# ---- guess_game_n_flat ----
Fig. 1: guess_game_n_flat, logic cells by family
Scale: 4 px per um.
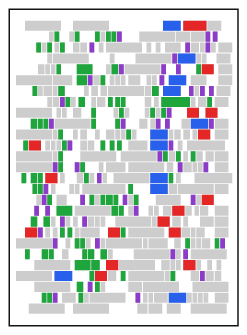

File: src/rtl/guess_game_n_if.sv
// Button/display bundle between the debounced button bank and the reaction game.
// master = button/display side, slave = game core.
interface guess_game_n_if #(
    parameter int N       = 4,
    parameter int SCORE_W = 8,
    parameter int LW      = 2
);
    logic [N-1:0]       b;
    logic [N-1:0]       y;
    logic               win;
    logic               lose;
    logic [SCORE_W-1:0] score;
    logic [LW-1:0]      lives_left;
    logic               game_over;

    modport master (
        output b,
        input  y, win, lose, score, lives_left, game_over
    );

    modport slave (
        input  b,
        output y, win, lose, score, lives_left, game_over
    );
endinterface

File: src/rtl/guess_game_n.sv
// N-position reaction game: a one-hot light walks across N LEDs; matching presses score, wrong ones cost lives.
// Optional macro GUESS_SPEEDUP_EN shortens the step period on every hit (floored at TICK_DIV/4).
module guess_game_n #(
    parameter int N        = 4,
    parameter int TICK_DIV = 25_000_000,
    parameter int LIVES    = 3,
    parameter int SCORE_W  = 8
) (
    input  logic           clk,
    input  logic           reset,
    guess_game_n_if.slave  bus
);
    localparam int PW = (N > 1) ? $clog2(N) : 1;
    localparam int LW = $clog2(LIVES + 1);
    localparam int CW = $clog2(TICK_DIV + 1);
    localparam logic [CW-1:0] C_DIV = CW'(TICK_DIV);

    typedef enum logic [1:0] {S_RUN, S_WIN, S_MISS, S_OVER} state_t;

    state_t             r_state, w_state_nxt;
    logic [PW-1:0]      r_pos, w_pos_nxt;
    logic [SCORE_W-1:0] r_score, w_score_nxt;
    logic [LW-1:0]      r_lives, w_lives_nxt;
    logic [CW-1:0]      r_cnt, w_cnt_nxt;
    logic [CW-1:0]      w_period;
    logic [N-1:0]       w_y;
    logic               w_tick;
    logic               w_pressed;

`ifdef GUESS_SPEEDUP_EN
    localparam logic [CW-1:0] C_STEP  = CW'(TICK_DIV / 8);
    localparam logic [CW-1:0] C_FLOOR = CW'(TICK_DIV / 4);

    logic [CW-1:0] r_period, w_period_nxt;
    logic          w_hit;

    assign w_period = r_period;
    assign w_hit    = (r_state == S_RUN) && w_pressed && (bus.b == w_y);

    // Compare before subtracting so the floor clamp never sees an underflow.
    always_comb begin
        w_period_nxt = r_period;
        if (w_hit) begin
            if (r_period > (C_FLOOR + C_STEP)) w_period_nxt = r_period - C_STEP;
            else                               w_period_nxt = C_FLOOR;
        end
    end

    always_ff @(posedge clk or posedge reset) begin
        if (reset) r_period <= C_DIV;
        else       r_period <= w_period_nxt;
    end
`else
    assign w_period = C_DIV;
`endif

    assign w_pressed = (bus.b != '0);
    assign w_y       = (r_state == S_RUN) ? ({{(N-1){1'b0}}, 1'b1} << r_pos) : '0;
    assign w_tick    = (r_state == S_RUN) && (r_cnt == (w_period - CW'(1)));

    always_comb begin
        w_state_nxt = r_state;
        w_pos_nxt   = r_pos;
        w_score_nxt = r_score;
        w_lives_nxt = r_lives;
        w_cnt_nxt   = '0;
        unique case (r_state)
            S_RUN: begin
                // A press outranks a same-cycle tick and is judged against the pre-step light.
                if (w_pressed) begin
                    if (bus.b == w_y) begin
                        w_state_nxt = S_WIN;
                        if (r_score != '1) w_score_nxt = r_score + SCORE_W'(1);
                    end else begin
                        w_state_nxt = S_MISS;
                        w_lives_nxt = r_lives - LW'(1);
                    end
                end else if (w_tick) begin
                    w_pos_nxt = (r_pos == PW'(N - 1)) ? '0 : r_pos + PW'(1);
                end else begin
                    w_cnt_nxt = r_cnt + CW'(1);
                end
            end
            S_WIN: begin
                if (!w_pressed) begin
                    w_state_nxt = S_RUN;
                    w_pos_nxt   = '0;
                end
            end
            S_MISS: begin
                if (!w_pressed) begin
                    w_pos_nxt   = '0;
                    w_state_nxt = (r_lives == '0) ? S_OVER : S_RUN;
                end
            end
            S_OVER: w_state_nxt = S_OVER;
            default: w_state_nxt = S_RUN;
        endcase
    end

    always_ff @(posedge clk or posedge reset) begin
        if (reset) begin
            r_state <= S_RUN;
            r_pos   <= '0;
            r_score <= '0;
            r_lives <= LW'(LIVES);
            r_cnt   <= '0;
        end else begin
            r_state <= w_state_nxt;
            r_pos   <= w_pos_nxt;
            r_score <= w_score_nxt;
            r_lives <= w_lives_nxt;
            r_cnt   <= w_cnt_nxt;
        end
    end

    assign bus.y          = w_y;
    assign bus.win        = (r_state == S_WIN);
    assign bus.lose       = (r_state == S_MISS) || (r_state == S_OVER);
    assign bus.game_over  = (r_state == S_OVER);
    assign bus.score      = r_score;
    assign bus.lives_left = r_lives;
endmodule

File: src/flat_wrapper.sv
// flat-port wrapper written by rule: the top's interface ports become plain ports
module guess_game_n_flat 
#(
    parameter int N        = 4,
    parameter int TICK_DIV = 25_000_000,
    parameter int LIVES    = 3,
    parameter int SCORE_W  = 8
)
  (clk, reset, bus_b, bus_y, bus_win, bus_lose, bus_score, bus_lives_left, bus_game_over);
  guess_game_n_if #(.N(N), .SCORE_W(SCORE_W), .LW(2)) bus_i ();
  input  logic clk;
  input  logic reset;
  input wire logic [$bits(bus_i.b)-1:0] bus_b;
  output wire logic [$bits(bus_i.y)-1:0] bus_y;
  output wire logic [$bits(bus_i.win)-1:0] bus_win;
  output wire logic [$bits(bus_i.lose)-1:0] bus_lose;
  output wire logic [$bits(bus_i.score)-1:0] bus_score;
  output wire logic [$bits(bus_i.lives_left)-1:0] bus_lives_left;
  output wire logic [$bits(bus_i.game_over)-1:0] bus_game_over;
  assign bus_i.b = bus_b;
  assign bus_y = bus_i.y;
  assign bus_win = bus_i.win;
  assign bus_lose = bus_i.lose;
  assign bus_score = bus_i.score;
  assign bus_lives_left = bus_i.lives_left;
  assign bus_game_over = bus_i.game_over;
  guess_game_n #(.N(N), .TICK_DIV(TICK_DIV), .LIVES(LIVES), .SCORE_W(SCORE_W)) u_core (.clk(clk), .reset(reset), .bus(bus_i));
endmodule
File: config.mk
export PLATFORM = sky130hd
export DESIGN_NAME = guess_game_n_flat
export DESIGN_NICKNAME = d
export VERILOG_FILES = /design/src/rtl/guess_game_n_if.sv /design/src/rtl/guess_game_n.sv /design/src/flat_wrapper.sv
export SDC_FILE = /design/constraint.sdc
export NUM_CORES = 1
export LEC_CHECK = 0
export ABC_AREA = 1
export CORE_ASPECT_RATIO = 1.4
export CORE_UTILIZATION = 61
export DETAILED_ROUTE_END_ITERATION = 7
export PLACE_DENSITY = 0.84
export SYNTH_ARGS = -nofsm -noshare
export SYNTH_HDL_FRONTEND = slang
export SYNTH_SLANG_ARGS = --single-unit
File: constraint.sdc
create_clock -name clk -period 4.5 [get_ports clk]
set_input_delay 0.675 -clock clk [delete_from_list [all_inputs] [get_ports clk]]
set_output_delay 0.675 -clock clk [all_outputs]
set_load 0.01 [all_outputs]
# ---- imgproc_writeback ----
==> config.mk <==
export PLATFORM = sky130hd
export DESIGN_NAME = imgproc_writeback
export DESIGN_NICKNAME = d
export VERILOG_FILES = /design/src/rtl/imgproc_writeback.sv
export SDC_FILE = /design/constraint.sdc
export NUM_CORES = 1
export LEC_CHECK = 0
export CAP_MARGIN = 40
export CORE_UTILIZATION = 45
export CTS_BUF_LIST = sky130_fd_sc_hd__clkbuf_8 sky130_fd_sc_hd__clkbuf_16
export CTS_CLUSTER_DIAMETER = 200
export CTS_CLUSTER_SIZE = 28
export DETAILED_ROUTE_END_ITERATION = 12
export PLACE_DENSITY_LB_ADDON = 0.08
export SYNTH_ARGS = -nofsm -noshare
export SYNTH_HDL_FRONTEND = slang
export SYNTH_SLANG_ARGS = --single-unit
==> constraint.sdc <==
create_clock -name clk -period 3.65 [get_ports clk]
set_input_delay 0.5475 -clock clk [delete_from_list [all_inputs] [get_ports clk]]
set_output_delay 0.5475 -clock clk [all_outputs]
set_load 0.005 [all_outputs]
==> src/rtl/imgproc_writeback.sv <==
// rtl/imgproc_writeback.sv - imgproc pixel writeback: {addr,data} FIFO to result SRAM with frame FSM
//   Optional feature macro: WRITEBACK_CHECKSUM_EN (adds 16-bit checksum output of written data)
module imgproc_writeback #(
    parameter int DEPTH = 8,      // FIFO entries, power of two, at least 2
    parameter int AW    = 14,     // pixel address width
    parameter int DW    = 8,      // pixel data width
    parameter int NPIX  = 16384   // pixels per frame
) (
    input  logic          clk,
    input  logic          rst,
    input  logic          imgproc_ready,
    input  logic [AW-1:0] imgproc_addr,
    input  logic [DW-1:0] imgproc_data,
    input  logic          finish,
    output logic          wr_en,
    output logic [AW-1:0] wr_addr,
    output logic [DW-1:0] wr_data,
    input  logic          wr_ack,
    output logic [AW:0]   pix_cnt,
    output logic          overflow,
`ifdef WRITEBACK_CHECKSUM_EN
    output logic [15:0]   checksum,
`endif
    output logic          done
);

    localparam int          PW     = $clog2(DEPTH);
    localparam int          EW     = AW + DW;
    localparam logic [PW:0] FULL_C = (PW+1)'(DEPTH);
    localparam logic [AW:0] NPIX_C = (AW+1)'(NPIX);

    typedef enum logic [1:0] {
        S_IDLE  = 2'd0,
        S_RUN   = 2'd1,
        S_FLUSH = 2'd2,
        S_DONE  = 2'd3
    } state_e;

    state_e          state_q;
    logic            done_q;

    logic [EW-1:0]   mem_q [DEPTH];
    logic [PW-1:0]   wptr_q, wptr_d;
    logic [PW-1:0]   rptr_q, rptr_d;
    logic [PW:0]     count_q, count_d;
    logic [AW:0]     pix_cnt_q, pix_cnt_d;
    logic            overflow_q, overflow_d;

    logic            accepting;
    logic            empty;
    logic            full;
    logic            pop;
    logic            push_req;
    logic            push;
    logic            drop;
    logic [EW-1:0]   head;

    // Pushes are only taken before finish; a full FIFO still accepts when
    // the head leaves on the same edge, so occupancy stays at DEPTH.
    assign accepting = (state_q == S_IDLE) || (state_q == S_RUN);
    assign empty     = (count_q == '0);
    assign full      = (count_q == FULL_C);
    assign pop       = !empty && wr_ack;
    assign push_req  = accepting && imgproc_ready;
    assign push      = push_req && (!full || pop);
    assign drop      = push_req && full && !pop;

    // Head entry drives the SRAM port directly; zeros when nothing is queued
    // so stale storage never shows after reset.
    assign head    = mem_q[rptr_q];
    assign wr_en   = !empty;
    assign wr_addr = empty ? '0 : head[EW-1:DW];
    assign wr_data = empty ? '0 : head[DW-1:0];

    assign pix_cnt  = pix_cnt_q;
    assign overflow = overflow_q;
    assign done     = done_q;

    // Next-state for pointers, occupancy, write counter and sticky drop flag.
    always_comb begin
        wptr_d     = wptr_q;
        rptr_d     = rptr_q;
        count_d    = count_q;
        pix_cnt_d  = pix_cnt_q;
        overflow_d = overflow_q | drop;

        if (push) begin
            wptr_d = wptr_q + 1'b1;
        end
        if (pop) begin
            rptr_d = rptr_q + 1'b1;
            if (pix_cnt_q < NPIX_C) begin
                pix_cnt_d = pix_cnt_q + 1'b1;
            end
        end

        unique case ({push, pop})
            2'b10:   count_d = count_q + 1'b1;
            2'b01:   count_d = count_q - 1'b1;
            default: count_d = count_q;
        endcase
    end

    // Pointer, occupancy, counter and overflow registers.
    always_ff @(posedge clk or negedge rst) begin
        if (!rst) begin
            wptr_q     <= '0;
            rptr_q     <= '0;
            count_q    <= '0;
            pix_cnt_q  <= '0;
            overflow_q <= 1'b0;
        end else begin
            wptr_q     <= wptr_d;
            rptr_q     <= rptr_d;
            count_q    <= count_d;
            pix_cnt_q  <= pix_cnt_d;
            overflow_q <= overflow_d;
        end
    end

    // FIFO storage; contents need no reset because occupancy gates every read.
    always_ff @(posedge clk) begin
        if (push) begin
            mem_q[wptr_q] <= {imgproc_addr, imgproc_data};
        end
    end

    // Frame FSM with registered done: finish wins over the IDLE->RUN move,
    // and DONE is entered on the first edge that sees the FIFO empty.
    always_ff @(posedge clk or negedge rst) begin
        if (!rst) begin
            state_q <= S_IDLE;
            done_q  <= 1'b0;
        end else begin
            unique case (state_q)
                S_IDLE: begin
                    if (finish) begin
                        state_q <= S_FLUSH;
                    end else if (imgproc_ready) begin
                        state_q <= S_RUN;
                    end
                end
                S_RUN: begin
                    if (finish) begin
                        state_q <= S_FLUSH;
                    end
                end
                S_FLUSH: begin
                    if (empty) begin
                        state_q <= S_DONE;
                        done_q  <= 1'b1;
                    end
                end
                S_DONE: begin
                    state_q <= S_DONE;
                    done_q  <= 1'b1;
                end
                default: begin
                    state_q <= S_IDLE;
                    done_q  <= 1'b0;
                end
            endcase
        end
    end

`ifdef WRITEBACK_CHECKSUM_EN
    logic [15:0] checksum_q;

    // Running modulo-2^16 sum of every pixel value written; frozen once DONE.
    always_ff @(posedge clk or negedge rst) begin
        if (!rst) begin
            checksum_q <= '0;
        end else if (pop && (state_q != S_DONE)) begin
            checksum_q <= checksum_q + 16'(wr_data);
        end
    end

    assign checksum = checksum_q;
`endif

endmodule
# ---- pipe_run_ctrl_flat ----
### src/rtl/pipe_run_ctrl_pkg.sv
// Shared types and default widths for the pipeline run/step/halt controller.
// Contents: state_t (controller state), cause_t (reason for the last stop),
//           default widths for the PC, the step counter and the cycle counter.
package pipe_run_ctrl_pkg;

  localparam int PC_W_DEF     = 12;
  localparam int STEP_W_DEF   = 8;
  localparam int CNT_W_DEF    = 32;
  localparam int WDOG_LIM_DEF = 1 << 20;

  typedef enum logic [1:0] {
    ST_IDLE = 2'd0,
    ST_RUN  = 2'd1,
    ST_STEP = 2'd2,
    ST_HALT = 2'd3
  } state_t;

  typedef enum logic [2:0] {
    C_NONE     = 3'd0,
    C_USER     = 3'd1,
    C_STEPDONE = 3'd2,
    C_BREAK    = 3'd3,
    C_SYSCALL  = 3'd4,
    C_WDOG     = 3'd5
  } cause_t;

endpackage

### src/rtl/pipe_run_ctrl_if.sv
// Bundle between the debug/console side (master) and the run controller (slave).
// Master drives: run_req/step_req/stop_req pulses, step_count, pc, bp_en/bp_addr,
//   syscall_halt. Slave drives: go, state, stop_cause, cycle_cnt.
interface pipe_run_ctrl_if #(
  parameter int PC_W   = pipe_run_ctrl_pkg::PC_W_DEF,
  parameter int STEP_W = pipe_run_ctrl_pkg::STEP_W_DEF,
  parameter int CNT_W  = pipe_run_ctrl_pkg::CNT_W_DEF
) ();
  import pipe_run_ctrl_pkg::*;

  logic              run_req;
  logic              step_req;
  logic              stop_req;
  logic [STEP_W-1:0] step_count;
  logic [PC_W-1:0]   pc;
  logic              bp_en;
  logic [PC_W-1:0]   bp_addr;
  logic              syscall_halt;
  logic              go;
  state_t            state;
  cause_t            stop_cause;
  logic [CNT_W-1:0]  cycle_cnt;

  modport master (
    output run_req, step_req, stop_req, step_count, pc, bp_en, bp_addr, syscall_halt,
    input  go, state, stop_cause, cycle_cnt
  );

  modport slave (
    input  run_req, step_req, stop_req, step_count, pc, bp_en, bp_addr, syscall_halt,
    output go, state, stop_cause, cycle_cnt
  );

endinterface

### src/rtl/pipe_run_ctrl_sat_counter.sv
// sat_counter: up-counter that sticks at all-ones instead of wrapping.
// Latency: count visible the edge after en_i; clr_n_i (sync, active-low) wins over en_i.
// Ports: clk, clr_n_i (clear), en_i (count enable), cnt_o (registered count). No backpressure.
module sat_counter #(
  parameter int W = 8
) (
  input  logic         clk,
  input  logic         clr_n_i,
  input  logic         en_i,
  output logic [W-1:0] cnt_o
);

  always_ff @(posedge clk) begin
    if (!clr_n_i) begin
      cnt_o <= '0;
    end else if (en_i && (cnt_o != '1)) begin
      cnt_o <= cnt_o + W'(1);
    end
  end

endmodule

### src/rtl/pipe_run_ctrl.sv
// pipe_run_ctrl: run/step/halt sequencer producing the pipeline advance enable (go).
// Latency: go is combinational from state/pc/syscall_halt; state/stop_cause/cycle_cnt
//   update on the next clk edge. No backpressure: request pulses not accepted are dropped.
// Ports: clk, rst (sync active-low), bus (pipe_run_ctrl_if.slave).
// Optional: define PIPE_RUN_CTRL_WATCHDOG_EN to stop a free run after WDOG_LIM advancing
//   cycles with cause WDOG; without it there is no watchdog hardware or WDOG_LIM parameter.
module pipe_run_ctrl
  import pipe_run_ctrl_pkg::*;
#(
  parameter int PC_W     = PC_W_DEF,
  parameter int STEP_W   = STEP_W_DEF,
  parameter int CNT_W    = CNT_W_DEF
`ifdef PIPE_RUN_CTRL_WATCHDOG_EN
  ,
  parameter int WDOG_LIM = WDOG_LIM_DEF
`endif
) (
  input logic            clk,
  input logic            rst,
  pipe_run_ctrl_if.slave bus
);

  state_t            state_q;
  cause_t            cause_q;
  logic [STEP_W-1:0] remaining_q;
  logic              bp_skip_q;

  logic bp_hit;
  logic go;
  logic wdog_exit;

  // bp_skip_q masks the breakpoint for the first advancing cycle after a resume,
  // so the instruction sitting on the breakpoint executes once.
  assign bp_hit = bus.bp_en && (bus.pc == bus.bp_addr) && !bp_skip_q;
  assign go     = ((state_q == ST_RUN) || (state_q == ST_STEP)) && !bp_hit && !bus.syscall_halt;

  assign bus.go         = go;
  assign bus.state      = state_q;
  assign bus.stop_cause = cause_q;

  sat_counter #(.W(CNT_W)) u_cycle_cnt (
    .clk     (clk),
    .clr_n_i (rst),
    .en_i    (go),
    .cnt_o   (bus.cycle_cnt)
  );

`ifdef PIPE_RUN_CTRL_WATCHDOG_EN
  localparam int WD_W = $clog2(WDOG_LIM + 1);
  logic [WD_W-1:0] wdog_cnt;

  // Held in clear outside RUN, so it only ever counts one uninterrupted free run.
  sat_counter #(.W(WD_W)) u_wdog_cnt (
    .clk     (clk),
    .clr_n_i (rst && (state_q == ST_RUN)),
    .en_i    (go),
    .cnt_o   (wdog_cnt)
  );

  // The count reflects advances already taken; this go cycle is number WDOG_LIM.
  assign wdog_exit = go && (wdog_cnt == WD_W'(WDOG_LIM - 1));
`else
  assign wdog_exit = 1'b0;
`endif

  always_ff @(posedge clk) begin
    if (!rst) begin
      state_q     <= ST_IDLE;
      cause_q     <= C_NONE;
      remaining_q <= '0;
      bp_skip_q   <= 1'b0;
    end else begin
      if (go) begin
        bp_skip_q <= 1'b0;
      end
      unique case (state_q)
        ST_IDLE: begin
          if (bus.syscall_halt) begin
            state_q <= ST_HALT;
            cause_q <= C_SYSCALL;
          end else if (bus.stop_req) begin
            // Nothing to stop; it still masks a coincident run/step request.
          end else if (bus.run_req) begin
            state_q <= ST_RUN;
            cause_q <= C_NONE;
          end else if (bus.step_req && (bus.step_count != '0)) begin
            state_q     <= ST_STEP;
            cause_q     <= C_NONE;
            remaining_q <= bus.step_count;
          end
        end
        ST_RUN: begin
          if (bus.syscall_halt) begin
            state_q <= ST_HALT;
            cause_q <= C_SYSCALL;
          end else if (bp_hit) begin
            state_q   <= ST_IDLE;
            cause_q   <= C_BREAK;
            bp_skip_q <= 1'b1;
          end else if (bus.stop_req) begin
            state_q <= ST_IDLE;
            cause_q <= C_USER;
          end else if (wdog_exit) begin
            state_q <= ST_IDLE;
            cause_q <= C_WDOG;
          end
        end
        ST_STEP: begin
          if (bus.syscall_halt) begin
            state_q     <= ST_HALT;
            cause_q     <= C_SYSCALL;
            remaining_q <= '0;
          end else if (bp_hit) begin
            state_q     <= ST_IDLE;
            cause_q     <= C_BREAK;
            bp_skip_q   <= 1'b1;
            remaining_q <= '0;
          end else if (bus.stop_req) begin
            state_q     <= ST_IDLE;
            cause_q     <= C_USER;
            remaining_q <= '0;
          end else if (go) begin
            if (remaining_q == STEP_W'(1)) begin
              state_q <= ST_IDLE;
              cause_q <= C_STEPDONE;
            end
            remaining_q <= remaining_q - STEP_W'(1);
          end
        end
        ST_HALT: begin
          // Terminal until reset.
        end
        default: begin
          state_q <= ST_IDLE;
        end
      endcase
    end
  end

endmodule
### src/flat_wrapper.sv
// flat-port wrapper written by rule: the top's interface ports become plain ports
module pipe_run_ctrl_flat import pipe_run_ctrl_pkg::*;
#(
  parameter int PC_W     = PC_W_DEF,
  parameter int STEP_W   = STEP_W_DEF,
  parameter int CNT_W    = CNT_W_DEF

)
  (clk, rst, bus_run_req, bus_step_req, bus_stop_req, bus_step_count, bus_pc, bus_bp_en, bus_bp_addr, bus_syscall_halt, bus_go, bus_state, bus_stop_cause, bus_cycle_cnt);
  pipe_run_ctrl_if #(.PC_W(PC_W), .STEP_W(STEP_W), .CNT_W(CNT_W)) bus_i ();
  input logic clk;
  input logic rst;
  input wire logic [$bits(bus_i.run_req)-1:0] bus_run_req;
  input wire logic [$bits(bus_i.step_req)-1:0] bus_step_req;
  input wire logic [$bits(bus_i.stop_req)-1:0] bus_stop_req;
  input wire logic [$bits(bus_i.step_count)-1:0] bus_step_count;
  input wire logic [$bits(bus_i.pc)-1:0] bus_pc;
  input wire logic [$bits(bus_i.bp_en)-1:0] bus_bp_en;
  input wire logic [$bits(bus_i.bp_addr)-1:0] bus_bp_addr;
  input wire logic [$bits(bus_i.syscall_halt)-1:0] bus_syscall_halt;
  output wire logic [$bits(bus_i.go)-1:0] bus_go;
  output wire logic [$bits(bus_i.state)-1:0] bus_state;
  output wire logic [$bits(bus_i.stop_cause)-1:0] bus_stop_cause;
  output wire logic [$bits(bus_i.cycle_cnt)-1:0] bus_cycle_cnt;
  assign bus_i.run_req = bus_run_req;
  assign bus_i.step_req = bus_step_req;
  assign bus_i.stop_req = bus_stop_req;
  assign bus_i.step_count = bus_step_count;
  assign bus_i.pc = bus_pc;
  assign bus_i.bp_en = bus_bp_en;
  assign bus_i.bp_addr = bus_bp_addr;
  assign bus_i.syscall_halt = bus_syscall_halt;
  assign bus_go = bus_i.go;
  assign bus_state = bus_i.state;
  assign bus_stop_cause = bus_i.stop_cause;
  assign bus_cycle_cnt = bus_i.cycle_cnt;
  pipe_run_ctrl #(.PC_W(PC_W), .STEP_W(STEP_W), .CNT_W(CNT_W)) u_core (.clk(clk), .rst(rst), .bus(bus_i));
endmodule
### config.mk
export PLATFORM = sky130hd
export DESIGN_NAME = pipe_run_ctrl_flat
export DESIGN_NICKNAME = d
export VERILOG_FILES = /design/src/rtl/pipe_run_ctrl_pkg.sv /design/src/rtl/pipe_run_ctrl_if.sv /design/src/rtl/pipe_run_ctrl_sat_counter.sv /design/src/rtl/pipe_run_ctrl.sv /design/src/flat_wrapper.sv
export SDC_FILE = /design/constraint.sdc
export NUM_CORES = 1
export LEC_CHECK = 0
export ABC_AREA = 0
export ABC_CLOCK_PERIOD_IN_PS = 3900
export CAP_MARGIN = 20
export CELL_PAD_IN_SITES_DETAIL_PLACEMENT = 0
export CELL_PAD_IN_SITES_GLOBAL_PLACEMENT = 1
export CORE_ASPECT_RATIO = 2
export CORE_MARGIN = 3
export CORE_UTILIZATION = 36
export CTS_CLUSTER_DIAMETER = 40
export DETAILED_ROUTE_END_ITERATION = 8
export GPL_ROUTABILITY_DRIVEN = 1
export GPL_TIMING_DRIVEN = 0
export HOLD_SLACK_MARGIN = 0.12
export PLACE_DENSITY_LB_ADDON = 0.1
export SLEW_MARGIN = 25
export SYNTH_ARGS = -nofsm -noshare
export SYNTH_HDL_FRONTEND = slang
export SYNTH_SLANG_ARGS = --single-unit
export TNS_END_PERCENT = 30
### constraint.sdc
create_clock -name clk -period 3.9 [get_ports clk]
set_input_delay 1.17 -clock clk [delete_from_list [all_inputs] [get_ports clk]]
set_output_delay 1.17 -clock clk [all_outputs]
set_load 0.02 [all_outputs]
# ---- uart_rx ----
--- config.mk ---
export PLATFORM = sky130hd
export DESIGN_NAME = uart_rx
export DESIGN_NICKNAME = d
export VERILOG_FILES = /design/src/rtl/uart_rx_pkg.sv /design/src/rtl/sync_2ff.sv /design/src/rtl/uart_rx.sv
export SDC_FILE = /design/constraint.sdc
export NUM_CORES = 1
export LEC_CHECK = 0
export CORE_ASPECT_RATIO = 0.9
export CORE_MARGIN = 2
export CORE_UTILIZATION = 55
export DETAILED_ROUTE_END_ITERATION = 12
export PLACE_DENSITY = 0.76
export SETUP_SLACK_MARGIN = 0.5
export SYNTH_ARGS = -nofsm -noshare
export SYNTH_HDL_FRONTEND = slang
export SYNTH_HIERARCHICAL = 1
export SYNTH_SLANG_ARGS = --single-unit
--- constraint.sdc ---
create_clock -name clk -period 5.1 [get_ports clk]
set_input_delay 0.51 -clock clk [delete_from_list [all_inputs] [get_ports clk]]
set_output_delay 0.51 -clock clk [all_outputs]
set_load 0.02 [all_outputs]
--- src/rtl/uart_rx_pkg.sv ---
// Shared UART definitions: frame FSM state encodings and the default bit divider
// for the 100 MHz board clock at 115200 baud. The transmitter uses them as well.
package uart_rx_pkg;

  localparam int unsigned UART_CLK_DIV = 868;
  localparam int unsigned UART_CNT_W   = 10;

  localparam logic [2:0] ST_IDLE  = 3'd0;
  localparam logic [2:0] ST_START = 3'd1;
  localparam logic [2:0] ST_DATA  = 3'd2;
  localparam logic [2:0] ST_STOP  = 3'd3;
  localparam logic [2:0] ST_BREAK = 3'd4;

  typedef enum logic [2:0] {
    IDLE  = ST_IDLE,
    START = ST_START,
    DATA  = ST_DATA,
    STOP  = ST_STOP,
    BREAK = ST_BREAK
  } uart_state_e;

endpackage

--- src/rtl/sync_2ff.sv ---
// Generic two-flop synchroniser for asynchronous inputs. The reset value is a
// parameter so that idle-high lines come out of reset already at their idle level.
module sync_2ff #(
  parameter int unsigned      WIDTH     = 1,
  parameter logic [WIDTH-1:0] RESET_VAL = {WIDTH{1'b0}}
) (
  input  logic             clk,
  input  logic             rst,
  input  logic [WIDTH-1:0] d,
  output logic [WIDTH-1:0] q
);

  logic [WIDTH-1:0] meta_r;
  logic [WIDTH-1:0] sync_r;

  // Two-stage resynchronisation into the clk domain
  always_ff @(posedge clk) begin
    if (rst) begin
      meta_r <= RESET_VAL;
      sync_r <= RESET_VAL;
    end else begin
      meta_r <= d;
      sync_r <= meta_r;
    end
  end

  assign q = sync_r;

endmodule

--- src/rtl/uart_rx.sv ---
// UART receiver for frames of one start bit, DATA_BITS data bits (LSB first) and one stop bit.
// Each bit is sampled at mid-period, and the word or a framing error is reported as a one-cycle pulse.
module uart_rx
  import uart_rx_pkg::*;
#(
  parameter int unsigned CLK_DIV   = UART_CLK_DIV,
  parameter int unsigned CNT_W     = UART_CNT_W,
  parameter int unsigned DATA_BITS = 8
) (
  input  logic                 clk,
  input  logic                 rst,
  input  logic                 rx_serial,
  output logic [DATA_BITS-1:0] rx_data,
  output logic                 rx_valid,
  output logic                 rx_frame_err,
  output logic                 rx_busy
);

  localparam int unsigned IDX_W = 4;
  localparam logic [CNT_W-1:0] CNT_LAST = CNT_W'(CLK_DIV - 1);
  localparam logic [CNT_W-1:0] CNT_HALF = CNT_W'(CLK_DIV / 2 - 1);
  localparam logic [CNT_W-1:0] CNT_ONE  = CNT_W'(1);
  localparam logic [CNT_W-1:0] CNT_ZERO = CNT_W'(0);
  localparam logic [IDX_W-1:0] IDX_LAST = IDX_W'(DATA_BITS - 1);
  localparam logic [IDX_W-1:0] IDX_ONE  = IDX_W'(1);
  localparam logic [IDX_W-1:0] IDX_ZERO = IDX_W'(0);

  logic                 rxs_s;
  uart_state_e          state_r, state_s;
  logic [CNT_W-1:0]     cnt_r, cnt_s;
  logic [IDX_W-1:0]     idx_r, idx_s;
  logic [DATA_BITS-1:0] shift_r, shift_s;
  logic [DATA_BITS-1:0] data_r, data_s;
  logic                 valid_r, valid_s;
  logic                 ferr_r, ferr_s;

  sync_2ff #(.WIDTH(1), .RESET_VAL(1'b1)) u_sync (
    .clk (clk),
    .rst (rst),
    .d   (rx_serial),
    .q   (rxs_s)
  );

  // Frame FSM: next state, bit-period counter, shift register and output pulses
  always_comb begin
    state_s = state_r;
    cnt_s   = cnt_r;
    idx_s   = idx_r;
    shift_s = shift_r;
    data_s  = data_r;
    valid_s = 1'b0;
    ferr_s  = 1'b0;
    case (state_r)
      IDLE: begin
        cnt_s = CNT_ZERO;
        if (!rxs_s) begin
          state_s = START;
        end else begin
          state_s = IDLE;
        end
      end
      START: begin
        if (cnt_r == CNT_HALF) begin
          cnt_s = CNT_ZERO;
          idx_s = IDX_ZERO;
          if (!rxs_s) begin
            state_s = DATA;
          end else begin
            state_s = IDLE;
          end
        end else begin
          cnt_s = cnt_r + CNT_ONE;
        end
      end
      DATA: begin
        if (cnt_r == CNT_LAST) begin
          cnt_s   = CNT_ZERO;
          shift_s = {rxs_s, shift_r[DATA_BITS-1:1]};
          if (idx_r == IDX_LAST) begin
            idx_s   = IDX_ZERO;
            state_s = STOP;
          end else begin
            idx_s = idx_r + IDX_ONE;
          end
        end else begin
          cnt_s = cnt_r + CNT_ONE;
        end
      end
      STOP: begin
        if (cnt_r == CNT_LAST) begin
          cnt_s = CNT_ZERO;
          if (rxs_s) begin
            data_s  = shift_r;
            valid_s = 1'b1;
            state_s = IDLE;
          end else begin
            ferr_s  = 1'b1;
            state_s = BREAK;
          end
        end else begin
          cnt_s = cnt_r + CNT_ONE;
        end
      end
      BREAK: begin
        cnt_s = CNT_ZERO;
        if (rxs_s) begin
          state_s = IDLE;
        end else begin
          state_s = BREAK;
        end
      end
      default: begin
        state_s = IDLE;
        cnt_s   = CNT_ZERO;
        idx_s   = IDX_ZERO;
      end
    endcase
  end

  // State, datapath and registered output pulses
  always_ff @(posedge clk) begin
    if (rst) begin
      state_r <= IDLE;
      cnt_r   <= CNT_ZERO;
      idx_r   <= IDX_ZERO;
      shift_r <= {DATA_BITS{1'b0}};
      data_r  <= {DATA_BITS{1'b0}};
      valid_r <= 1'b0;
      ferr_r  <= 1'b0;
    end else begin
      state_r <= state_s;
      cnt_r   <= cnt_s;
      idx_r   <= idx_s;
      shift_r <= shift_s;
      data_r  <= data_s;
      valid_r <= valid_s;
      ferr_r  <= ferr_s;
    end
  end

  assign rx_data      = data_r;
  assign rx_valid     = valid_r;
  assign rx_frame_err = ferr_r;
  assign rx_busy      = (state_r != IDLE);

endmodule
Fig. 2: guess_game_n_flat, routed metal, one color a layer
Scale: 4 px per um. Two of the layers only.
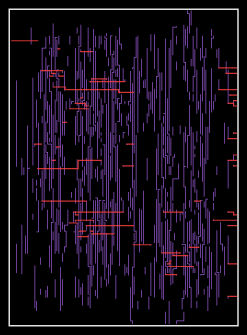
[metal 2] purple | wire length: 2850 um
[metal 3] red | wire length: 206 um
Global Route Usage Sum: 28.1%
drt wl/cell: 12.7 um
Vias: 2301
routed wire length: 5460 um

About Fig. 1:
[fa/ha/maj cells] blue | cells: 11 | most used: ha_1
[inv cells] purple | cells: 50 | most used: inv_1 | where: all over the die
[xor and xnor cells] red | cells: 16 | most used: xor2_1
[nor cells] green | cells: 88 | most used: nor2_1
most common cell after layout, fill and taps aside: nand2_1
Post-Layout Cell Count: 430
logic share of the area: 46.8%

==> reports/qor.yml, guess_game_n_flat <==
ys.flops: 39
tns_ns: 0
comb_cells: 267
timing.final.hold_violations: 0
worst_slack_ns: 1.37
failed_checks: "design-rule violations"
run_status: "complete, but fails checks"
postRouteAntennaNets: 0
portBuffers: 22
hold_class: "reg2reg"
top_area_share_pct: 36.1
clockBufferDepth: 2
post-route-util_pct: 73.6
r2r_start: "u_core.r_state[0]"
num_antenna_cells: 0
fin_crit_ns: 3.13
wl_met1_um: 2180
synth-edff-count: 0
biggestCellCategory: "logic gates"
worst-path-buf-inv: 3
largest-register: "u_core.r_cnt"
route.detailed.drc: 4
viasPerCell: 5.35
antenna_found_initial: 0
inverters: 50
cts.sinks: 39
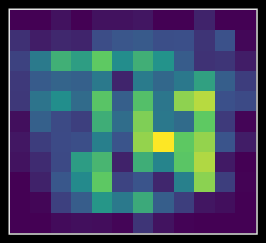
Fig. 3. Signal metal coverage by tile (uart_rx).
Scale: 4 px per um. The die is cut into 12 by 11 equal tiles; dark purple is low, yellow is high, scaled to the fullest tile. Values are wire area over tile area, all layers added.
mean over tiles: 0.14
nearly empty tiles: 17%
densest ninth of the die: center
emptiest ninth of the die: lower left
fullest tile: 0.49
tiles over half the peak: 20%
Vias: 1228
drt wl/cell: 13.4 um
routed wire length: 3000 um
Global Route Usage Sum: 19.0%

==> reports/qor.yml, uart_rx <==
openroad.warnings: 27
grt.busiest_layer: "met2"
cts_tree: "yes"
placedInstanceArea_um2: 1770
coreArea_um2: 2790
cp_slowest_stage_delay_ns: 1.05
grt_pass1_vias: 1044
internal_power_mw: 0.358
cp_data_required_time_ns: 5.30
fillers: 272
gr-usage-met2_pct: 26.8
synth_cell_types: 41
pg_clk_mw: 0.152
lay_top_count: "dfxtp_1"
run_status: "completed"
ctsResizeCount: 0
portBuffers: 13
timing.final.hold_violations: 0
num_antenna_cells: 0
top_area_cell: "dfxtp_1"
finalSetupViolCount: 0
post-route-util_pct: 65.4
largest_reg_flops: 10
hold_path_depth: 1
clk_share_pct: 3.01
yosys.area_share.aoi_pct: 9.38
highest_layer: "met4"
postRouteAntennaNets: 0
cts.sinks: 37
Fig. 4: pipe_run_ctrl_flat, signal metal coverage by tile
Scale: 3 px per um. The die is cut into 14 by 27 equal tiles; dark purple is low, yellow is high, scaled to the fullest tile. Values are wire area over tile area, all layers added.
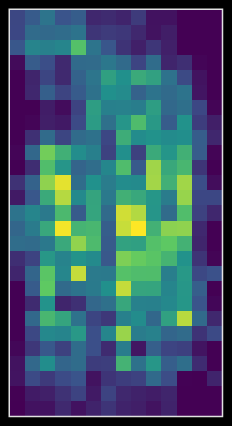
fullest tile: 0.50
mean over tiles: 0.16
nearly empty tiles: 12%
Global Route Usage Sum: 20.6%
drt wl/cell: 18.1 um
Vias: 3141

==> reports/qor.yml, pipe_run_ctrl_flat <==
run_status: "completed"
ctsResizeCount: 8
dieArea_um2: 9550
drtIter0Drc: 128
gr-usage-met2_pct: 41.3
syn_inst: 366
cp.depth: 7
clockBufferDepth: 2
timing.final.hold_violations: 0
synth-edff-count: 0
fa_ha_area_share_pct: 2.91
power_frac_seq_pct: 36.9
common_cells: "46 x dfxtp_1, 41 x nand2_1, 22 x mux2i_1, 22 x o31ai_1, 19 x or4_1"
fillers: 821
post-route-util_pct: 51.0
cpMaxStageDelayCell: "clkdlybuf4s50_1"
cts-hold-fix-buffers: 0
whs_endpoint: "u_core.bus.stop_cause[2]"
syn_nets: 412
worstSetupStartpoint: "bus_pc[2]"
die_x_um: 70.6
path_cells: "clkdlybuf4s50_1 > xnor2_1 > nand4_1 > nor4_4 > buf_6 > nor2_1 > buf_4"
highest_layer: "met4"
Fig. 5: imgproc_writeback, placement view
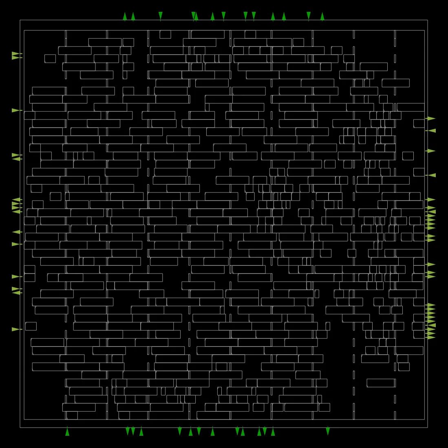
Tapcells: 225
core area: 17500 um2
row count: 48
fraction of area in registers: 63.2%
final core occ: 54.2%

Fig. 6: imgproc_writeback, routed metal, one color a layer
Scale: 3 px per um. Two of the layers only.
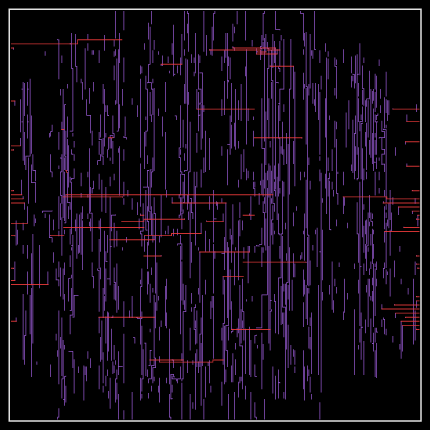
[metal 3] red | wire length: 632 um
[metal 2] purple | wire length: 7280 um
Vias: 3992
Global Route Usage Sum: 16.9%
routed wire length: 15000 um

==> reports/qor.yml, imgproc_writeback <==
switchingPower_mw: 1.61
gr-usage-met1_pct: 24.0
ys.flop_type: "edfxtp_1"
min_period_over_period_pct: 83.8
worst_pin_slew_ns: 0.697
ys_top_logic_family: "multiplexers"
run_status: "completed"
grt.busiest_layer: "met2"
placedInstanceArea_um2: 9200
seq_area_um2: 6010
comb_area_um2: 2060
clock_power_share_pct: 21.9
dieArea_um2: 18700
cts_tree: "yes"
die_x_um: 137
yosysWarnings: 0
pg_comb_mw: 1.82
yosys_cells: 419
synth_cell_types: 46
hold_path_depth: 1
biggestCellCategory: "registers"
whs_endpoint: "done"
syn_nets: 450
wl_met3_um: 631
cp.depth: 5
timing.final.hold_violations: 0
fa_ha_area_share_pct: 0.613
final_layout_size_suffix_gt1_share_pct: 19.1
openroad.warnings: 26

# ---- sync_ram_err ----
Fig. 7: sync_ram_err, zoomed window
Region (26, 26) to (56, 56) um. Cells in gray, sequential cells in the stronger gray; small squares are vias.
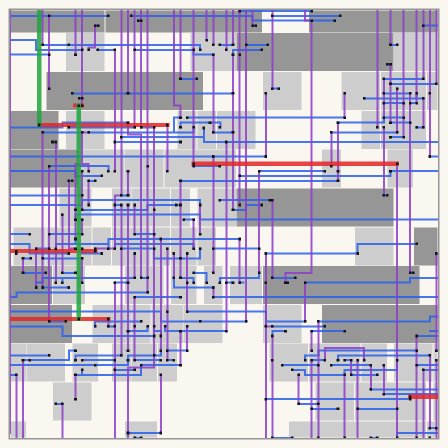

**src/rtl/sync_ram_err.sv**
```systemverilog
// Single-port synchronous RAM with registered read, per-entry valid bits and
// fault reporting (out-of-range, read/write collision, uninitialised read).
module sync_ram_err #(
    parameter int DATA_W = 4,
    parameter int DEPTH  = 8,
    parameter int ADDR_W = 4,
    parameter int CNT_W  = 8
) (
    input  logic              clk,
    input  logic              rst_n,
    input  logic              wen,
    input  logic              ren,
    input  logic [ADDR_W-1:0] addr,
    input  logic [DATA_W-1:0] w_data,
    input  logic              err_clr,
    output logic [DATA_W-1:0] r_data,
    output logic              r_valid,
    output logic              error,
    output logic [1:0]        err_code,
    output logic              err_sticky,
    output logic [CNT_W-1:0]  err_count
);

    localparam int IDX_W = (DEPTH > 1) ? $clog2(DEPTH) : 1;
    // One extra bit so DEPTH == 2**ADDR_W still compares correctly.
    localparam logic [ADDR_W:0] DEPTH_EXT = (ADDR_W + 1)'(DEPTH);

    localparam logic [1:0] CODE_NONE  = 2'b00;
    localparam logic [1:0] CODE_RANGE = 2'b01;
    localparam logic [1:0] CODE_COLL  = 2'b10;
    localparam logic [1:0] CODE_UNINI = 2'b11;

    function automatic logic [CNT_W-1:0] sat_inc(input logic [CNT_W-1:0] v);
        return (&v) ? v : v + {{(CNT_W-1){1'b0}}, 1'b1};
    endfunction

    logic [DATA_W-1:0] mem_q [DEPTH];
    logic [DEPTH-1:0]  valid_q, valid_d;
    logic [DATA_W-1:0] r_data_q, r_data_d;
    logic              r_valid_q, r_valid_d;
    logic              error_q, error_d;
    logic [1:0]        err_code_q, err_code_d;
    logic              err_sticky_q, err_sticky_d;
    logic [CNT_W-1:0]  err_count_q, err_count_d;
    logic              mem_we_s;
    logic              in_range_s;
    logic [IDX_W-1:0]  idx_s;

    assign in_range_s = ({1'b0, addr} < DEPTH_EXT);
    assign idx_s      = addr[IDX_W-1:0];

    // Request decode in fault-priority order, plus next-state for bookkeeping.
    always_comb begin
        mem_we_s     = 1'b0;
        valid_d      = valid_q;
        r_data_d     = r_data_q;
        r_valid_d    = 1'b0;
        error_d      = 1'b0;
        err_code_d   = CODE_NONE;
        err_sticky_d = err_sticky_q;
        err_count_d  = err_count_q;

        if (!(wen || ren)) begin
            error_d = 1'b0;
        end else if (!in_range_s) begin
            error_d    = 1'b1;
            err_code_d = CODE_RANGE;
        end else if (wen && ren) begin
            mem_we_s       = 1'b1;
            valid_d[idx_s] = 1'b1;
            error_d        = 1'b1;
            err_code_d     = CODE_COLL;
        end else if (wen) begin
            mem_we_s       = 1'b1;
            valid_d[idx_s] = 1'b1;
        end else if (valid_q[idx_s]) begin
            r_data_d  = mem_q[idx_s];
            r_valid_d = 1'b1;
        end else begin
            r_data_d   = {DATA_W{1'b0}};
            r_valid_d  = 1'b1;
            error_d    = 1'b1;
            err_code_d = CODE_UNINI;
        end

        // A fault in the same cycle as err_clr restarts the count at one.
        if (error_d) begin
            err_sticky_d = 1'b1;
            err_count_d  = err_clr ? {{(CNT_W-1){1'b0}}, 1'b1} : sat_inc(err_count_q);
        end else if (err_clr) begin
            err_sticky_d = 1'b0;
            err_count_d  = {CNT_W{1'b0}};
        end else begin
            err_sticky_d = err_sticky_q;
            err_count_d  = err_count_q;
        end
    end

    // Storage array; contents intentionally not reset.
    always_ff @(posedge clk) begin
        if (mem_we_s) begin
            mem_q[idx_s] <= w_data;
        end
    end

    // Valid bits, registered read response and fault state.
    always_ff @(posedge clk or negedge rst_n) begin
        if (!rst_n) begin
            valid_q      <= {DEPTH{1'b0}};
            r_data_q     <= {DATA_W{1'b0}};
            r_valid_q    <= 1'b0;
            error_q      <= 1'b0;
            err_code_q   <= CODE_NONE;
            err_sticky_q <= 1'b0;
            err_count_q  <= {CNT_W{1'b0}};
        end else begin
            valid_q      <= valid_d;
            r_data_q     <= r_data_d;
            r_valid_q    <= r_valid_d;
            error_q      <= error_d;
            err_code_q   <= err_code_d;
            err_sticky_q <= err_sticky_d;
            err_count_q  <= err_count_d;
        end
    end

    assign r_data     = r_data_q;
    assign r_valid    = r_valid_q;
    assign error      = error_q;
    assign err_code   = err_code_q;
    assign err_sticky = err_sticky_q;
    assign err_count  = err_count_q;

endmodule

```
**config.mk**
```make
export PLATFORM = sky130hd
export DESIGN_NAME = sync_ram_err
export DESIGN_NICKNAME = d
export VERILOG_FILES = /design/src/rtl/sync_ram_err.sv
export SDC_FILE = /design/constraint.sdc
export NUM_CORES = 1
export LEC_CHECK = 0
export ABC_AREA = 0
export CAP_MARGIN = 15
export CORE_AREA = 5 5 76 78
export CTS_CLUSTER_SIZE = 12
export DETAILED_ROUTE_END_ITERATION = 10
export DIE_AREA = 0 0 81 83
export PLACE_DENSITY_LB_ADDON = 0.15
export SLEW_MARGIN = 20
export SYNTH_ARGS = -nofsm -noshare
export SYNTH_HDL_FRONTEND = slang
export SYNTH_SLANG_ARGS = --single-unit
```
**constraint.sdc**
```tcl
create_clock -name clk -period 2.2 [get_ports clk]
set_clock_uncertainty 0.05 [all_clocks]
set_input_delay 0.66 -clock clk [delete_from_list [all_inputs] [get_ports clk]]
set_output_delay 0.66 -clock clk [all_outputs]
set_load 0.03 [all_outputs]
```
# ---- mem_responder ----
[config.mk]
export PLATFORM = sky130hd
export DESIGN_NAME = mem_responder
export DESIGN_NICKNAME = d
export VERILOG_FILES = /design/src/rtl/mem_responder.sv
export SDC_FILE = /design/constraint.sdc
export NUM_CORES = 1
export LEC_CHECK = 0
export ABC_AREA = 0
export CAP_MARGIN = 20
export CORE_ASPECT_RATIO = 1.25
export CORE_MARGIN = 10
export CORE_UTILIZATION = 40
export DETAILED_ROUTE_END_ITERATION = 8
export MAX_ROUTING_LAYER = met4
export PLACE_DENSITY = 0.65
export SLEW_MARGIN = 20
export SYNTH_ARGS = -nofsm -noshare
export SYNTH_HDL_FRONTEND = slang
export SYNTH_SLANG_ARGS = --single-unit
[constraint.sdc]
create_clock -name clk -period 2.6 [get_ports clk]
set_input_delay 0.52 -clock clk [delete_from_list [all_inputs] [get_ports clk]]
set_output_delay 0.52 -clock clk [all_outputs]
set_load 0.005 [all_outputs]
[src/rtl/mem_responder.sv]
// mem_responder: target side of the CPU rd/wr strobe bus. Serves requests from
// an internal store with programmable wait states, write protection and an access counter.
module mem_responder #(
   parameter int AWIDTH      = 5,
   parameter int DWIDTH      = 8,
   parameter int WAIT_STATES = 2,
   parameter int PROT_BASE   = 24
) (
   input  logic              clk,
   input  logic              rst,
   input  logic              rd,
   input  logic              wr,
   input  logic [AWIDTH-1:0] addr,
   input  logic [DWIDTH-1:0] wdata,
   output logic [DWIDTH-1:0] rdata,
   output logic              rdata_en,
   output logic              ready,
   output logic              err,
   output logic              busy,
   output logic [15:0]       acc_cnt
);
   typedef enum logic [1:0] {IDLE, WAIT, ACK, HOLD} state_t;

   localparam logic [3:0]  WS       = 4'(WAIT_STATES);
   localparam logic [31:0] PROT_LIM = 32'(PROT_BASE);
   localparam int          DEPTH    = 2**AWIDTH;

   state_t            state_reg;
   logic [3:0]        wait_cnt_reg;
   logic [AWIDTH-1:0] addr_reg;
   logic [DWIDTH-1:0] wdata_reg;
   logic              rd_reg;
   logic              wr_reg;
   logic              ready_reg;
   logic              err_reg;
   logic              rdata_en_reg;
   logic              busy_reg;
   logic [15:0]       acc_cnt_reg;
   logic [DWIDTH-1:0] mem_rdata_reg;
   logic [DWIDTH-1:0] mem [DEPTH];

   logic              cap_rd;
   logic              cap_wr;
   logic [AWIDTH-1:0] cap_addr;
   logic              cap_prot;
   logic              ack_err;
   logic              ack_read;
   logic              commit;

   // In IDLE the live bus is the request (zero-wait path straight to ACK);
   // afterwards only the latched copy matters, so late bus changes are ignored.
   always_comb begin
      cap_rd   = rd_reg;
      cap_wr   = wr_reg;
      cap_addr = addr_reg;
      if (state_reg == IDLE) begin
         cap_rd   = rd;
         cap_wr   = wr;
         cap_addr = addr;
      end
   end

   assign cap_prot = 32'(cap_addr) >= PROT_LIM;
   assign ack_err  = (cap_rd & cap_wr) | (cap_wr & cap_prot);
   assign ack_read = cap_rd & ~cap_wr;
   assign commit   = (state_reg == ACK) & cap_wr & ~cap_rd & ~cap_prot;

   // Store is never reset; the read register tracks the address the next ACK will use.
   always_ff @(posedge clk) begin
      if (commit)
         mem[addr_reg] <= wdata_reg;
      mem_rdata_reg <= mem[cap_addr];
   end

   always_ff @(posedge clk or negedge rst) begin
      if (!rst) begin
         state_reg    <= IDLE;
         wait_cnt_reg <= '0;
         addr_reg     <= '0;
         wdata_reg    <= '0;
         rd_reg       <= 1'b0;
         wr_reg       <= 1'b0;
         ready_reg    <= 1'b0;
         err_reg      <= 1'b0;
         rdata_en_reg <= 1'b0;
         busy_reg     <= 1'b0;
         acc_cnt_reg  <= '0;
      end else begin
         ready_reg    <= 1'b0;
         err_reg      <= 1'b0;
         rdata_en_reg <= 1'b0;
         case (state_reg)
            IDLE: begin
               if (rd || wr) begin
                  addr_reg     <= addr;
                  wdata_reg    <= wdata;
                  rd_reg       <= rd;
                  wr_reg       <= wr;
                  wait_cnt_reg <= WS;
                  busy_reg     <= 1'b1;
                  if (WS == 4'd0) begin
                     state_reg    <= ACK;
                     ready_reg    <= 1'b1;
                     err_reg      <= ack_err;
                     rdata_en_reg <= ack_read;
                  end else begin
                     state_reg <= WAIT;
                  end
               end
            end
            WAIT: begin
               wait_cnt_reg <= wait_cnt_reg - 4'd1;
               if (wait_cnt_reg == 4'd1) begin
                  state_reg    <= ACK;
                  ready_reg    <= 1'b1;
                  err_reg      <= ack_err;
                  rdata_en_reg <= ack_read;
               end
            end
            ACK: begin
               state_reg <= HOLD;
               if (acc_cnt_reg != 16'hFFFF)
                  acc_cnt_reg <= acc_cnt_reg + 16'd1;
            end
            HOLD: begin
               if (!rd && !wr) begin
                  state_reg <= IDLE;
                  busy_reg  <= 1'b0;
               end
            end
            default: begin
               state_reg <= IDLE;
               busy_reg  <= 1'b0;
            end
         endcase
      end
   end

   assign rdata    = rdata_en_reg ? mem_rdata_reg : '0;
   assign rdata_en = rdata_en_reg;
   assign ready    = ready_reg;
   assign err      = err_reg;
   assign busy     = busy_reg;
   assign acc_cnt  = acc_cnt_reg;

endmodule

Fig. 8: sync_ram_err, routed metal, one color a layer
Scale: 4 px per um. Two of the layers only.
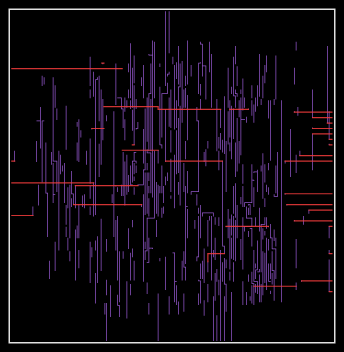
[metal 2] purple | wire length: 2510 um
[metal 3] red | wire length: 269 um
Global Route Usage Sum: 16.6%
Vias: 1701

About Fig. 7:
[metal 3] red
[metal 2] purple
[metal 4] green
[metal 1] blue
most frequent: buf_4 (16), nor2_1 (9), edfxtp_1 (7)
netlist names of flops here include: mem_q (7), err_count (1)
cells with their middle in the window: 60
sequential cells in the window: 8

==> reports/qor.yml, sync_ram_err <==
clockBufferDepth: 2
fin_crit_ns: 2.14
run_status: "completed"
grtUsageMet3_pct: 5.09
power_density_nw_per_um2: 780
rsz0062_at_grt: "no"
areaGrowthSynthToFinish_pct: 29.7
yosys.area_share.aoi_pct: 11.6
route.detailed.drc: 0
yosys_cells: 187
nonClkBufAreaFrac_pct: 16.2
worstPathArrival_ns: 1.43
synth_cell_types: 35
whs_endpoint: "valid_q[2]"
leakage_nw: 1.28
Fig. 9: mem_responder, logic cells by family
Scale: 1.5 px per um.
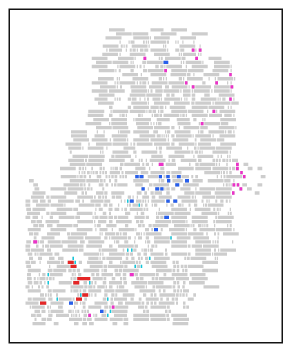
[non-inverting ao/oa cells] blue | cells: 19 | most used: a21o_1 | where: center
[fa/ha/maj cells] red | cells: 7 | most used: ha_1 | where: lower left
[and/or cells] magenta | cells: 26 | most used: and3_1
[inv cells] cyan | cells: 18 | most used: inv_1
logic share of the area: 24.7%
Post-Layout Cell Count: 1604
most common cell after layout, fill and taps aside: edfxtp_1

Fig. 10: mem_responder, routed metal, one color a layer
Scale: 1.5 px per um. Two of the layers only.
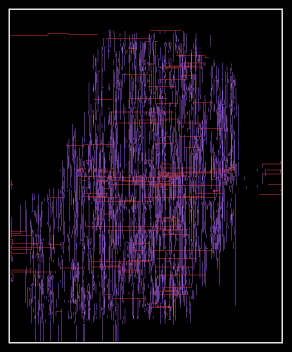
[metal 3] red | wire length: 2030 um
[metal 2] purple | wire length: 16700 um
drt wl/cell: 21.2 um
Global Route Usage Sum: 16.7%
Vias: 8854
routed wire length: 34000 um

==> reports/qor.yml, mem_responder <==
synthMuxAreaShare_pct: 3.51
syn_nets: 1038
top_power_group: "combinational logic"
maxSlewViolCount: 0
ctsResizeCount: 10
ys_seq_share_pct: 68.4
synth_top_cell_by_count: "edfxtp_1"
yosys.area_share.simple_pct: 13.7
crit_path_end_kind: "flop"
fin_skew_ns: 0.0175
top_area_cell: "edfxtp_1"
dieArea_um2: 40100
comb_cells: 637
pwr-share-comb_pct: 44.2
worst_slack_ns: 0.0443
cts_tree: "yes"
yosys_cells: 1014
crit_end: "mem_rdata_reg[3]"
inverters: 18
nNonClkBuffers: 180
highest_layer: "met4"
run_status: "completed"
gr-usage-met1_pct: 20.3

# ---- mem_bridge ----
===== src/rtl/mem_bridge.sv =====
// mem_bridge
// ----------
// Bridge between the multicycle datapath/controller and a variable-latency
// unified instruction/data memory. A read or write strobe from the controller
// is turned into a req/ack transaction on the memory side. Read data is
// captured into ReadData, and a one-cycle MemReady pulse marks completion,
// whether the access succeeded or failed. Misaligned addresses are rejected
// without touching memory. A request left unacknowledged for TIMEOUT cycles
// is aborted with MemErr set.
//
// Handshake: m_req is held high with m_addr/m_we/m_wdata stable until the
// first cycle in which m_ack is sampled high. That cycle completes the
// transfer, and m_rdata is taken in that same cycle on reads. An m_ack seen
// while no request is outstanding is ignored.
//
// Ports:
//   clk        clock, rising edge
//   reset      synchronous active-low reset
//   Adr        byte address from the datapath
//   WriteData  store data from the datapath
//   MemRead    read strobe (level) from the controller
//   MemWrite   write strobe (level) from the controller
//   ReadData   last captured read word
//   MemReady   one-cycle completion pulse (success or error)
//   MemErr     error flag of the most recent access
//   m_req      memory request
//   m_we       memory write enable, valid with m_req
//   m_addr     word-aligned memory address
//   m_wdata    memory write data
//   m_ack      memory acknowledge
//   m_rdata    memory read data, valid with m_ack on reads
module mem_bridge #(
    parameter int TIMEOUT = 255
) (
    input  logic        clk,
    input  logic        reset,
    input  logic [31:0] Adr,
    input  logic [31:0] WriteData,
    input  logic        MemRead,
    input  logic        MemWrite,
    output logic [31:0] ReadData,
    output logic        MemReady,
    output logic        MemErr,
    output logic        m_req,
    output logic        m_we,
    output logic [31:0] m_addr,
    output logic [31:0] m_wdata,
    input  logic        m_ack,
    input  logic [31:0] m_rdata
);

    typedef enum logic [1:0] {
        IDLE = 2'd0,
        REQ  = 2'd1,
        DONE = 2'd2,
        ERR  = 2'd3
    } state_t;

    // The counter value in the last cycle m_req may be high. Reaching it
    // without an ack aborts, so m_req stays high for exactly TIMEOUT cycles.
    localparam logic [15:0] COUNT_LAST = 16'(TIMEOUT - 1);

    state_t      state;
    logic [15:0] count;
    logic        strobe;

    assign strobe = MemRead | MemWrite;

    always_ff @(posedge clk) begin
        if (!reset) begin
            state    <= IDLE;
            count    <= '0;
            m_req    <= 1'b0;
            m_we     <= 1'b0;
            m_addr   <= '0;
            m_wdata  <= '0;
            ReadData <= '0;
            MemReady <= 1'b0;
            MemErr   <= 1'b0;
        end else begin
            case (state)
                IDLE: begin
                    if (strobe) begin
                        if (Adr[1:0] == 2'b00) begin
                            // Write wins when both strobes are high.
                            m_addr  <= {Adr[31:2], 2'b00};
                            m_wdata <= WriteData;
                            m_we    <= MemWrite;
                            count   <= '0;
                            m_req   <= 1'b1;
                            MemErr  <= 1'b0;
                            state   <= REQ;
                        end else begin
                            // Rejected without issuing a memory request.
                            // The error flag goes up together with MemReady.
                            MemReady <= 1'b1;
                            MemErr   <= 1'b1;
                            state    <= ERR;
                        end
                    end
                end
                REQ: begin
                    if (m_ack) begin
                        if (!m_we) begin
                            ReadData <= m_rdata;
                        end
                        m_req    <= 1'b0;
                        MemReady <= 1'b1;
                        state    <= DONE;
                    end else if (count == COUNT_LAST) begin
                        m_req    <= 1'b0;
                        MemReady <= 1'b1;
                        MemErr   <= 1'b1;
                        state    <= ERR;
                    end else begin
                        count <= count + 16'd1;
                    end
                end
                DONE, ERR: begin
                    // Completion cycle. The strobes are ignored here, so a
                    // new access can start in the following IDLE cycle.
                    MemReady <= 1'b0;
                    state    <= IDLE;
                end
                default: begin
                    state <= IDLE;
                end
            endcase
        end
    end

endmodule


===== config.mk =====
export PLATFORM = sky130hd
export DESIGN_NAME = mem_bridge
export DESIGN_NICKNAME = d
export VERILOG_FILES = /design/src/rtl/mem_bridge.sv
export SDC_FILE = /design/constraint.sdc
export NUM_CORES = 1
export LEC_CHECK = 0
export CAP_MARGIN = 5
export CORE_ASPECT_RATIO = 1.25
export CORE_MARGIN = 2
export CORE_UTILIZATION = 45
export DETAILED_ROUTE_END_ITERATION = 6
export GPL_ROUTABILITY_DRIVEN = 1
export PLACE_DENSITY = 0.85
export SYNTH_ARGS = -nofsm -noshare
export SYNTH_HDL_FRONTEND = slang
export SYNTH_SLANG_ARGS = --single-unit

===== constraint.sdc =====
create_clock -name clk -period 4 [get_ports clk]
set_clock_uncertainty 0.1 [all_clocks]
set_input_delay 1 -clock clk [delete_from_list [all_inputs] [get_ports clk]]
set_output_delay 1 -clock clk [all_outputs]
set_load 0.01 [all_outputs]

# ---- async_queue_rd ----
[config.mk]
export PLATFORM = sky130hd
export DESIGN_NAME = async_queue_rd
export DESIGN_NICKNAME = d
export VERILOG_FILES = /design/src/rtl/async_queue_rd.sv
export SDC_FILE = /design/constraint.sdc
export NUM_CORES = 1
export LEC_CHECK = 0
export CAP_MARGIN = 20
export CORE_AREA = 10 10 91 85
export CTS_BUF_LIST = sky130_fd_sc_hd__clkbuf_16
export DETAILED_ROUTE_END_ITERATION = 16
export DIE_AREA = 0 0 101 95
export HOLD_SLACK_MARGIN = 0.15
export PLACE_DENSITY = 0.76
export SETUP_SLACK_MARGIN = 0.15
export SLEW_MARGIN = 20
export SYNTH_ARGS = -nofsm -noshare
export SYNTH_HDL_FRONTEND = slang
export SYNTH_SLANG_ARGS = --single-unit
[constraint.sdc]
create_clock -name clk -period 2.4 [get_ports clk]
set_clock_uncertainty 0.05 [all_clocks]
set_input_delay 0.36 -clock clk [delete_from_list [all_inputs] [get_ports clk]]
set_output_delay 0.36 -clock clk [all_outputs]
set_load 0.03 [all_outputs]
[src/rtl/async_queue_rd.sv]
// async_queue_rd: read-side adapter turning the dual-clock queue's empty/pop/data port into a registered valid/ready stream.
// Latency: q_empty falling in cycle t gives q_pop in t+1 and out_valid with that word in t+2; one word per cycle sustained.
// Backpressure: a 2-entry buffer absorbs the one in-flight pop, so out_ready never reaches q_pop combinationally.
//
// Ports: clk (read-domain clock, same as the queue's rclk), rst_n (synchronous, active-low),
//        q_empty / q_pop / q_data (queue read port), out_valid / out_ready / out_data (output stream),
//        perf_pop_cnt / perf_stall_cnt (saturating 16-bit counters, present only with ASYNC_QUEUE_RD_PERF_EN).
// Optional feature macro: ASYNC_QUEUE_RD_PERF_EN.
module async_queue_rd #(
  parameter int W = 32
) (
  input  logic         clk,
  input  logic         rst_n,
  input  logic         q_empty,
  output logic         q_pop,
  input  logic [W-1:0] q_data,
  output logic         out_valid,
  input  logic         out_ready,
  output logic [W-1:0] out_data
`ifdef ASYNC_QUEUE_RD_PERF_EN
  ,
  output logic [15:0]  perf_pop_cnt,
  output logic [15:0]  perf_stall_cnt
`endif
);

  // Functional states are just the buffer occupancy.
  localparam logic [1:0] CNT_EMPTY = 2'd0;
  localparam logic [1:0] CNT_ONE   = 2'd1;

  logic [1:0]   count_r;
  logic [1:0]   count_nxt;
  logic [1:0]   post_drain_cnt;
  logic         drain;
  logic         q_pop_nxt;
  logic [W-1:0] buf0;
  logic [W-1:0] buf1;

  assign out_valid = (count_r != CNT_EMPTY);
  assign out_data  = buf0;
  assign drain     = out_valid & out_ready;

  // count_r + q_pop never exceeds 2, so neither expression can wrap.
  assign post_drain_cnt = count_r - {1'b0, drain};
  assign count_nxt      = post_drain_cnt + {1'b0, q_pop};

  // Only request a word if there will still be a free slot for it next
  // cycle, counting the pop that is already in flight.
  assign q_pop_nxt = !q_empty && (count_nxt <= CNT_ONE);

  always_ff @(posedge clk) begin
    if (!rst_n) begin
      q_pop   <= 1'b0;
      count_r <= CNT_EMPTY;
      buf0    <= '0;
    end else begin
      q_pop   <= q_pop_nxt;
      count_r <= count_nxt;
      if (drain) begin
        buf0 <= buf1;
      end
      // A captured word lands in the head slot when the buffer is empty
      // after this cycle's drain; the later assignment overrides the shift.
      if (q_pop) begin
        if (post_drain_cnt == CNT_EMPTY) begin
          buf0 <= q_data;
        end else begin
          buf1 <= q_data;
        end
      end
    end
  end

`ifdef ASYNC_QUEUE_RD_PERF_EN
  always_ff @(posedge clk) begin
    if (!rst_n) begin
      perf_pop_cnt   <= 16'h0000;
      perf_stall_cnt <= 16'h0000;
    end else begin
      if (q_pop && (perf_pop_cnt != 16'hFFFF)) begin
        perf_pop_cnt <= perf_pop_cnt + 16'h0001;
      end
      if (out_valid && !out_ready && (perf_stall_cnt != 16'hFFFF)) begin
        perf_stall_cnt <= perf_stall_cnt + 16'h0001;
      end
    end
  end
`endif

endmodule
# ---- diag_func_sequencer ----
### config.mk
export PLATFORM = sky130hd
export DESIGN_NAME = diag_func_sequencer
export DESIGN_NICKNAME = d
export VERILOG_FILES = /design/src/rtl/diag_func_sequencer.sv
export SDC_FILE = /design/constraint.sdc
export NUM_CORES = 1
export LEC_CHECK = 0
export CAP_MARGIN = 20
export CORE_MARGIN = 2
export CORE_UTILIZATION = 41
export DETAILED_ROUTE_END_ITERATION = 8
export GPL_TIMING_DRIVEN = 0
export PLACE_DENSITY = 0.9
export SLEW_MARGIN = 0
export SYNTH_ARGS = -nofsm -noshare
export SYNTH_HDL_FRONTEND = slang
export SYNTH_SLANG_ARGS = --single-unit
### constraint.sdc
create_clock -name clk -period 2.7 [get_ports clk]
set_input_delay 0.405 -clock clk [delete_from_list [all_inputs] [get_ports clk]]
set_output_delay 0.405 -clock clk [all_outputs]
set_load 0.02 [all_outputs]
### src/rtl/diag_func_sequencer.sv
// diag_func_sequencer: arbitrates KL10-PV EBUS diagnostic-function requests
// from NREQ requesters and runs one strobe/recovery cycle per grant toward
// the CLK module. Plain function, write (drive EBUS RH) and read (capture
// EBUS) kinds are supported.
module diag_func_sequencer #(
    parameter int         NREQ            = 2,
    parameter int         STROBE_CYCLES   = 9,
    parameter int         RECOVERY_CYCLES = 4,
    parameter logic [6:0] IDLE_DS         = 7'o000
) (
    input  logic                 clk,
    input  logic                 rst,
    input  logic [NREQ-1:0]      req,
    input  logic [NREQ*7-1:0]    req_func,
    input  logic [NREQ*2-1:0]    req_kind,
    input  logic [NREQ*18-1:0]   req_wdata,
    output logic [NREQ-1:0]      grant,
    output logic [NREQ-1:0]      done,
    output logic [35:0]          rdata,
    output logic                 busy,
    output logic [6:0]           ds,
    output logic                 diag_strobe,
    output logic                 ebus_drive,
    output logic [17:0]          ebus_data_out,
    input  logic [35:0]          ebus_data_in
);

    localparam int PTR_W = (NREQ > 1) ? $clog2(NREQ) : 1;
    localparam int CMAX  = (STROBE_CYCLES > RECOVERY_CYCLES) ? STROBE_CYCLES : RECOVERY_CYCLES;
    localparam int CNT_W = (CMAX > 1) ? $clog2(CMAX) : 1;

    typedef enum logic [1:0] {
        ST_IDLE    = 2'd0,
        ST_STROBE  = 2'd1,
        ST_RECOVER = 2'd2
    } state_e;

    typedef enum logic [1:0] {
        K_FUNC  = 2'd0,
        K_WRITE = 2'd1,
        K_READ  = 2'd2,
        K_RSVD  = 2'd3
    } kind_e;

    state_e             state;
    kind_e              cur_kind;
    logic [PTR_W-1:0]   owner;
    logic [PTR_W-1:0]   ptr;
    logic [CNT_W-1:0]   cnt;

    logic               win_valid;
    logic [PTR_W-1:0]   win_idx;
    logic [PTR_W-1:0]   ptr_next;
    logic [6:0]         sel_func;
    logic [1:0]         sel_kind;
    logic [17:0]        sel_wdata;
    logic [NREQ-1:0]    owner_onehot;

    // Round-robin search starting at ptr, wrapping modulo NREQ.
    always_comb begin
        logic [PTR_W:0] sum;
        win_valid = 1'b0;
        win_idx   = '0;
        sum       = '0;
        for (int unsigned i = 0; i < NREQ; i++) begin
            sum = {1'b0, ptr} + (PTR_W+1)'(i);
            if (sum >= (PTR_W+1)'(NREQ))
                sum = sum - (PTR_W+1)'(NREQ);
            if (!win_valid && req[sum[PTR_W-1:0]]) begin
                win_valid = 1'b1;
                win_idx   = sum[PTR_W-1:0];
            end
        end
    end

    // Winner field selection, grant pulse and owner decode.
    always_comb begin
        sel_func     = '0;
        sel_kind     = '0;
        sel_wdata    = '0;
        grant        = '0;
        owner_onehot = '0;
        for (int unsigned j = 0; j < NREQ; j++) begin
            if (win_idx == PTR_W'(j)) begin
                sel_func  = req_func[7*j +: 7];
                sel_kind  = req_kind[2*j +: 2];
                sel_wdata = req_wdata[18*j +: 18];
                grant[j]  = win_valid && !rst && (state == ST_IDLE);
            end
            owner_onehot[j] = (owner == PTR_W'(j));
        end
        ptr_next = (win_idx == PTR_W'(NREQ-1)) ? '0 : win_idx + PTR_W'(1);
    end

    assign busy = (state != ST_IDLE);

    // Sequencer FSM: all strobe/recovery outputs are registered here.
    always_ff @(posedge clk or posedge rst) begin
        if (rst) begin
            state         <= ST_IDLE;
            cur_kind      <= K_FUNC;
            owner         <= '0;
            ptr           <= '0;
            cnt           <= '0;
            ds            <= IDLE_DS;
            diag_strobe   <= 1'b0;
            ebus_drive    <= 1'b0;
            ebus_data_out <= '0;
            done          <= '0;
            rdata         <= '0;
        end else begin
            done <= '0;
            case (state)
                ST_IDLE: begin
                    if (win_valid) begin
                        state       <= ST_STROBE;
                        cnt         <= '0;
                        owner       <= win_idx;
                        ptr         <= ptr_next;
                        ds          <= sel_func;
                        diag_strobe <= 1'b1;
                        if (kind_e'(sel_kind) == K_WRITE) begin
                            cur_kind      <= K_WRITE;
                            ebus_drive    <= 1'b1;
                            ebus_data_out <= sel_wdata;
                        end else begin
                            // Reserved kind runs as a plain function.
                            cur_kind      <= (kind_e'(sel_kind) == K_READ) ? K_READ : K_FUNC;
                            ebus_drive    <= 1'b0;
                            ebus_data_out <= '0;
                        end
                    end
                end
                ST_STROBE: begin
                    if (cnt == CNT_W'(STROBE_CYCLES-1)) begin
                        state         <= ST_RECOVER;
                        cnt           <= '0;
                        ds            <= IDLE_DS;
                        diag_strobe   <= 1'b0;
                        ebus_drive    <= 1'b0;
                        ebus_data_out <= '0;
                        if (cur_kind == K_READ)
                            rdata <= ebus_data_in;
                        // done is raised on entry to the last recovery cycle
                        if (RECOVERY_CYCLES == 1)
                            done <= owner_onehot;
                    end else begin
                        cnt <= cnt + CNT_W'(1);
                    end
                end
                ST_RECOVER: begin
                    if (cnt == CNT_W'(RECOVERY_CYCLES-1)) begin
                        state <= ST_IDLE;
                        cnt   <= '0;
                    end else begin
                        cnt <= cnt + CNT_W'(1);
                        if (cnt == CNT_W'(RECOVERY_CYCLES-2))
                            done <= owner_onehot;
                    end
                end
                default: begin
                    state <= ST_IDLE;
                end
            endcase
        end
    end

endmodule

Fig. 11: diag_func_sequencer, placement view
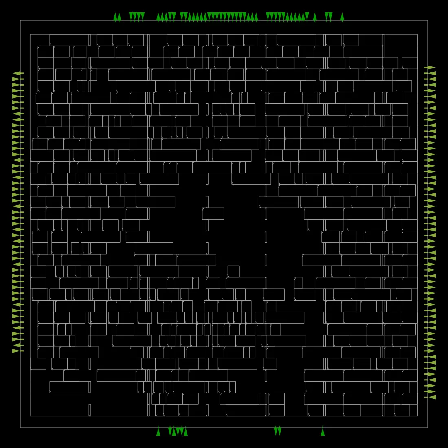
Post-Layout Cell Count: 563
final core occ: 66.1%
core area: 8180 um2
FILL cells: 638

Fig. 12: diag_func_sequencer, zoomed window
Region (33, 33) to (63, 63) um. Cells in gray, sequential cells in the stronger gray; small squares are vias.
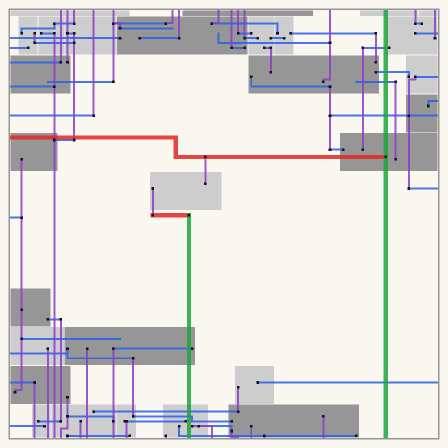
[metal 1] blue
[metal 3] red
[metal 2] purple
[metal 4] green
netlist names of flops here include: ds (2)
cells with their middle in the window: 19
most frequent: dfrtp_1 (5)
sequential cells in the window: 5

==> reports/qor.yml, diag_func_sequencer <==
die.size.y_um: 95.7
total_power_mw: 3.86
postRouteAntennaNets: 0
min_period_over_period_pct: 91.3
tns_ns: 0
worstSetupStartpoint: "state[1]"
firstDrtPassIters: 4
fp-utilization_pct: 42.2
run_status: "completed"
top_area_share_pct: 54.4
crit_family: "buffers and inverters"
grt-ovfl-total: 0
placedInstanceArea_um2: 5210
vdd_ir_drop_max_v: 0.000424
grtUsageMet3_pct: 5.87
crit_path_end_kind: "primary output"
path_clk_slew_ns: 0.08
finalSetupViolCount: 0
num_antenna_cells: 0
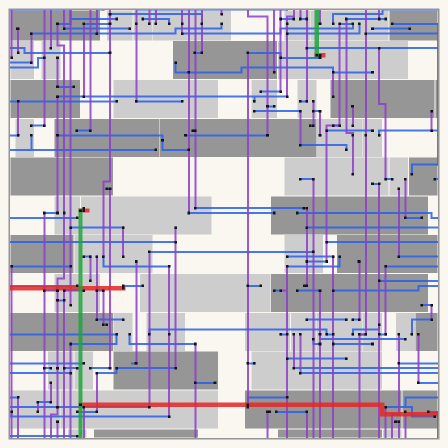
Fig. 13. Zoomed window (async_queue_rd).
Region (36, 32) to (66, 62) um. Cells in gray, sequential cells in the stronger gray; small squares are vias.
[metal 1] blue
[metal 3] red
[metal 4] green
[metal 2] purple
cells with their middle in the window: 47
sequential cells in the window: 13
most frequent: nand2_1 (11), nor3_1 (7), dfxtp_1 (7)
netlist names of flops here include: out_data (7), buf1 (6)

Fig. 14: async_queue_rd, logic cells by family
Scale: 4 px per um.
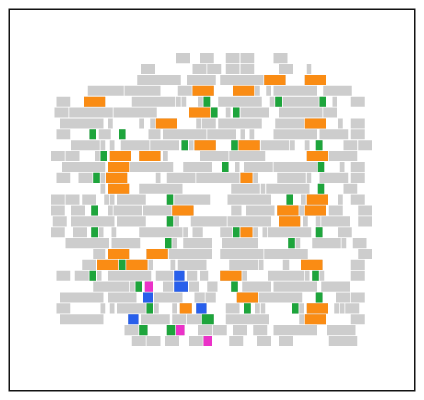
[non-inverting ao/oa cells] blue | cells: 5 | most used: o21a_1 | where: bottom center
[and/or cells] magenta | cells: 3 | most used: or2_2
[aoi and oai cells] orange | cells: 33 | most used: a311oi_2
[nor cells] green | cells: 36 | most used: nor3_1
most common cell after layout, fill and taps aside: clkdlybuf4s50_1
logic share of the area: 25.4%
Post-Layout Cell Count: 379

==> reports/qor.yml, async_queue_rd <==
cp_data_required_time_ns: 1.99
ys.flop_type: "dfxtp_1"
wl_met3_um: 579
run_status: "completed"
switchingPower_mw: 0.787
clk_latency_ns: 0.33
htreeDepth: 3
worst_slack_ns: 0.419
top_area_cell: "edfxtp_1"
top_power_group: "clock"
leakage_nw: 1.31
common_cells: "64 x nand2_1, 35 x dfxtp_1, 33 x nor3_1"
n_clock_buffer: 9
total_power_mw: 3.16
pg_clk_mw: 1.42
yosys.area_share.simple_pct: 16.3
seq_area_um2: 1660
inverters: 2
synth_top_cell_by_count: "nand2_1"
r2r_slack_ns: 0.79
power_frac_seq_pct: 40.6
vias: 2086
cts_setup_buffers: 0
maxSlewViolCount: 0
die.size.y_um: 95
hold_slack_ns: 0.447
Fig. 15: mem_bridge, routed metal, one color a layer
Scale: 3 px per um. Two of the layers only.
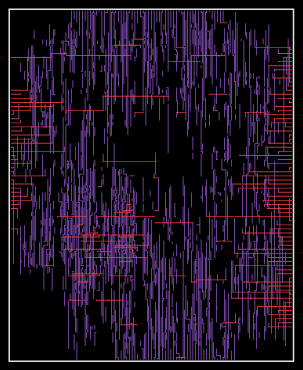
[metal 2] purple | wire length: 7320 um
[metal 3] red | wire length: 1130 um
routed wire length: 13800 um
Vias: 4634
Global Route Usage Sum: 24.9%
drt wl/cell: 15.5 um

Fig. 16: mem_bridge, zoomed window
Region (32, 43) to (62, 73) um. Cells in gray, sequential cells in the stronger gray; small squares are vias.
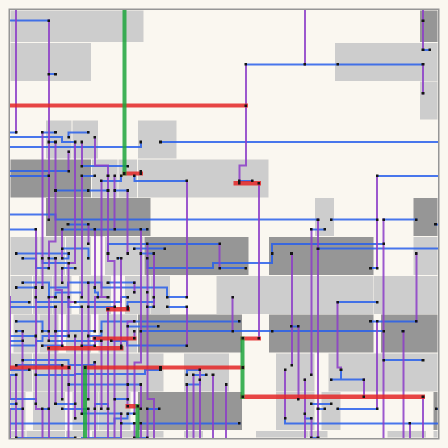
[metal 2] purple
[metal 3] red
[metal 1] blue
[metal 4] green
cells with their middle in the window: 44
most frequent: dfxtp_1 (8), nand2_1 (5), clkbuf_16 (5)
sequential cells in the window: 8
netlist names of flops here include: count (5), ReadData (3)

==> reports/qor.yml, mem_bridge <==
num_antenna_cells: 0
cpMaxStageDelayCell: "nor3b_1"
ys_top_logic_family: "simple AND/OR/NAND/NOR gates"
cp_data_required_time_ns: 4.22
r2r_start: "count[11]"
tns_ns: 0
viasPerCell: 5.20
wl_met3_um: 1130
dieArea_um2: 11000
top_area_cell: "dfxtp_1"
firstDrtPassIters: 5
place_inst: 860
placedInstanceArea_um2: 6660
cp_max_fo: 8
comb_cells: 405
worst_slack_ns: 1.28
coreArea_um2: 10000
vdd_ir_drop_max_v: 0.000332
run_status: "completed"
grt_max_degree: 61
timing.final.hold_violations: 0

==> screenshots <==
Signal metal coverage by tile.
panel A
Scale: 3 px per um. The die is cut into 19 by 19 equal tiles; dark purple is low, yellow is high, scaled to the fullest tile. Values are wire area over tile area, all layers added.
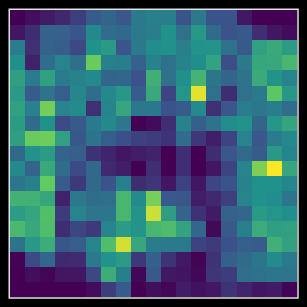
panel B
Scale: 2 px per um. The die is cut into 19 by 23 equal tiles; dark purple is low, yellow is high, scaled to the fullest tile. Values are wire area over tile area, all layers added.
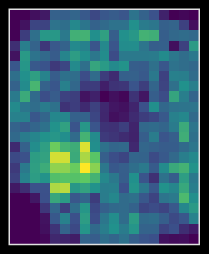
panel C
Scale: 3 px per um. The die is cut into 20 by 19 equal tiles; dark purple is low, yellow is high, scaled to the fullest tile. Values are wire area over tile area, all layers added.
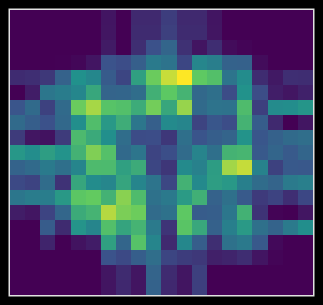
panel C -> async_queue_rd
panel B -> mem_bridge
panel A -> diag_func_sequencer


# ---- reservation_station ----
Fig. 17: reservation_station, placement view
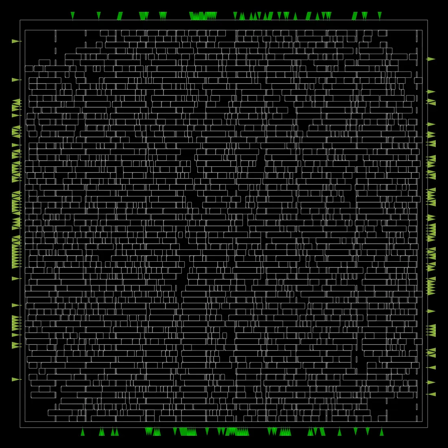

[src/rtl/reservation_station.sv]
// rtl/reservation_station.sv - DEPTH-entry reservation station that snoops the CDB and issues ready entries
// Ports:
//   clk, rst        : clock, synchronous active-high reset
//   disp_*          : dispatch handshake, opcode, dest tag and per-source pend/tag/data
//   cdb_*           : common data bus broadcast (valid/tag/data)
//   issue_*         : registered valid/ready output stage feeding the functional unit
//   occupancy       : valid entries in the array, output stage excluded
module reservation_station #(
    parameter int DEPTH  = 4,
    parameter int TAG_W  = 5,
    parameter int DATA_W = 32,
    parameter int OP_W   = 6,
    localparam int CNT_W = $clog2(DEPTH + 1)
) (
    input  logic              clk,
    input  logic              rst,
    input  logic              disp_valid,
    output logic              disp_ready,
    input  logic [OP_W-1:0]   disp_op,
    input  logic [TAG_W-1:0]  disp_dest_tag,
    input  logic              disp_src1_pend,
    input  logic [TAG_W-1:0]  disp_src1_tag,
    input  logic [DATA_W-1:0] disp_src1_data,
    input  logic              disp_src2_pend,
    input  logic [TAG_W-1:0]  disp_src2_tag,
    input  logic [DATA_W-1:0] disp_src2_data,
    input  logic              cdb_valid,
    input  logic [TAG_W-1:0]  cdb_tag,
    input  logic [DATA_W-1:0] cdb_data,
    output logic              issue_valid,
    input  logic              issue_ready,
    output logic [OP_W-1:0]   issue_op,
    output logic [TAG_W-1:0]  issue_dest_tag,
    output logic [DATA_W-1:0] issue_src1,
    output logic [DATA_W-1:0] issue_src2,
    output logic [CNT_W-1:0]  occupancy
);

    logic [DEPTH-1:0]  ent_valid_q, ent_valid_d;
    logic [DEPTH-1:0]  s1_pend_q, s1_pend_d;
    logic [DEPTH-1:0]  s2_pend_q, s2_pend_d;
    logic [OP_W-1:0]   ent_op_q   [DEPTH];
    logic [OP_W-1:0]   ent_op_d   [DEPTH];
    logic [TAG_W-1:0]  ent_dest_q [DEPTH];
    logic [TAG_W-1:0]  ent_dest_d [DEPTH];
    logic [TAG_W-1:0]  s1_tag_q   [DEPTH];
    logic [TAG_W-1:0]  s1_tag_d   [DEPTH];
    logic [TAG_W-1:0]  s2_tag_q   [DEPTH];
    logic [TAG_W-1:0]  s2_tag_d   [DEPTH];
    logic [DATA_W-1:0] s1_data_q  [DEPTH];
    logic [DATA_W-1:0] s1_data_d  [DEPTH];
    logic [DATA_W-1:0] s2_data_q  [DEPTH];
    logic [DATA_W-1:0] s2_data_d  [DEPTH];

    logic              issue_valid_q, issue_valid_d;
    logic [OP_W-1:0]   issue_op_q, issue_op_d;
    logic [TAG_W-1:0]  issue_dest_q, issue_dest_d;
    logic [DATA_W-1:0] issue_src1_q, issue_src1_d;
    logic [DATA_W-1:0] issue_src2_q, issue_src2_d;
    logic [CNT_W-1:0]  occupancy_q, occupancy_d;

    logic [DEPTH-1:0]  ready_vec, issue_sel, free_vec, disp_sel;
    logic              disp_fire, load_en, issue_fire;
    logic              src1_byp, src2_byp;

    assign disp_ready     = (occupancy_q != CNT_W'(DEPTH));
    assign issue_valid    = issue_valid_q;
    assign issue_op       = issue_op_q;
    assign issue_dest_tag = issue_dest_q;
    assign issue_src1     = issue_src1_q;
    assign issue_src2     = issue_src2_q;
    assign occupancy      = occupancy_q;

    always_comb begin
        // Selection works on pre-edge state only: an operand captured this
        // cycle makes its entry eligible next cycle, and a slot freed this
        // cycle is not offered to dispatch until next cycle.
        ready_vec  = ent_valid_q & ~s1_pend_q & ~s2_pend_q;
        issue_sel  = ready_vec & ~(ready_vec - DEPTH'(1));
        free_vec   = ~ent_valid_q;
        disp_sel   = free_vec & ~(free_vec - DEPTH'(1));
        disp_fire  = disp_valid & disp_ready;
        load_en    = ~issue_valid_q | issue_ready;
        issue_fire = load_en & (|ready_vec);

        // A broadcast in the dispatch cycle would otherwise be missed forever.
        src1_byp = disp_src1_pend & cdb_valid & (cdb_tag == disp_src1_tag);
        src2_byp = disp_src2_pend & cdb_valid & (cdb_tag == disp_src2_tag);

        ent_valid_d = ent_valid_q;
        s1_pend_d   = s1_pend_q;
        s2_pend_d   = s2_pend_q;
        ent_op_d    = ent_op_q;
        ent_dest_d  = ent_dest_q;
        s1_tag_d    = s1_tag_q;
        s2_tag_d    = s2_tag_q;
        s1_data_d   = s1_data_q;
        s2_data_d   = s2_data_q;

        issue_valid_d = load_en ? (|ready_vec) : issue_valid_q;
        issue_op_d    = issue_op_q;
        issue_dest_d  = issue_dest_q;
        issue_src1_d  = issue_src1_q;
        issue_src2_d  = issue_src2_q;

        for (int i = 0; i < DEPTH; i++) begin
            if (cdb_valid && ent_valid_q[i] && s1_pend_q[i] && (s1_tag_q[i] == cdb_tag)) begin
                s1_pend_d[i] = 1'b0;
                s1_data_d[i] = cdb_data;
            end
            if (cdb_valid && ent_valid_q[i] && s2_pend_q[i] && (s2_tag_q[i] == cdb_tag)) begin
                s2_pend_d[i] = 1'b0;
                s2_data_d[i] = cdb_data;
            end
            if (load_en && issue_sel[i]) begin
                issue_op_d     = ent_op_q[i];
                issue_dest_d   = ent_dest_q[i];
                issue_src1_d   = s1_data_q[i];
                issue_src2_d   = s2_data_q[i];
                ent_valid_d[i] = 1'b0;
            end
            if (disp_fire && disp_sel[i]) begin
                ent_valid_d[i] = 1'b1;
                ent_op_d[i]    = disp_op;
                ent_dest_d[i]  = disp_dest_tag;
                s1_pend_d[i]   = disp_src1_pend & ~src1_byp;
                s1_tag_d[i]    = disp_src1_tag;
                s1_data_d[i]   = src1_byp ? cdb_data : disp_src1_data;
                s2_pend_d[i]   = disp_src2_pend & ~src2_byp;
                s2_tag_d[i]    = disp_src2_tag;
                s2_data_d[i]   = src2_byp ? cdb_data : disp_src2_data;
            end
        end

        occupancy_d = occupancy_q + CNT_W'(disp_fire) - CNT_W'(issue_fire);
    end

    always_ff @(posedge clk) begin
        if (rst) begin
            ent_valid_q   <= '0;
            s1_pend_q     <= '0;
            s2_pend_q     <= '0;
            issue_valid_q <= 1'b0;
            issue_op_q    <= '0;
            issue_dest_q  <= '0;
            issue_src1_q  <= '0;
            issue_src2_q  <= '0;
            occupancy_q   <= '0;
        end else begin
            ent_valid_q   <= ent_valid_d;
            s1_pend_q     <= s1_pend_d;
            s2_pend_q     <= s2_pend_d;
            ent_op_q      <= ent_op_d;
            ent_dest_q    <= ent_dest_d;
            s1_tag_q      <= s1_tag_d;
            s2_tag_q      <= s2_tag_d;
            s1_data_q     <= s1_data_d;
            s2_data_q     <= s2_data_d;
            issue_valid_q <= issue_valid_d;
            issue_op_q    <= issue_op_d;
            issue_dest_q  <= issue_dest_d;
            issue_src1_q  <= issue_src1_d;
            issue_src2_q  <= issue_src2_d;
            occupancy_q   <= occupancy_d;
        end
    end

endmodule

[config.mk]
export PLATFORM = sky130hd
export DESIGN_NAME = reservation_station
export DESIGN_NICKNAME = d
export VERILOG_FILES = /design/src/rtl/reservation_station.sv
export SDC_FILE = /design/constraint.sdc
export NUM_CORES = 1
export LEC_CHECK = 0
export ABC_CLOCK_PERIOD_IN_PS = 8560
export CAP_MARGIN = 20
export CORE_MARGIN = 2
export CORE_UTILIZATION = 61
export CTS_BUF_LIST = sky130_fd_sc_hd__clkbuf_2 sky130_fd_sc_hd__clkbuf_4 sky130_fd_sc_hd__clkbuf_8
export DETAILED_ROUTE_END_ITERATION = 16
export PLACE_DENSITY_LB_ADDON = 0.1
export SLEW_MARGIN = 20
export SYNTH_ARGS = -nofsm -noshare
export SYNTH_HDL_FRONTEND = slang
export SYNTH_SLANG_ARGS = --single-unit
[constraint.sdc]
create_clock -name clk -period 8.56 [get_ports clk]
set_clock_uncertainty 0.1 [all_clocks]
set_input_delay 1.712 -clock clk [delete_from_list [all_inputs] [get_ports clk]]
set_output_delay 1.712 -clock clk [all_outputs]
set_load 0.02 [all_outputs]
# ---- key_debouncer ----
--- src/rtl/key_debouncer.sv ---
// key_debouncer: per-key 2-flop synchronizer plus 4-state confirm FSM producing debounced levels.
// Define KEY_DEBOUNCER_ACTIVE_LOW_EN for active-low key pins (inverted before the synchronizer).
module key_debouncer #(
    parameter int WIDTH           = 4,
    parameter int DEBOUNCE_CYCLES = 16
) (
    input  logic             clk,
    input  logic             reset,
    input  logic [WIDTH-1:0] raw,
    output logic [WIDTH-1:0] out,
    output logic [WIDTH-1:0] settling
);
    localparam int CW = $clog2(DEBOUNCE_CYCLES);
    localparam logic [CW-1:0] CNT_LAST = CW'(DEBOUNCE_CYCLES - 1);

    typedef enum logic [1:0] {LOW, CHK_HI, HIGH, CHK_LO} state_t;

    logic [WIDTH-1:0] pin_lvl;
    logic [WIDTH-1:0] meta_q;
    logic [WIDTH-1:0] sync_q;

`ifdef KEY_DEBOUNCER_ACTIVE_LOW_EN
    assign pin_lvl = ~raw;
`else
    assign pin_lvl = raw;
`endif

    // two-flop synchronizer; resets to 0 on the (possibly inverted) pressed-level path
    always_ff @(posedge clk) begin
        if (reset) begin
            meta_q <= '0;
            sync_q <= '0;
        end else begin
            meta_q <= pin_lvl;
            sync_q <= meta_q;
        end
    end

    for (genvar g = 0; g < WIDTH; g++) begin : g_ch
        state_t        state_q;
        logic [CW-1:0] cnt_q;
        logic          out_q;
        logic          settling_q;

        // confirm FSM: a candidate level must be seen DEBOUNCE_CYCLES samples in a row
        always_ff @(posedge clk) begin
            if (reset) begin
                state_q    <= LOW;
                cnt_q      <= '0;
                out_q      <= 1'b0;
                settling_q <= 1'b0;
            end else begin
                unique case (state_q)
                    LOW: if (sync_q[g]) begin
                        state_q    <= CHK_HI;
                        cnt_q      <= CW'(1);
                        settling_q <= 1'b1;
                    end
                    CHK_HI: if (!sync_q[g]) begin
                        state_q    <= LOW;
                        cnt_q      <= '0;
                        settling_q <= 1'b0;
                    end else if (cnt_q == CNT_LAST) begin
                        state_q    <= HIGH;
                        cnt_q      <= '0;
                        out_q      <= 1'b1;
                        settling_q <= 1'b0;
                    end else begin
                        cnt_q <= cnt_q + CW'(1);
                    end
                    HIGH: if (!sync_q[g]) begin
                        state_q    <= CHK_LO;
                        cnt_q      <= CW'(1);
                        settling_q <= 1'b1;
                    end
                    CHK_LO: if (sync_q[g]) begin
                        state_q    <= HIGH;
                        cnt_q      <= '0;
                        settling_q <= 1'b0;
                    end else if (cnt_q == CNT_LAST) begin
                        state_q    <= LOW;
                        cnt_q      <= '0;
                        out_q      <= 1'b0;
                        settling_q <= 1'b0;
                    end else begin
                        cnt_q <= cnt_q + CW'(1);
                    end
                    default: begin
                        state_q    <= LOW;
                        cnt_q      <= '0;
                        out_q      <= 1'b0;
                        settling_q <= 1'b0;
                    end
                endcase
            end
        end

        assign out[g]      = out_q;
        assign settling[g] = settling_q;
    end
endmodule

--- config.mk ---
export PLATFORM = sky130hd
export DESIGN_NAME = key_debouncer
export DESIGN_NICKNAME = d
export VERILOG_FILES = /design/src/rtl/key_debouncer.sv
export SDC_FILE = /design/constraint.sdc
export NUM_CORES = 1
export LEC_CHECK = 0
export ABC_AREA = 1
export CELL_PAD_IN_SITES_DETAIL_PLACEMENT = 1
export CELL_PAD_IN_SITES_GLOBAL_PLACEMENT = 2
export CORE_MARGIN = 8
export CORE_UTILIZATION = 35
export CTS_CLUSTER_DIAMETER = 120
export DETAILED_ROUTE_END_ITERATION = 8
export PLACE_DENSITY = 0.89
export SLEW_MARGIN = 30
export SYNTH_ARGS = -nofsm -noshare
export SYNTH_HDL_FRONTEND = slang
export SYNTH_SLANG_ARGS = --single-unit
--- constraint.sdc ---
create_clock -name clk -period 2.9 [get_ports clk]
set_input_delay 0.58 -clock clk [delete_from_list [all_inputs] [get_ports clk]]
set_output_delay 0.58 -clock clk [all_outputs]
set_load 0.03 [all_outputs]
# ---- hit_resolver ----
**src/rtl/hit_resolver.sv**
```systemverilog
// Two-player hit resolution: hitbox/hurtbox overlap, one-cycle hit pulses, damage/block, round result.
// Block-charge regeneration is compiled in only when BLOCK_REGEN_EN is defined.
module hit_resolver #(
    parameter logic [2:0] HEALTH_INIT  = 3'd5,
    parameter logic [2:0] BLOCK_INIT   = 3'd3,
    parameter int         REGEN_FRAMES = 120
) (
    input  logic        clk,
    input  logic        rst,
    input  logic [2:0]  gamestate,
    input  logic [3:0]  p1_state,
    input  logic [3:0]  p2_state,
    input  logic [39:0] p1_basic_box,
    input  logic [39:0] p2_basic_box,
    input  logic [39:0] p1_dir_box,
    input  logic [39:0] p2_dir_box,
    input  logic [39:0] p1_hurt_box,
    input  logic [39:0] p2_hurt_box,
    output logic [1:0]  p1_hitFlag,
    output logic [1:0]  p2_hitFlag,
    output logic [2:0]  p1_health,
    output logic [2:0]  p2_health,
    output logic [2:0]  p1_block,
    output logic [2:0]  p2_block,
    output logic        round_over,
    output logic [1:0]  winner
);

    localparam logic [2:0] GS_FIGHT   = 3'd2;
    localparam logic [3:0] ST_BACK    = 4'd2;
    localparam logic [3:0] ST_BASIC   = 4'd4;
    localparam logic [3:0] ST_DIR     = 4'd7;
    localparam logic [3:0] ST_HITSTUN = 4'd9;
    localparam logic [3:0] ST_BLKSTUN = 4'd10;

    if (REGEN_FRAMES < 1) begin : g_bad_regen_frames
        $error("REGEN_FRAMES must be at least 1");
    end

    // Index 0 is player 1, index 1 is player 2.
    logic [3:0]  state_w [2];
    logic [39:0] basic_w [2];
    logic [39:0] dir_w   [2];
    logic [39:0] hurt_w  [2];

    logic [1:0]  flag_q    [2];
    logic [1:0]  flag_d    [2];
    logic [2:0]  health_q  [2];
    logic [2:0]  health_nx [2];
    logic [2:0]  block_q   [2];
    logic [2:0]  block_nx  [2];
    logic        done_q    [2];
    logic        hit_w     [2];
    logic        use_blk_w [2];
    logic        round_over_q;
    logic [1:0]  winner_q;
    logic        fight_w;

`ifdef BLOCK_REGEN_EN
    localparam int RW = (REGEN_FRAMES > 1) ? $clog2(REGEN_FRAMES) : 1;
    logic [RW-1:0] regen_q [2];
`endif

    assign state_w[0] = p1_state;
    assign state_w[1] = p2_state;
    assign basic_w[0] = p1_basic_box;
    assign basic_w[1] = p2_basic_box;
    assign dir_w[0]   = p1_dir_box;
    assign dir_w[1]   = p2_dir_box;
    assign hurt_w[0]  = p1_hurt_box;
    assign hurt_w[1]  = p2_hurt_box;
    assign fight_w    = (gamestate == GS_FIGHT);

    // Boxes are packed {x1,x2,y1,y2}; edges touching count as overlap.
    function automatic logic overlap(input logic [39:0] a, input logic [39:0] b);
        return (a[39:30] <= b[29:20]) && (b[39:30] <= a[29:20]) &&
               (a[19:10] <= b[9:0])   && (b[19:10] <= a[9:0]);
    endfunction

    always_comb begin
        for (int i = 0; i < 2; i++) begin
            flag_d[i]    = 2'b00;
            hit_w[i]     = 1'b0;
            use_blk_w[i] = 1'b0;
            health_nx[i] = health_q[i];
            block_nx[i]  = block_q[i];
        end
        for (int i = 0; i < 2; i++) begin
            hit_w[i] = fight_w && !round_over_q && !done_q[i] &&
                       (state_w[1-i] != ST_HITSTUN) && (state_w[1-i] != ST_BLKSTUN) &&
                       (((state_w[i] == ST_BASIC) && overlap(basic_w[i], hurt_w[1-i])) ||
                        ((state_w[i] == ST_DIR)   && overlap(dir_w[i],   hurt_w[1-i])));
            if (hit_w[i]) begin
                flag_d[1-i] = (state_w[i] == ST_DIR) ? 2'b10 : 2'b01;
            end
        end
        // Damage lands as the pulse ends, judged against the defender's current stance.
        for (int i = 0; i < 2; i++) begin
            if (flag_q[i] != 2'b00) begin
                if ((state_w[i] == ST_BACK) && (block_q[i] != 3'd0)) begin
                    use_blk_w[i] = 1'b1;
                    block_nx[i]  = block_q[i] - 3'd1;
                end else if (flag_q[i] == 2'b10) begin
                    health_nx[i] = (health_q[i] > 3'd2) ? health_q[i] - 3'd2 : 3'd0;
                end else begin
                    health_nx[i] = (health_q[i] != 3'd0) ? health_q[i] - 3'd1 : 3'd0;
                end
            end
        end
    end

    always_ff @(posedge clk) begin
        if (rst || !fight_w) begin
            for (int i = 0; i < 2; i++) begin
                flag_q[i]   <= 2'b00;
                health_q[i] <= HEALTH_INIT;
                block_q[i]  <= BLOCK_INIT;
                done_q[i]   <= 1'b0;
`ifdef BLOCK_REGEN_EN
                regen_q[i]  <= '0;
`endif
            end
            round_over_q <= 1'b0;
            winner_q     <= 2'b00;
        end else begin
            for (int i = 0; i < 2; i++) begin
                flag_q[i]   <= flag_d[i];
                health_q[i] <= health_nx[i];
                block_q[i]  <= block_nx[i];
                if ((state_w[i] != ST_BASIC) && (state_w[i] != ST_DIR)) begin
                    done_q[i] <= 1'b0;
                end else if (hit_w[i]) begin
                    done_q[i] <= 1'b1;
                end
`ifdef BLOCK_REGEN_EN
                if (use_blk_w[i]) begin
                    regen_q[i] <= '0;
                end else if (!round_over_q && (block_q[i] < BLOCK_INIT)) begin
                    if (regen_q[i] == RW'(REGEN_FRAMES - 1)) begin
                        regen_q[i] <= '0;
                        block_q[i] <= block_q[i] + 3'd1;
                    end else begin
                        regen_q[i] <= regen_q[i] + 1'b1;
                    end
                end
`endif
            end
            // Winner bits: {p1 dead, p2 dead} maps directly onto 10 / 01 / 11.
            if (!round_over_q && ((health_q[0] == 3'd0) || (health_q[1] == 3'd0))) begin
                round_over_q <= 1'b1;
                winner_q     <= {health_q[0] == 3'd0, health_q[1] == 3'd0};
            end
        end
    end

    assign p1_hitFlag = flag_q[0];
    assign p2_hitFlag = flag_q[1];
    assign p1_health  = health_q[0];
    assign p2_health  = health_q[1];
    assign p1_block   = block_q[0];
    assign p2_block   = block_q[1];
    assign round_over = round_over_q;
    assign winner     = winner_q;

endmodule
```
**config.mk**
```make
export PLATFORM = sky130hd
export DESIGN_NAME = hit_resolver
export DESIGN_NICKNAME = d
export VERILOG_FILES = /design/src/rtl/hit_resolver.sv
export SDC_FILE = /design/constraint.sdc
export NUM_CORES = 1
export LEC_CHECK = 0
export CAP_MARGIN = 30
export CELL_PAD_IN_SITES_DETAIL_PLACEMENT = 1
export CELL_PAD_IN_SITES_GLOBAL_PLACEMENT = 2
export CORE_UTILIZATION = 19
export DETAILED_ROUTE_END_ITERATION = 12
export PLACE_DENSITY_LB_ADDON = 0.1
export SETUP_SLACK_MARGIN = 0.4
export SYNTH_ARGS = -nofsm -noshare
export SYNTH_HDL_FRONTEND = slang
export SYNTH_SLANG_ARGS = --single-unit
```
**constraint.sdc**
```tcl
create_clock -name clk -period 2.3 [get_ports clk]
set_input_delay 0.46 -clock clk [delete_from_list [all_inputs] [get_ports clk]]
set_output_delay 0.46 -clock clk [all_outputs]
set_load 0.02 [all_outputs]
```
# ---- mips_mem_arbiter ----
===== src/rtl/mips_mem_arbiter.sv =====
// Arbiter for a shared single-port 1024x32 memory, serving instruction fetch and data load/store.
// Data has priority; a starvation counter lets fetch through. Reads return two cycles after grant.
module mips_mem_arbiter #(
  parameter int AW         = 10,
  parameter int DW         = 32,
  parameter int STARVE_MAX = 4
) (
  input  logic          clk1,
  input  logic          rst,
  input  logic          halted,
  input  logic          if_flush,
  input  logic          if_req,
  input  logic [AW-1:0] if_addr,
  output logic          if_gnt,
  output logic          if_rvalid,
  output logic [DW-1:0] if_rdata,
  input  logic          d_req,
  input  logic          d_we,
  input  logic [AW-1:0] d_addr,
  input  logic [DW-1:0] d_wdata,
  output logic          d_gnt,
  output logic          d_rvalid,
  output logic [DW-1:0] d_rdata,
  output logic          mem_en,
  output logic          mem_we,
  output logic [AW-1:0] mem_addr,
  output logic [DW-1:0] mem_wdata,
  input  logic [DW-1:0] mem_rdata
);

  logic [3:0] cnt;
  logic       if_eff;
  logic       if_ok;
  logic       d_act;
  logic       starved;
  logic       tag_f1;
  logic       tag_d1;
  logic       rv_f2;
  logic       rv_d2;

  // Fetch is eligible unless halted or in reset; a flush also blocks the grant
  // but the request still counts as waiting for starvation purposes.
  assign if_eff  = if_req & ~halted & ~rst;
  assign if_ok   = if_eff & ~if_flush;
  assign d_act   = d_req & ~rst;
  assign starved = (cnt == 4'(STARVE_MAX));

  assign if_gnt  = if_ok & (~d_act | starved);
  assign d_gnt   = d_act & ~(if_ok & starved);

  // A flush in the return cycle itself hides the fetch data being returned now.
  assign if_rvalid = rv_f2 & ~if_flush;
  assign if_rdata  = if_rvalid ? mem_rdata : '0;
  assign d_rvalid  = rv_d2;
  assign d_rdata   = rv_d2 ? mem_rdata : '0;

  // Count consecutive cycles a live fetch request is refused; saturate at the limit.
  always_ff @(posedge clk1) begin
    if (rst) begin
      cnt <= '0;
    end else if (!if_eff || if_gnt) begin
      cnt <= '0;
    end else if (!starved) begin
      cnt <= cnt + 4'd1;
    end
  end

  // Register the winning access onto the memory port and tag what it was.
  always_ff @(posedge clk1) begin
    if (rst) begin
      mem_en    <= 1'b0;
      mem_we    <= 1'b0;
      mem_addr  <= '0;
      mem_wdata <= '0;
      tag_f1    <= 1'b0;
      tag_d1    <= 1'b0;
    end else begin
      mem_en <= if_gnt | d_gnt;
      mem_we <= d_gnt & d_we;
      tag_f1 <= if_gnt;
      tag_d1 <= d_gnt & ~d_we;
      if (if_gnt) begin
        mem_addr <= if_addr;
      end else if (d_gnt) begin
        mem_addr  <= d_addr;
        mem_wdata <= d_wdata;
      end
    end
  end

  // Advance tags to the return stage; a flush kills the fetch one cycle behind.
  always_ff @(posedge clk1) begin
    if (rst) begin
      rv_f2 <= 1'b0;
      rv_d2 <= 1'b0;
    end else begin
      rv_f2 <= tag_f1 & ~if_flush;
      rv_d2 <= tag_d1;
    end
  end

endmodule


===== config.mk =====
export PLATFORM = sky130hd
export DESIGN_NAME = mips_mem_arbiter
export DESIGN_NICKNAME = d
export VERILOG_FILES = /design/src/rtl/mips_mem_arbiter.sv
export SDC_FILE = /design/constraint.sdc
export NUM_CORES = 1
export LEC_CHECK = 0
export ABC_AREA = 1
export CAP_MARGIN = 40
export CORE_MARGIN = 5
export CORE_UTILIZATION = 32
export CTS_BUF_LIST = sky130_fd_sc_hd__clkbuf_2 sky130_fd_sc_hd__clkbuf_4 sky130_fd_sc_hd__clkbuf_8
export DETAILED_ROUTE_END_ITERATION = 10
export GPL_ROUTABILITY_DRIVEN = 0
export HOLD_SLACK_MARGIN = 0.08
export PLACE_DENSITY = 0.79
export SETUP_SLACK_MARGIN = 0.5
export SYNTH_ARGS = -nofsm -noshare
export SYNTH_HDL_FRONTEND = slang
export SYNTH_SLANG_ARGS = --single-unit

===== constraint.sdc =====
create_clock -name clk1 -period 1.3 [get_ports clk1]
set_input_delay 0.13 -clock clk1 [delete_from_list [all_inputs] [get_ports clk1]]
set_output_delay 0.13 -clock clk1 [all_outputs]
set_load 0.01 [all_outputs]

Fig. 18: hit_resolver, routed metal, one color a layer
Scale: 2 px per um. Two of the layers only.
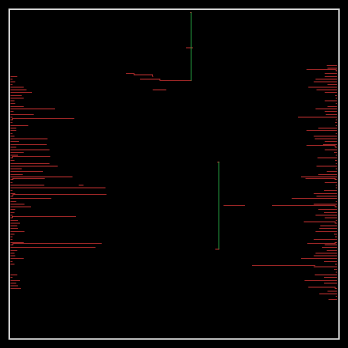
[metal 4] green | wire length: 77.5 um
[metal 3] red | wire length: 1430 um
routed wire length: 21900 um
drt wl/cell: 15.9 um
Vias: 6062

==> reports/qor.yml, hit_resolver <==
power_density_nw_per_um2: 221
grt_pass1_vias: 6714
comb_cells: 481
biggestCellCategory: "logic gates"
ff_count: 21
grt-ovfl-total: 0
grt.total_usage_pct: 15.7
clock_power_share_pct: 16.0
whs_endpoint: "done_q[1]"
syn-cell-area_um2: 4990
worstPathArrival_ns: 2.35
cts-hold-fix-buffers: 0
yosys.area_share.xor_xnor_pct: 0.702
largest_registers: "block_q (6), health_q (6), flag_q (4)"
grt_pass1_wl_um: 33500
final_layout_size_suffix_gt1_share_pct: 56.8
run_status: "completed"
inverters: 152
ctsResizeCount: 823
Fig. 19: mips_mem_arbiter, signal metal coverage by tile
Scale: 3 px per um. The die is cut into 21 by 21 equal tiles; dark purple is low, yellow is high, scaled to the fullest tile. Values are wire area over tile area, all layers added.
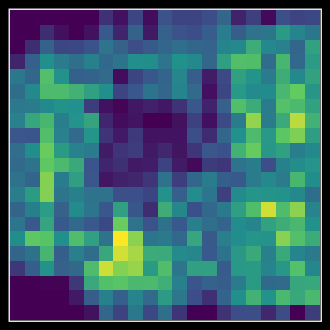
fullest tile: 0.52
densest ninth of the die: middle right
nearly empty tiles: 6.6%
routed wire length: 13200 um
Vias: 3709
Global Route Usage Sum: 21.9%

==> reports/qor.yml, mips_mem_arbiter <==
swShare_pct: 28.0
syn_inst: 455
worst_slack_ns: -0.178
cts-root-buf: "clkbuf_8"
clock.fmax_ghz: 0.677
clk_share_pct: 1.88
crit_family: "flip-flops"
layout_top_cells: "121 x buf_6, 88 x clkdlybuf4s50_1, 74 x inv_1"
pg_seq_mw: 1.82
run_status: "complete, but fails checks"
failed_checks: "negative setup slack"
io-pin-count: 203
grt.busiest_layer: "met2"
fin_crit_ns: 1.48
ys_top_logic_family: "simple AND/OR/NAND/NOR gates"
finalSetupViolCount: 90
lay_top_count: "buf_6"
gr-usage-met1_pct: 23.9
postRouteAntennaNets: 0
Fig. 20: reservation_station, zoomed window
Region (78, 78) to (108, 108) um. Cells in gray, sequential cells in the stronger gray; small squares are vias.
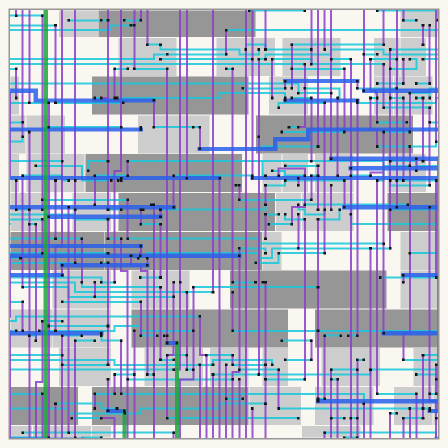
[metal 4] green
[metal 3] blue
[metal 2] purple
[metal 1] cyan
cells with their middle in the window: 49
sequential cells in the window: 11
netlist names of flops here include: s1_data_q (5), s2_data_q (5)
most frequent: edfxtp_1 (10), mux2_2 (9)

## Picture notes: Fig. 17
fraction of area in registers: 49.6%
Post-Layout Cell Count: 2254
flop count: 431
FILL cells: 2184
Tapcells: 442

==> reports/qor.yml, reservation_station <==
switchingPower_mw: 1.55
run_status: "completed"
wl_met2_um: 28200
layout_top_cells: "340 x edfxtp_1, 241 x mux2_2, 208 x clkdlybuf4s50_1"
worstSetupPathType: "in2reg"
cts.sinks: 431
coreArea_um2: 32700
io-pin-count: 209
maxSlewViolCount: 0
clockBufferDepth: 3
path_clk_slew_ns: 0.06
route.detailed.drc: 0
top_power_group: "registers"
clk_share_pct: 5.85
wl_per_cell_um: 25.1
num_antenna_cells: 3
avgSynthCellArea_um2: 13.0
vias: 14700
Fig. 21: key_debouncer, zoomed window
Region (29, 29) to (59, 59) um. Cells in gray, sequential cells in the stronger gray; small squares are vias.
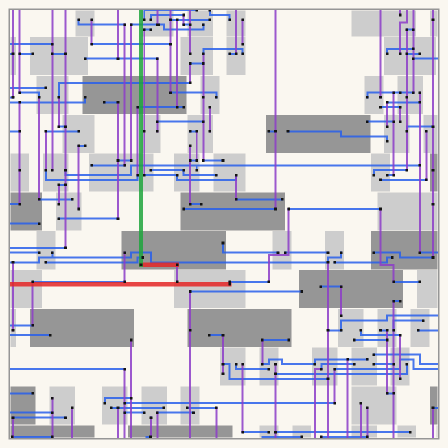
[metal 3] red
[metal 2] purple
[metal 1] blue
[metal 4] green
sequential cells in the window: 8
cells with their middle in the window: 50
most frequent: nand2_1 (11), dfxtp_1 (8), a21oi_1 (7)
netlist names of flops here include: g_ch.cnt_q (5), sync_q (2)

==> reports/qor.yml, key_debouncer <==
path_cells: "clkdlybuf4s50_1"
cp.depth: 1
place_inst: 321
nets: 268
largest-register: "g_ch.cnt_q"
run_status: "completed"
fp-utilization_pct: 36.0
post-route-util_pct: 40.4
antenna_found_initial: 0
syn_inst: 250
lay_top_count: "nand2_1"
maxSlewViolCount: 0
comb_area_um2: 820
cts-hold-fix-buffers: 0
yosysWarnings: 0
ctsResizeCount: 0
grtUsageMet3_pct: 2.88
areaGrowthSynthToFinish_pct: 12.4
cp_max_fo: 3


## Gallery

Signal metal coverage by tile.
Plate I
Scale: 4 px per um. The die is cut into 11 by 16 equal tiles; dark purple is low, yellow is high, scaled to the fullest tile. Values are wire area over tile area, all layers added.
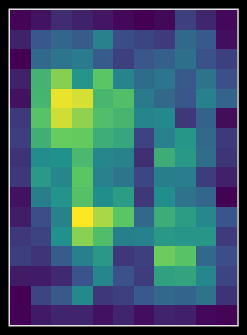
Plate II
Scale: 1.5 px per um. The die is cut into 37 by 37 equal tiles; dark purple is low, yellow is high, scaled to the fullest tile. Values are wire area over tile area, all layers added.
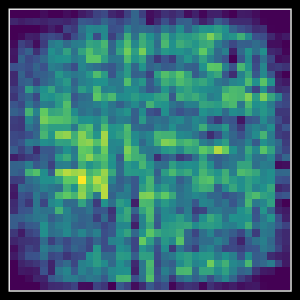
Plate III
Scale: 3 px per um. The die is cut into 16 by 17 equal tiles; dark purple is low, yellow is high, scaled to the fullest tile. Values are wire area over tile area, all layers added.
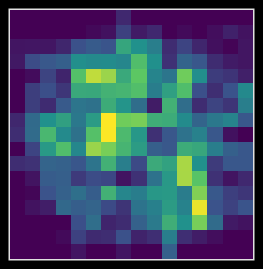
Plate IV
Scale: 1 px per um. The die is cut into 18 by 22 equal tiles; dark purple is low, yellow is high, scaled to the fullest tile. Values are wire area over tile area, all layers added.
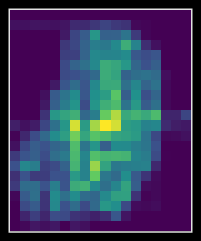
Plate V
Scale: 2 px per um. The die is cut into 27 by 27 equal tiles; dark purple is low, yellow is high, scaled to the fullest tile. Values are wire area over tile area, all layers added.
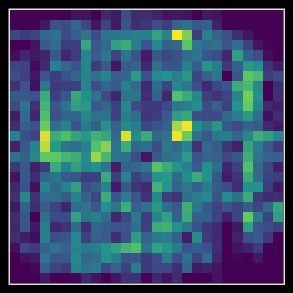
Plate VI
Scale: 1.5 px per um. The die is cut into 33 by 33 equal tiles; dark purple is low, yellow is high, scaled to the fullest tile. Values are wire area over tile area, all layers added.
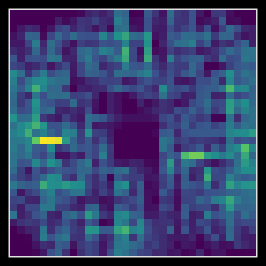
The one with the smallest die is Plate I.
Plate I comes from guess_game_n_flat.
Plate II comes from reservation_station.
Plate VI comes from hit_resolver.
Plate III comes from sync_ram_err.
Plate V comes from imgproc_writeback.
Plate IV comes from mem_responder.

Key to Plate III:
mean over tiles: 0.12
densest ninth of the die: center
emptiest ninth of the die: lower left


==> gallery <==
Placement view.
(a)
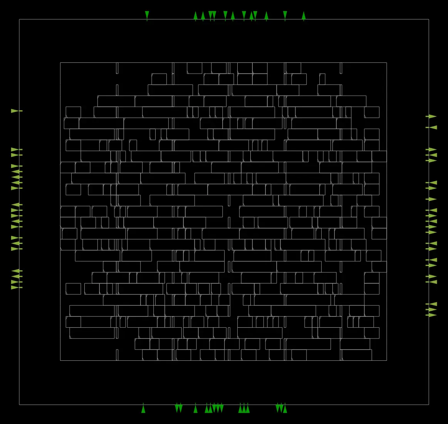
(b)
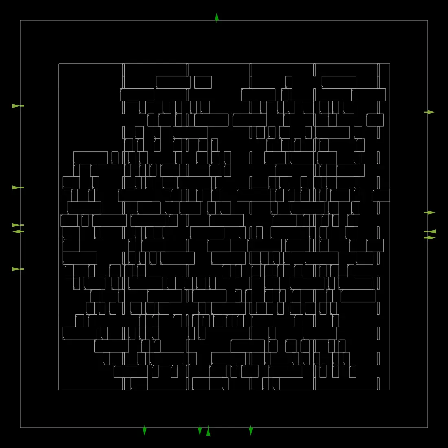
(c)
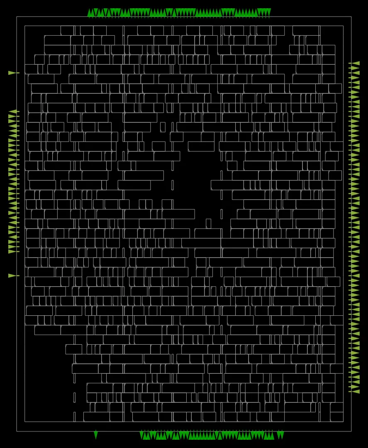
(d)
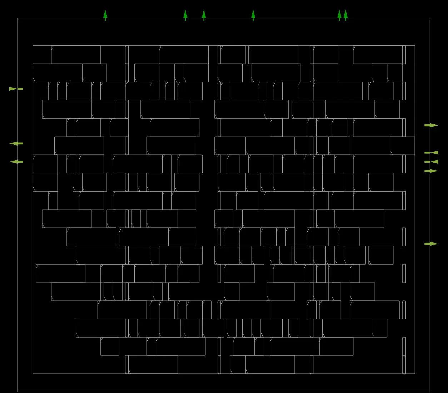
(e)
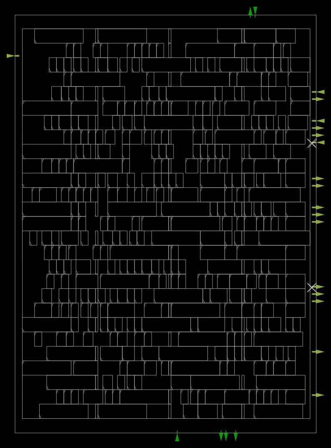
(f)
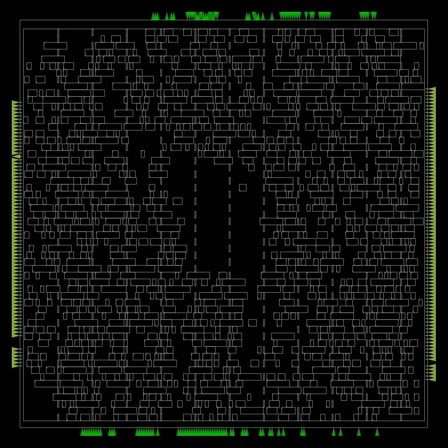
Of these, fewest sequential cells: (f)
Of these, fewest cells: (d)
key_debouncer -> (b)
hit_resolver -> (f)
mem_bridge -> (c)
uart_rx -> (d)
async_queue_rd -> (a)
guess_game_n_flat -> (e)

No activity file was given, so power comes from the tool's default toggle rates.
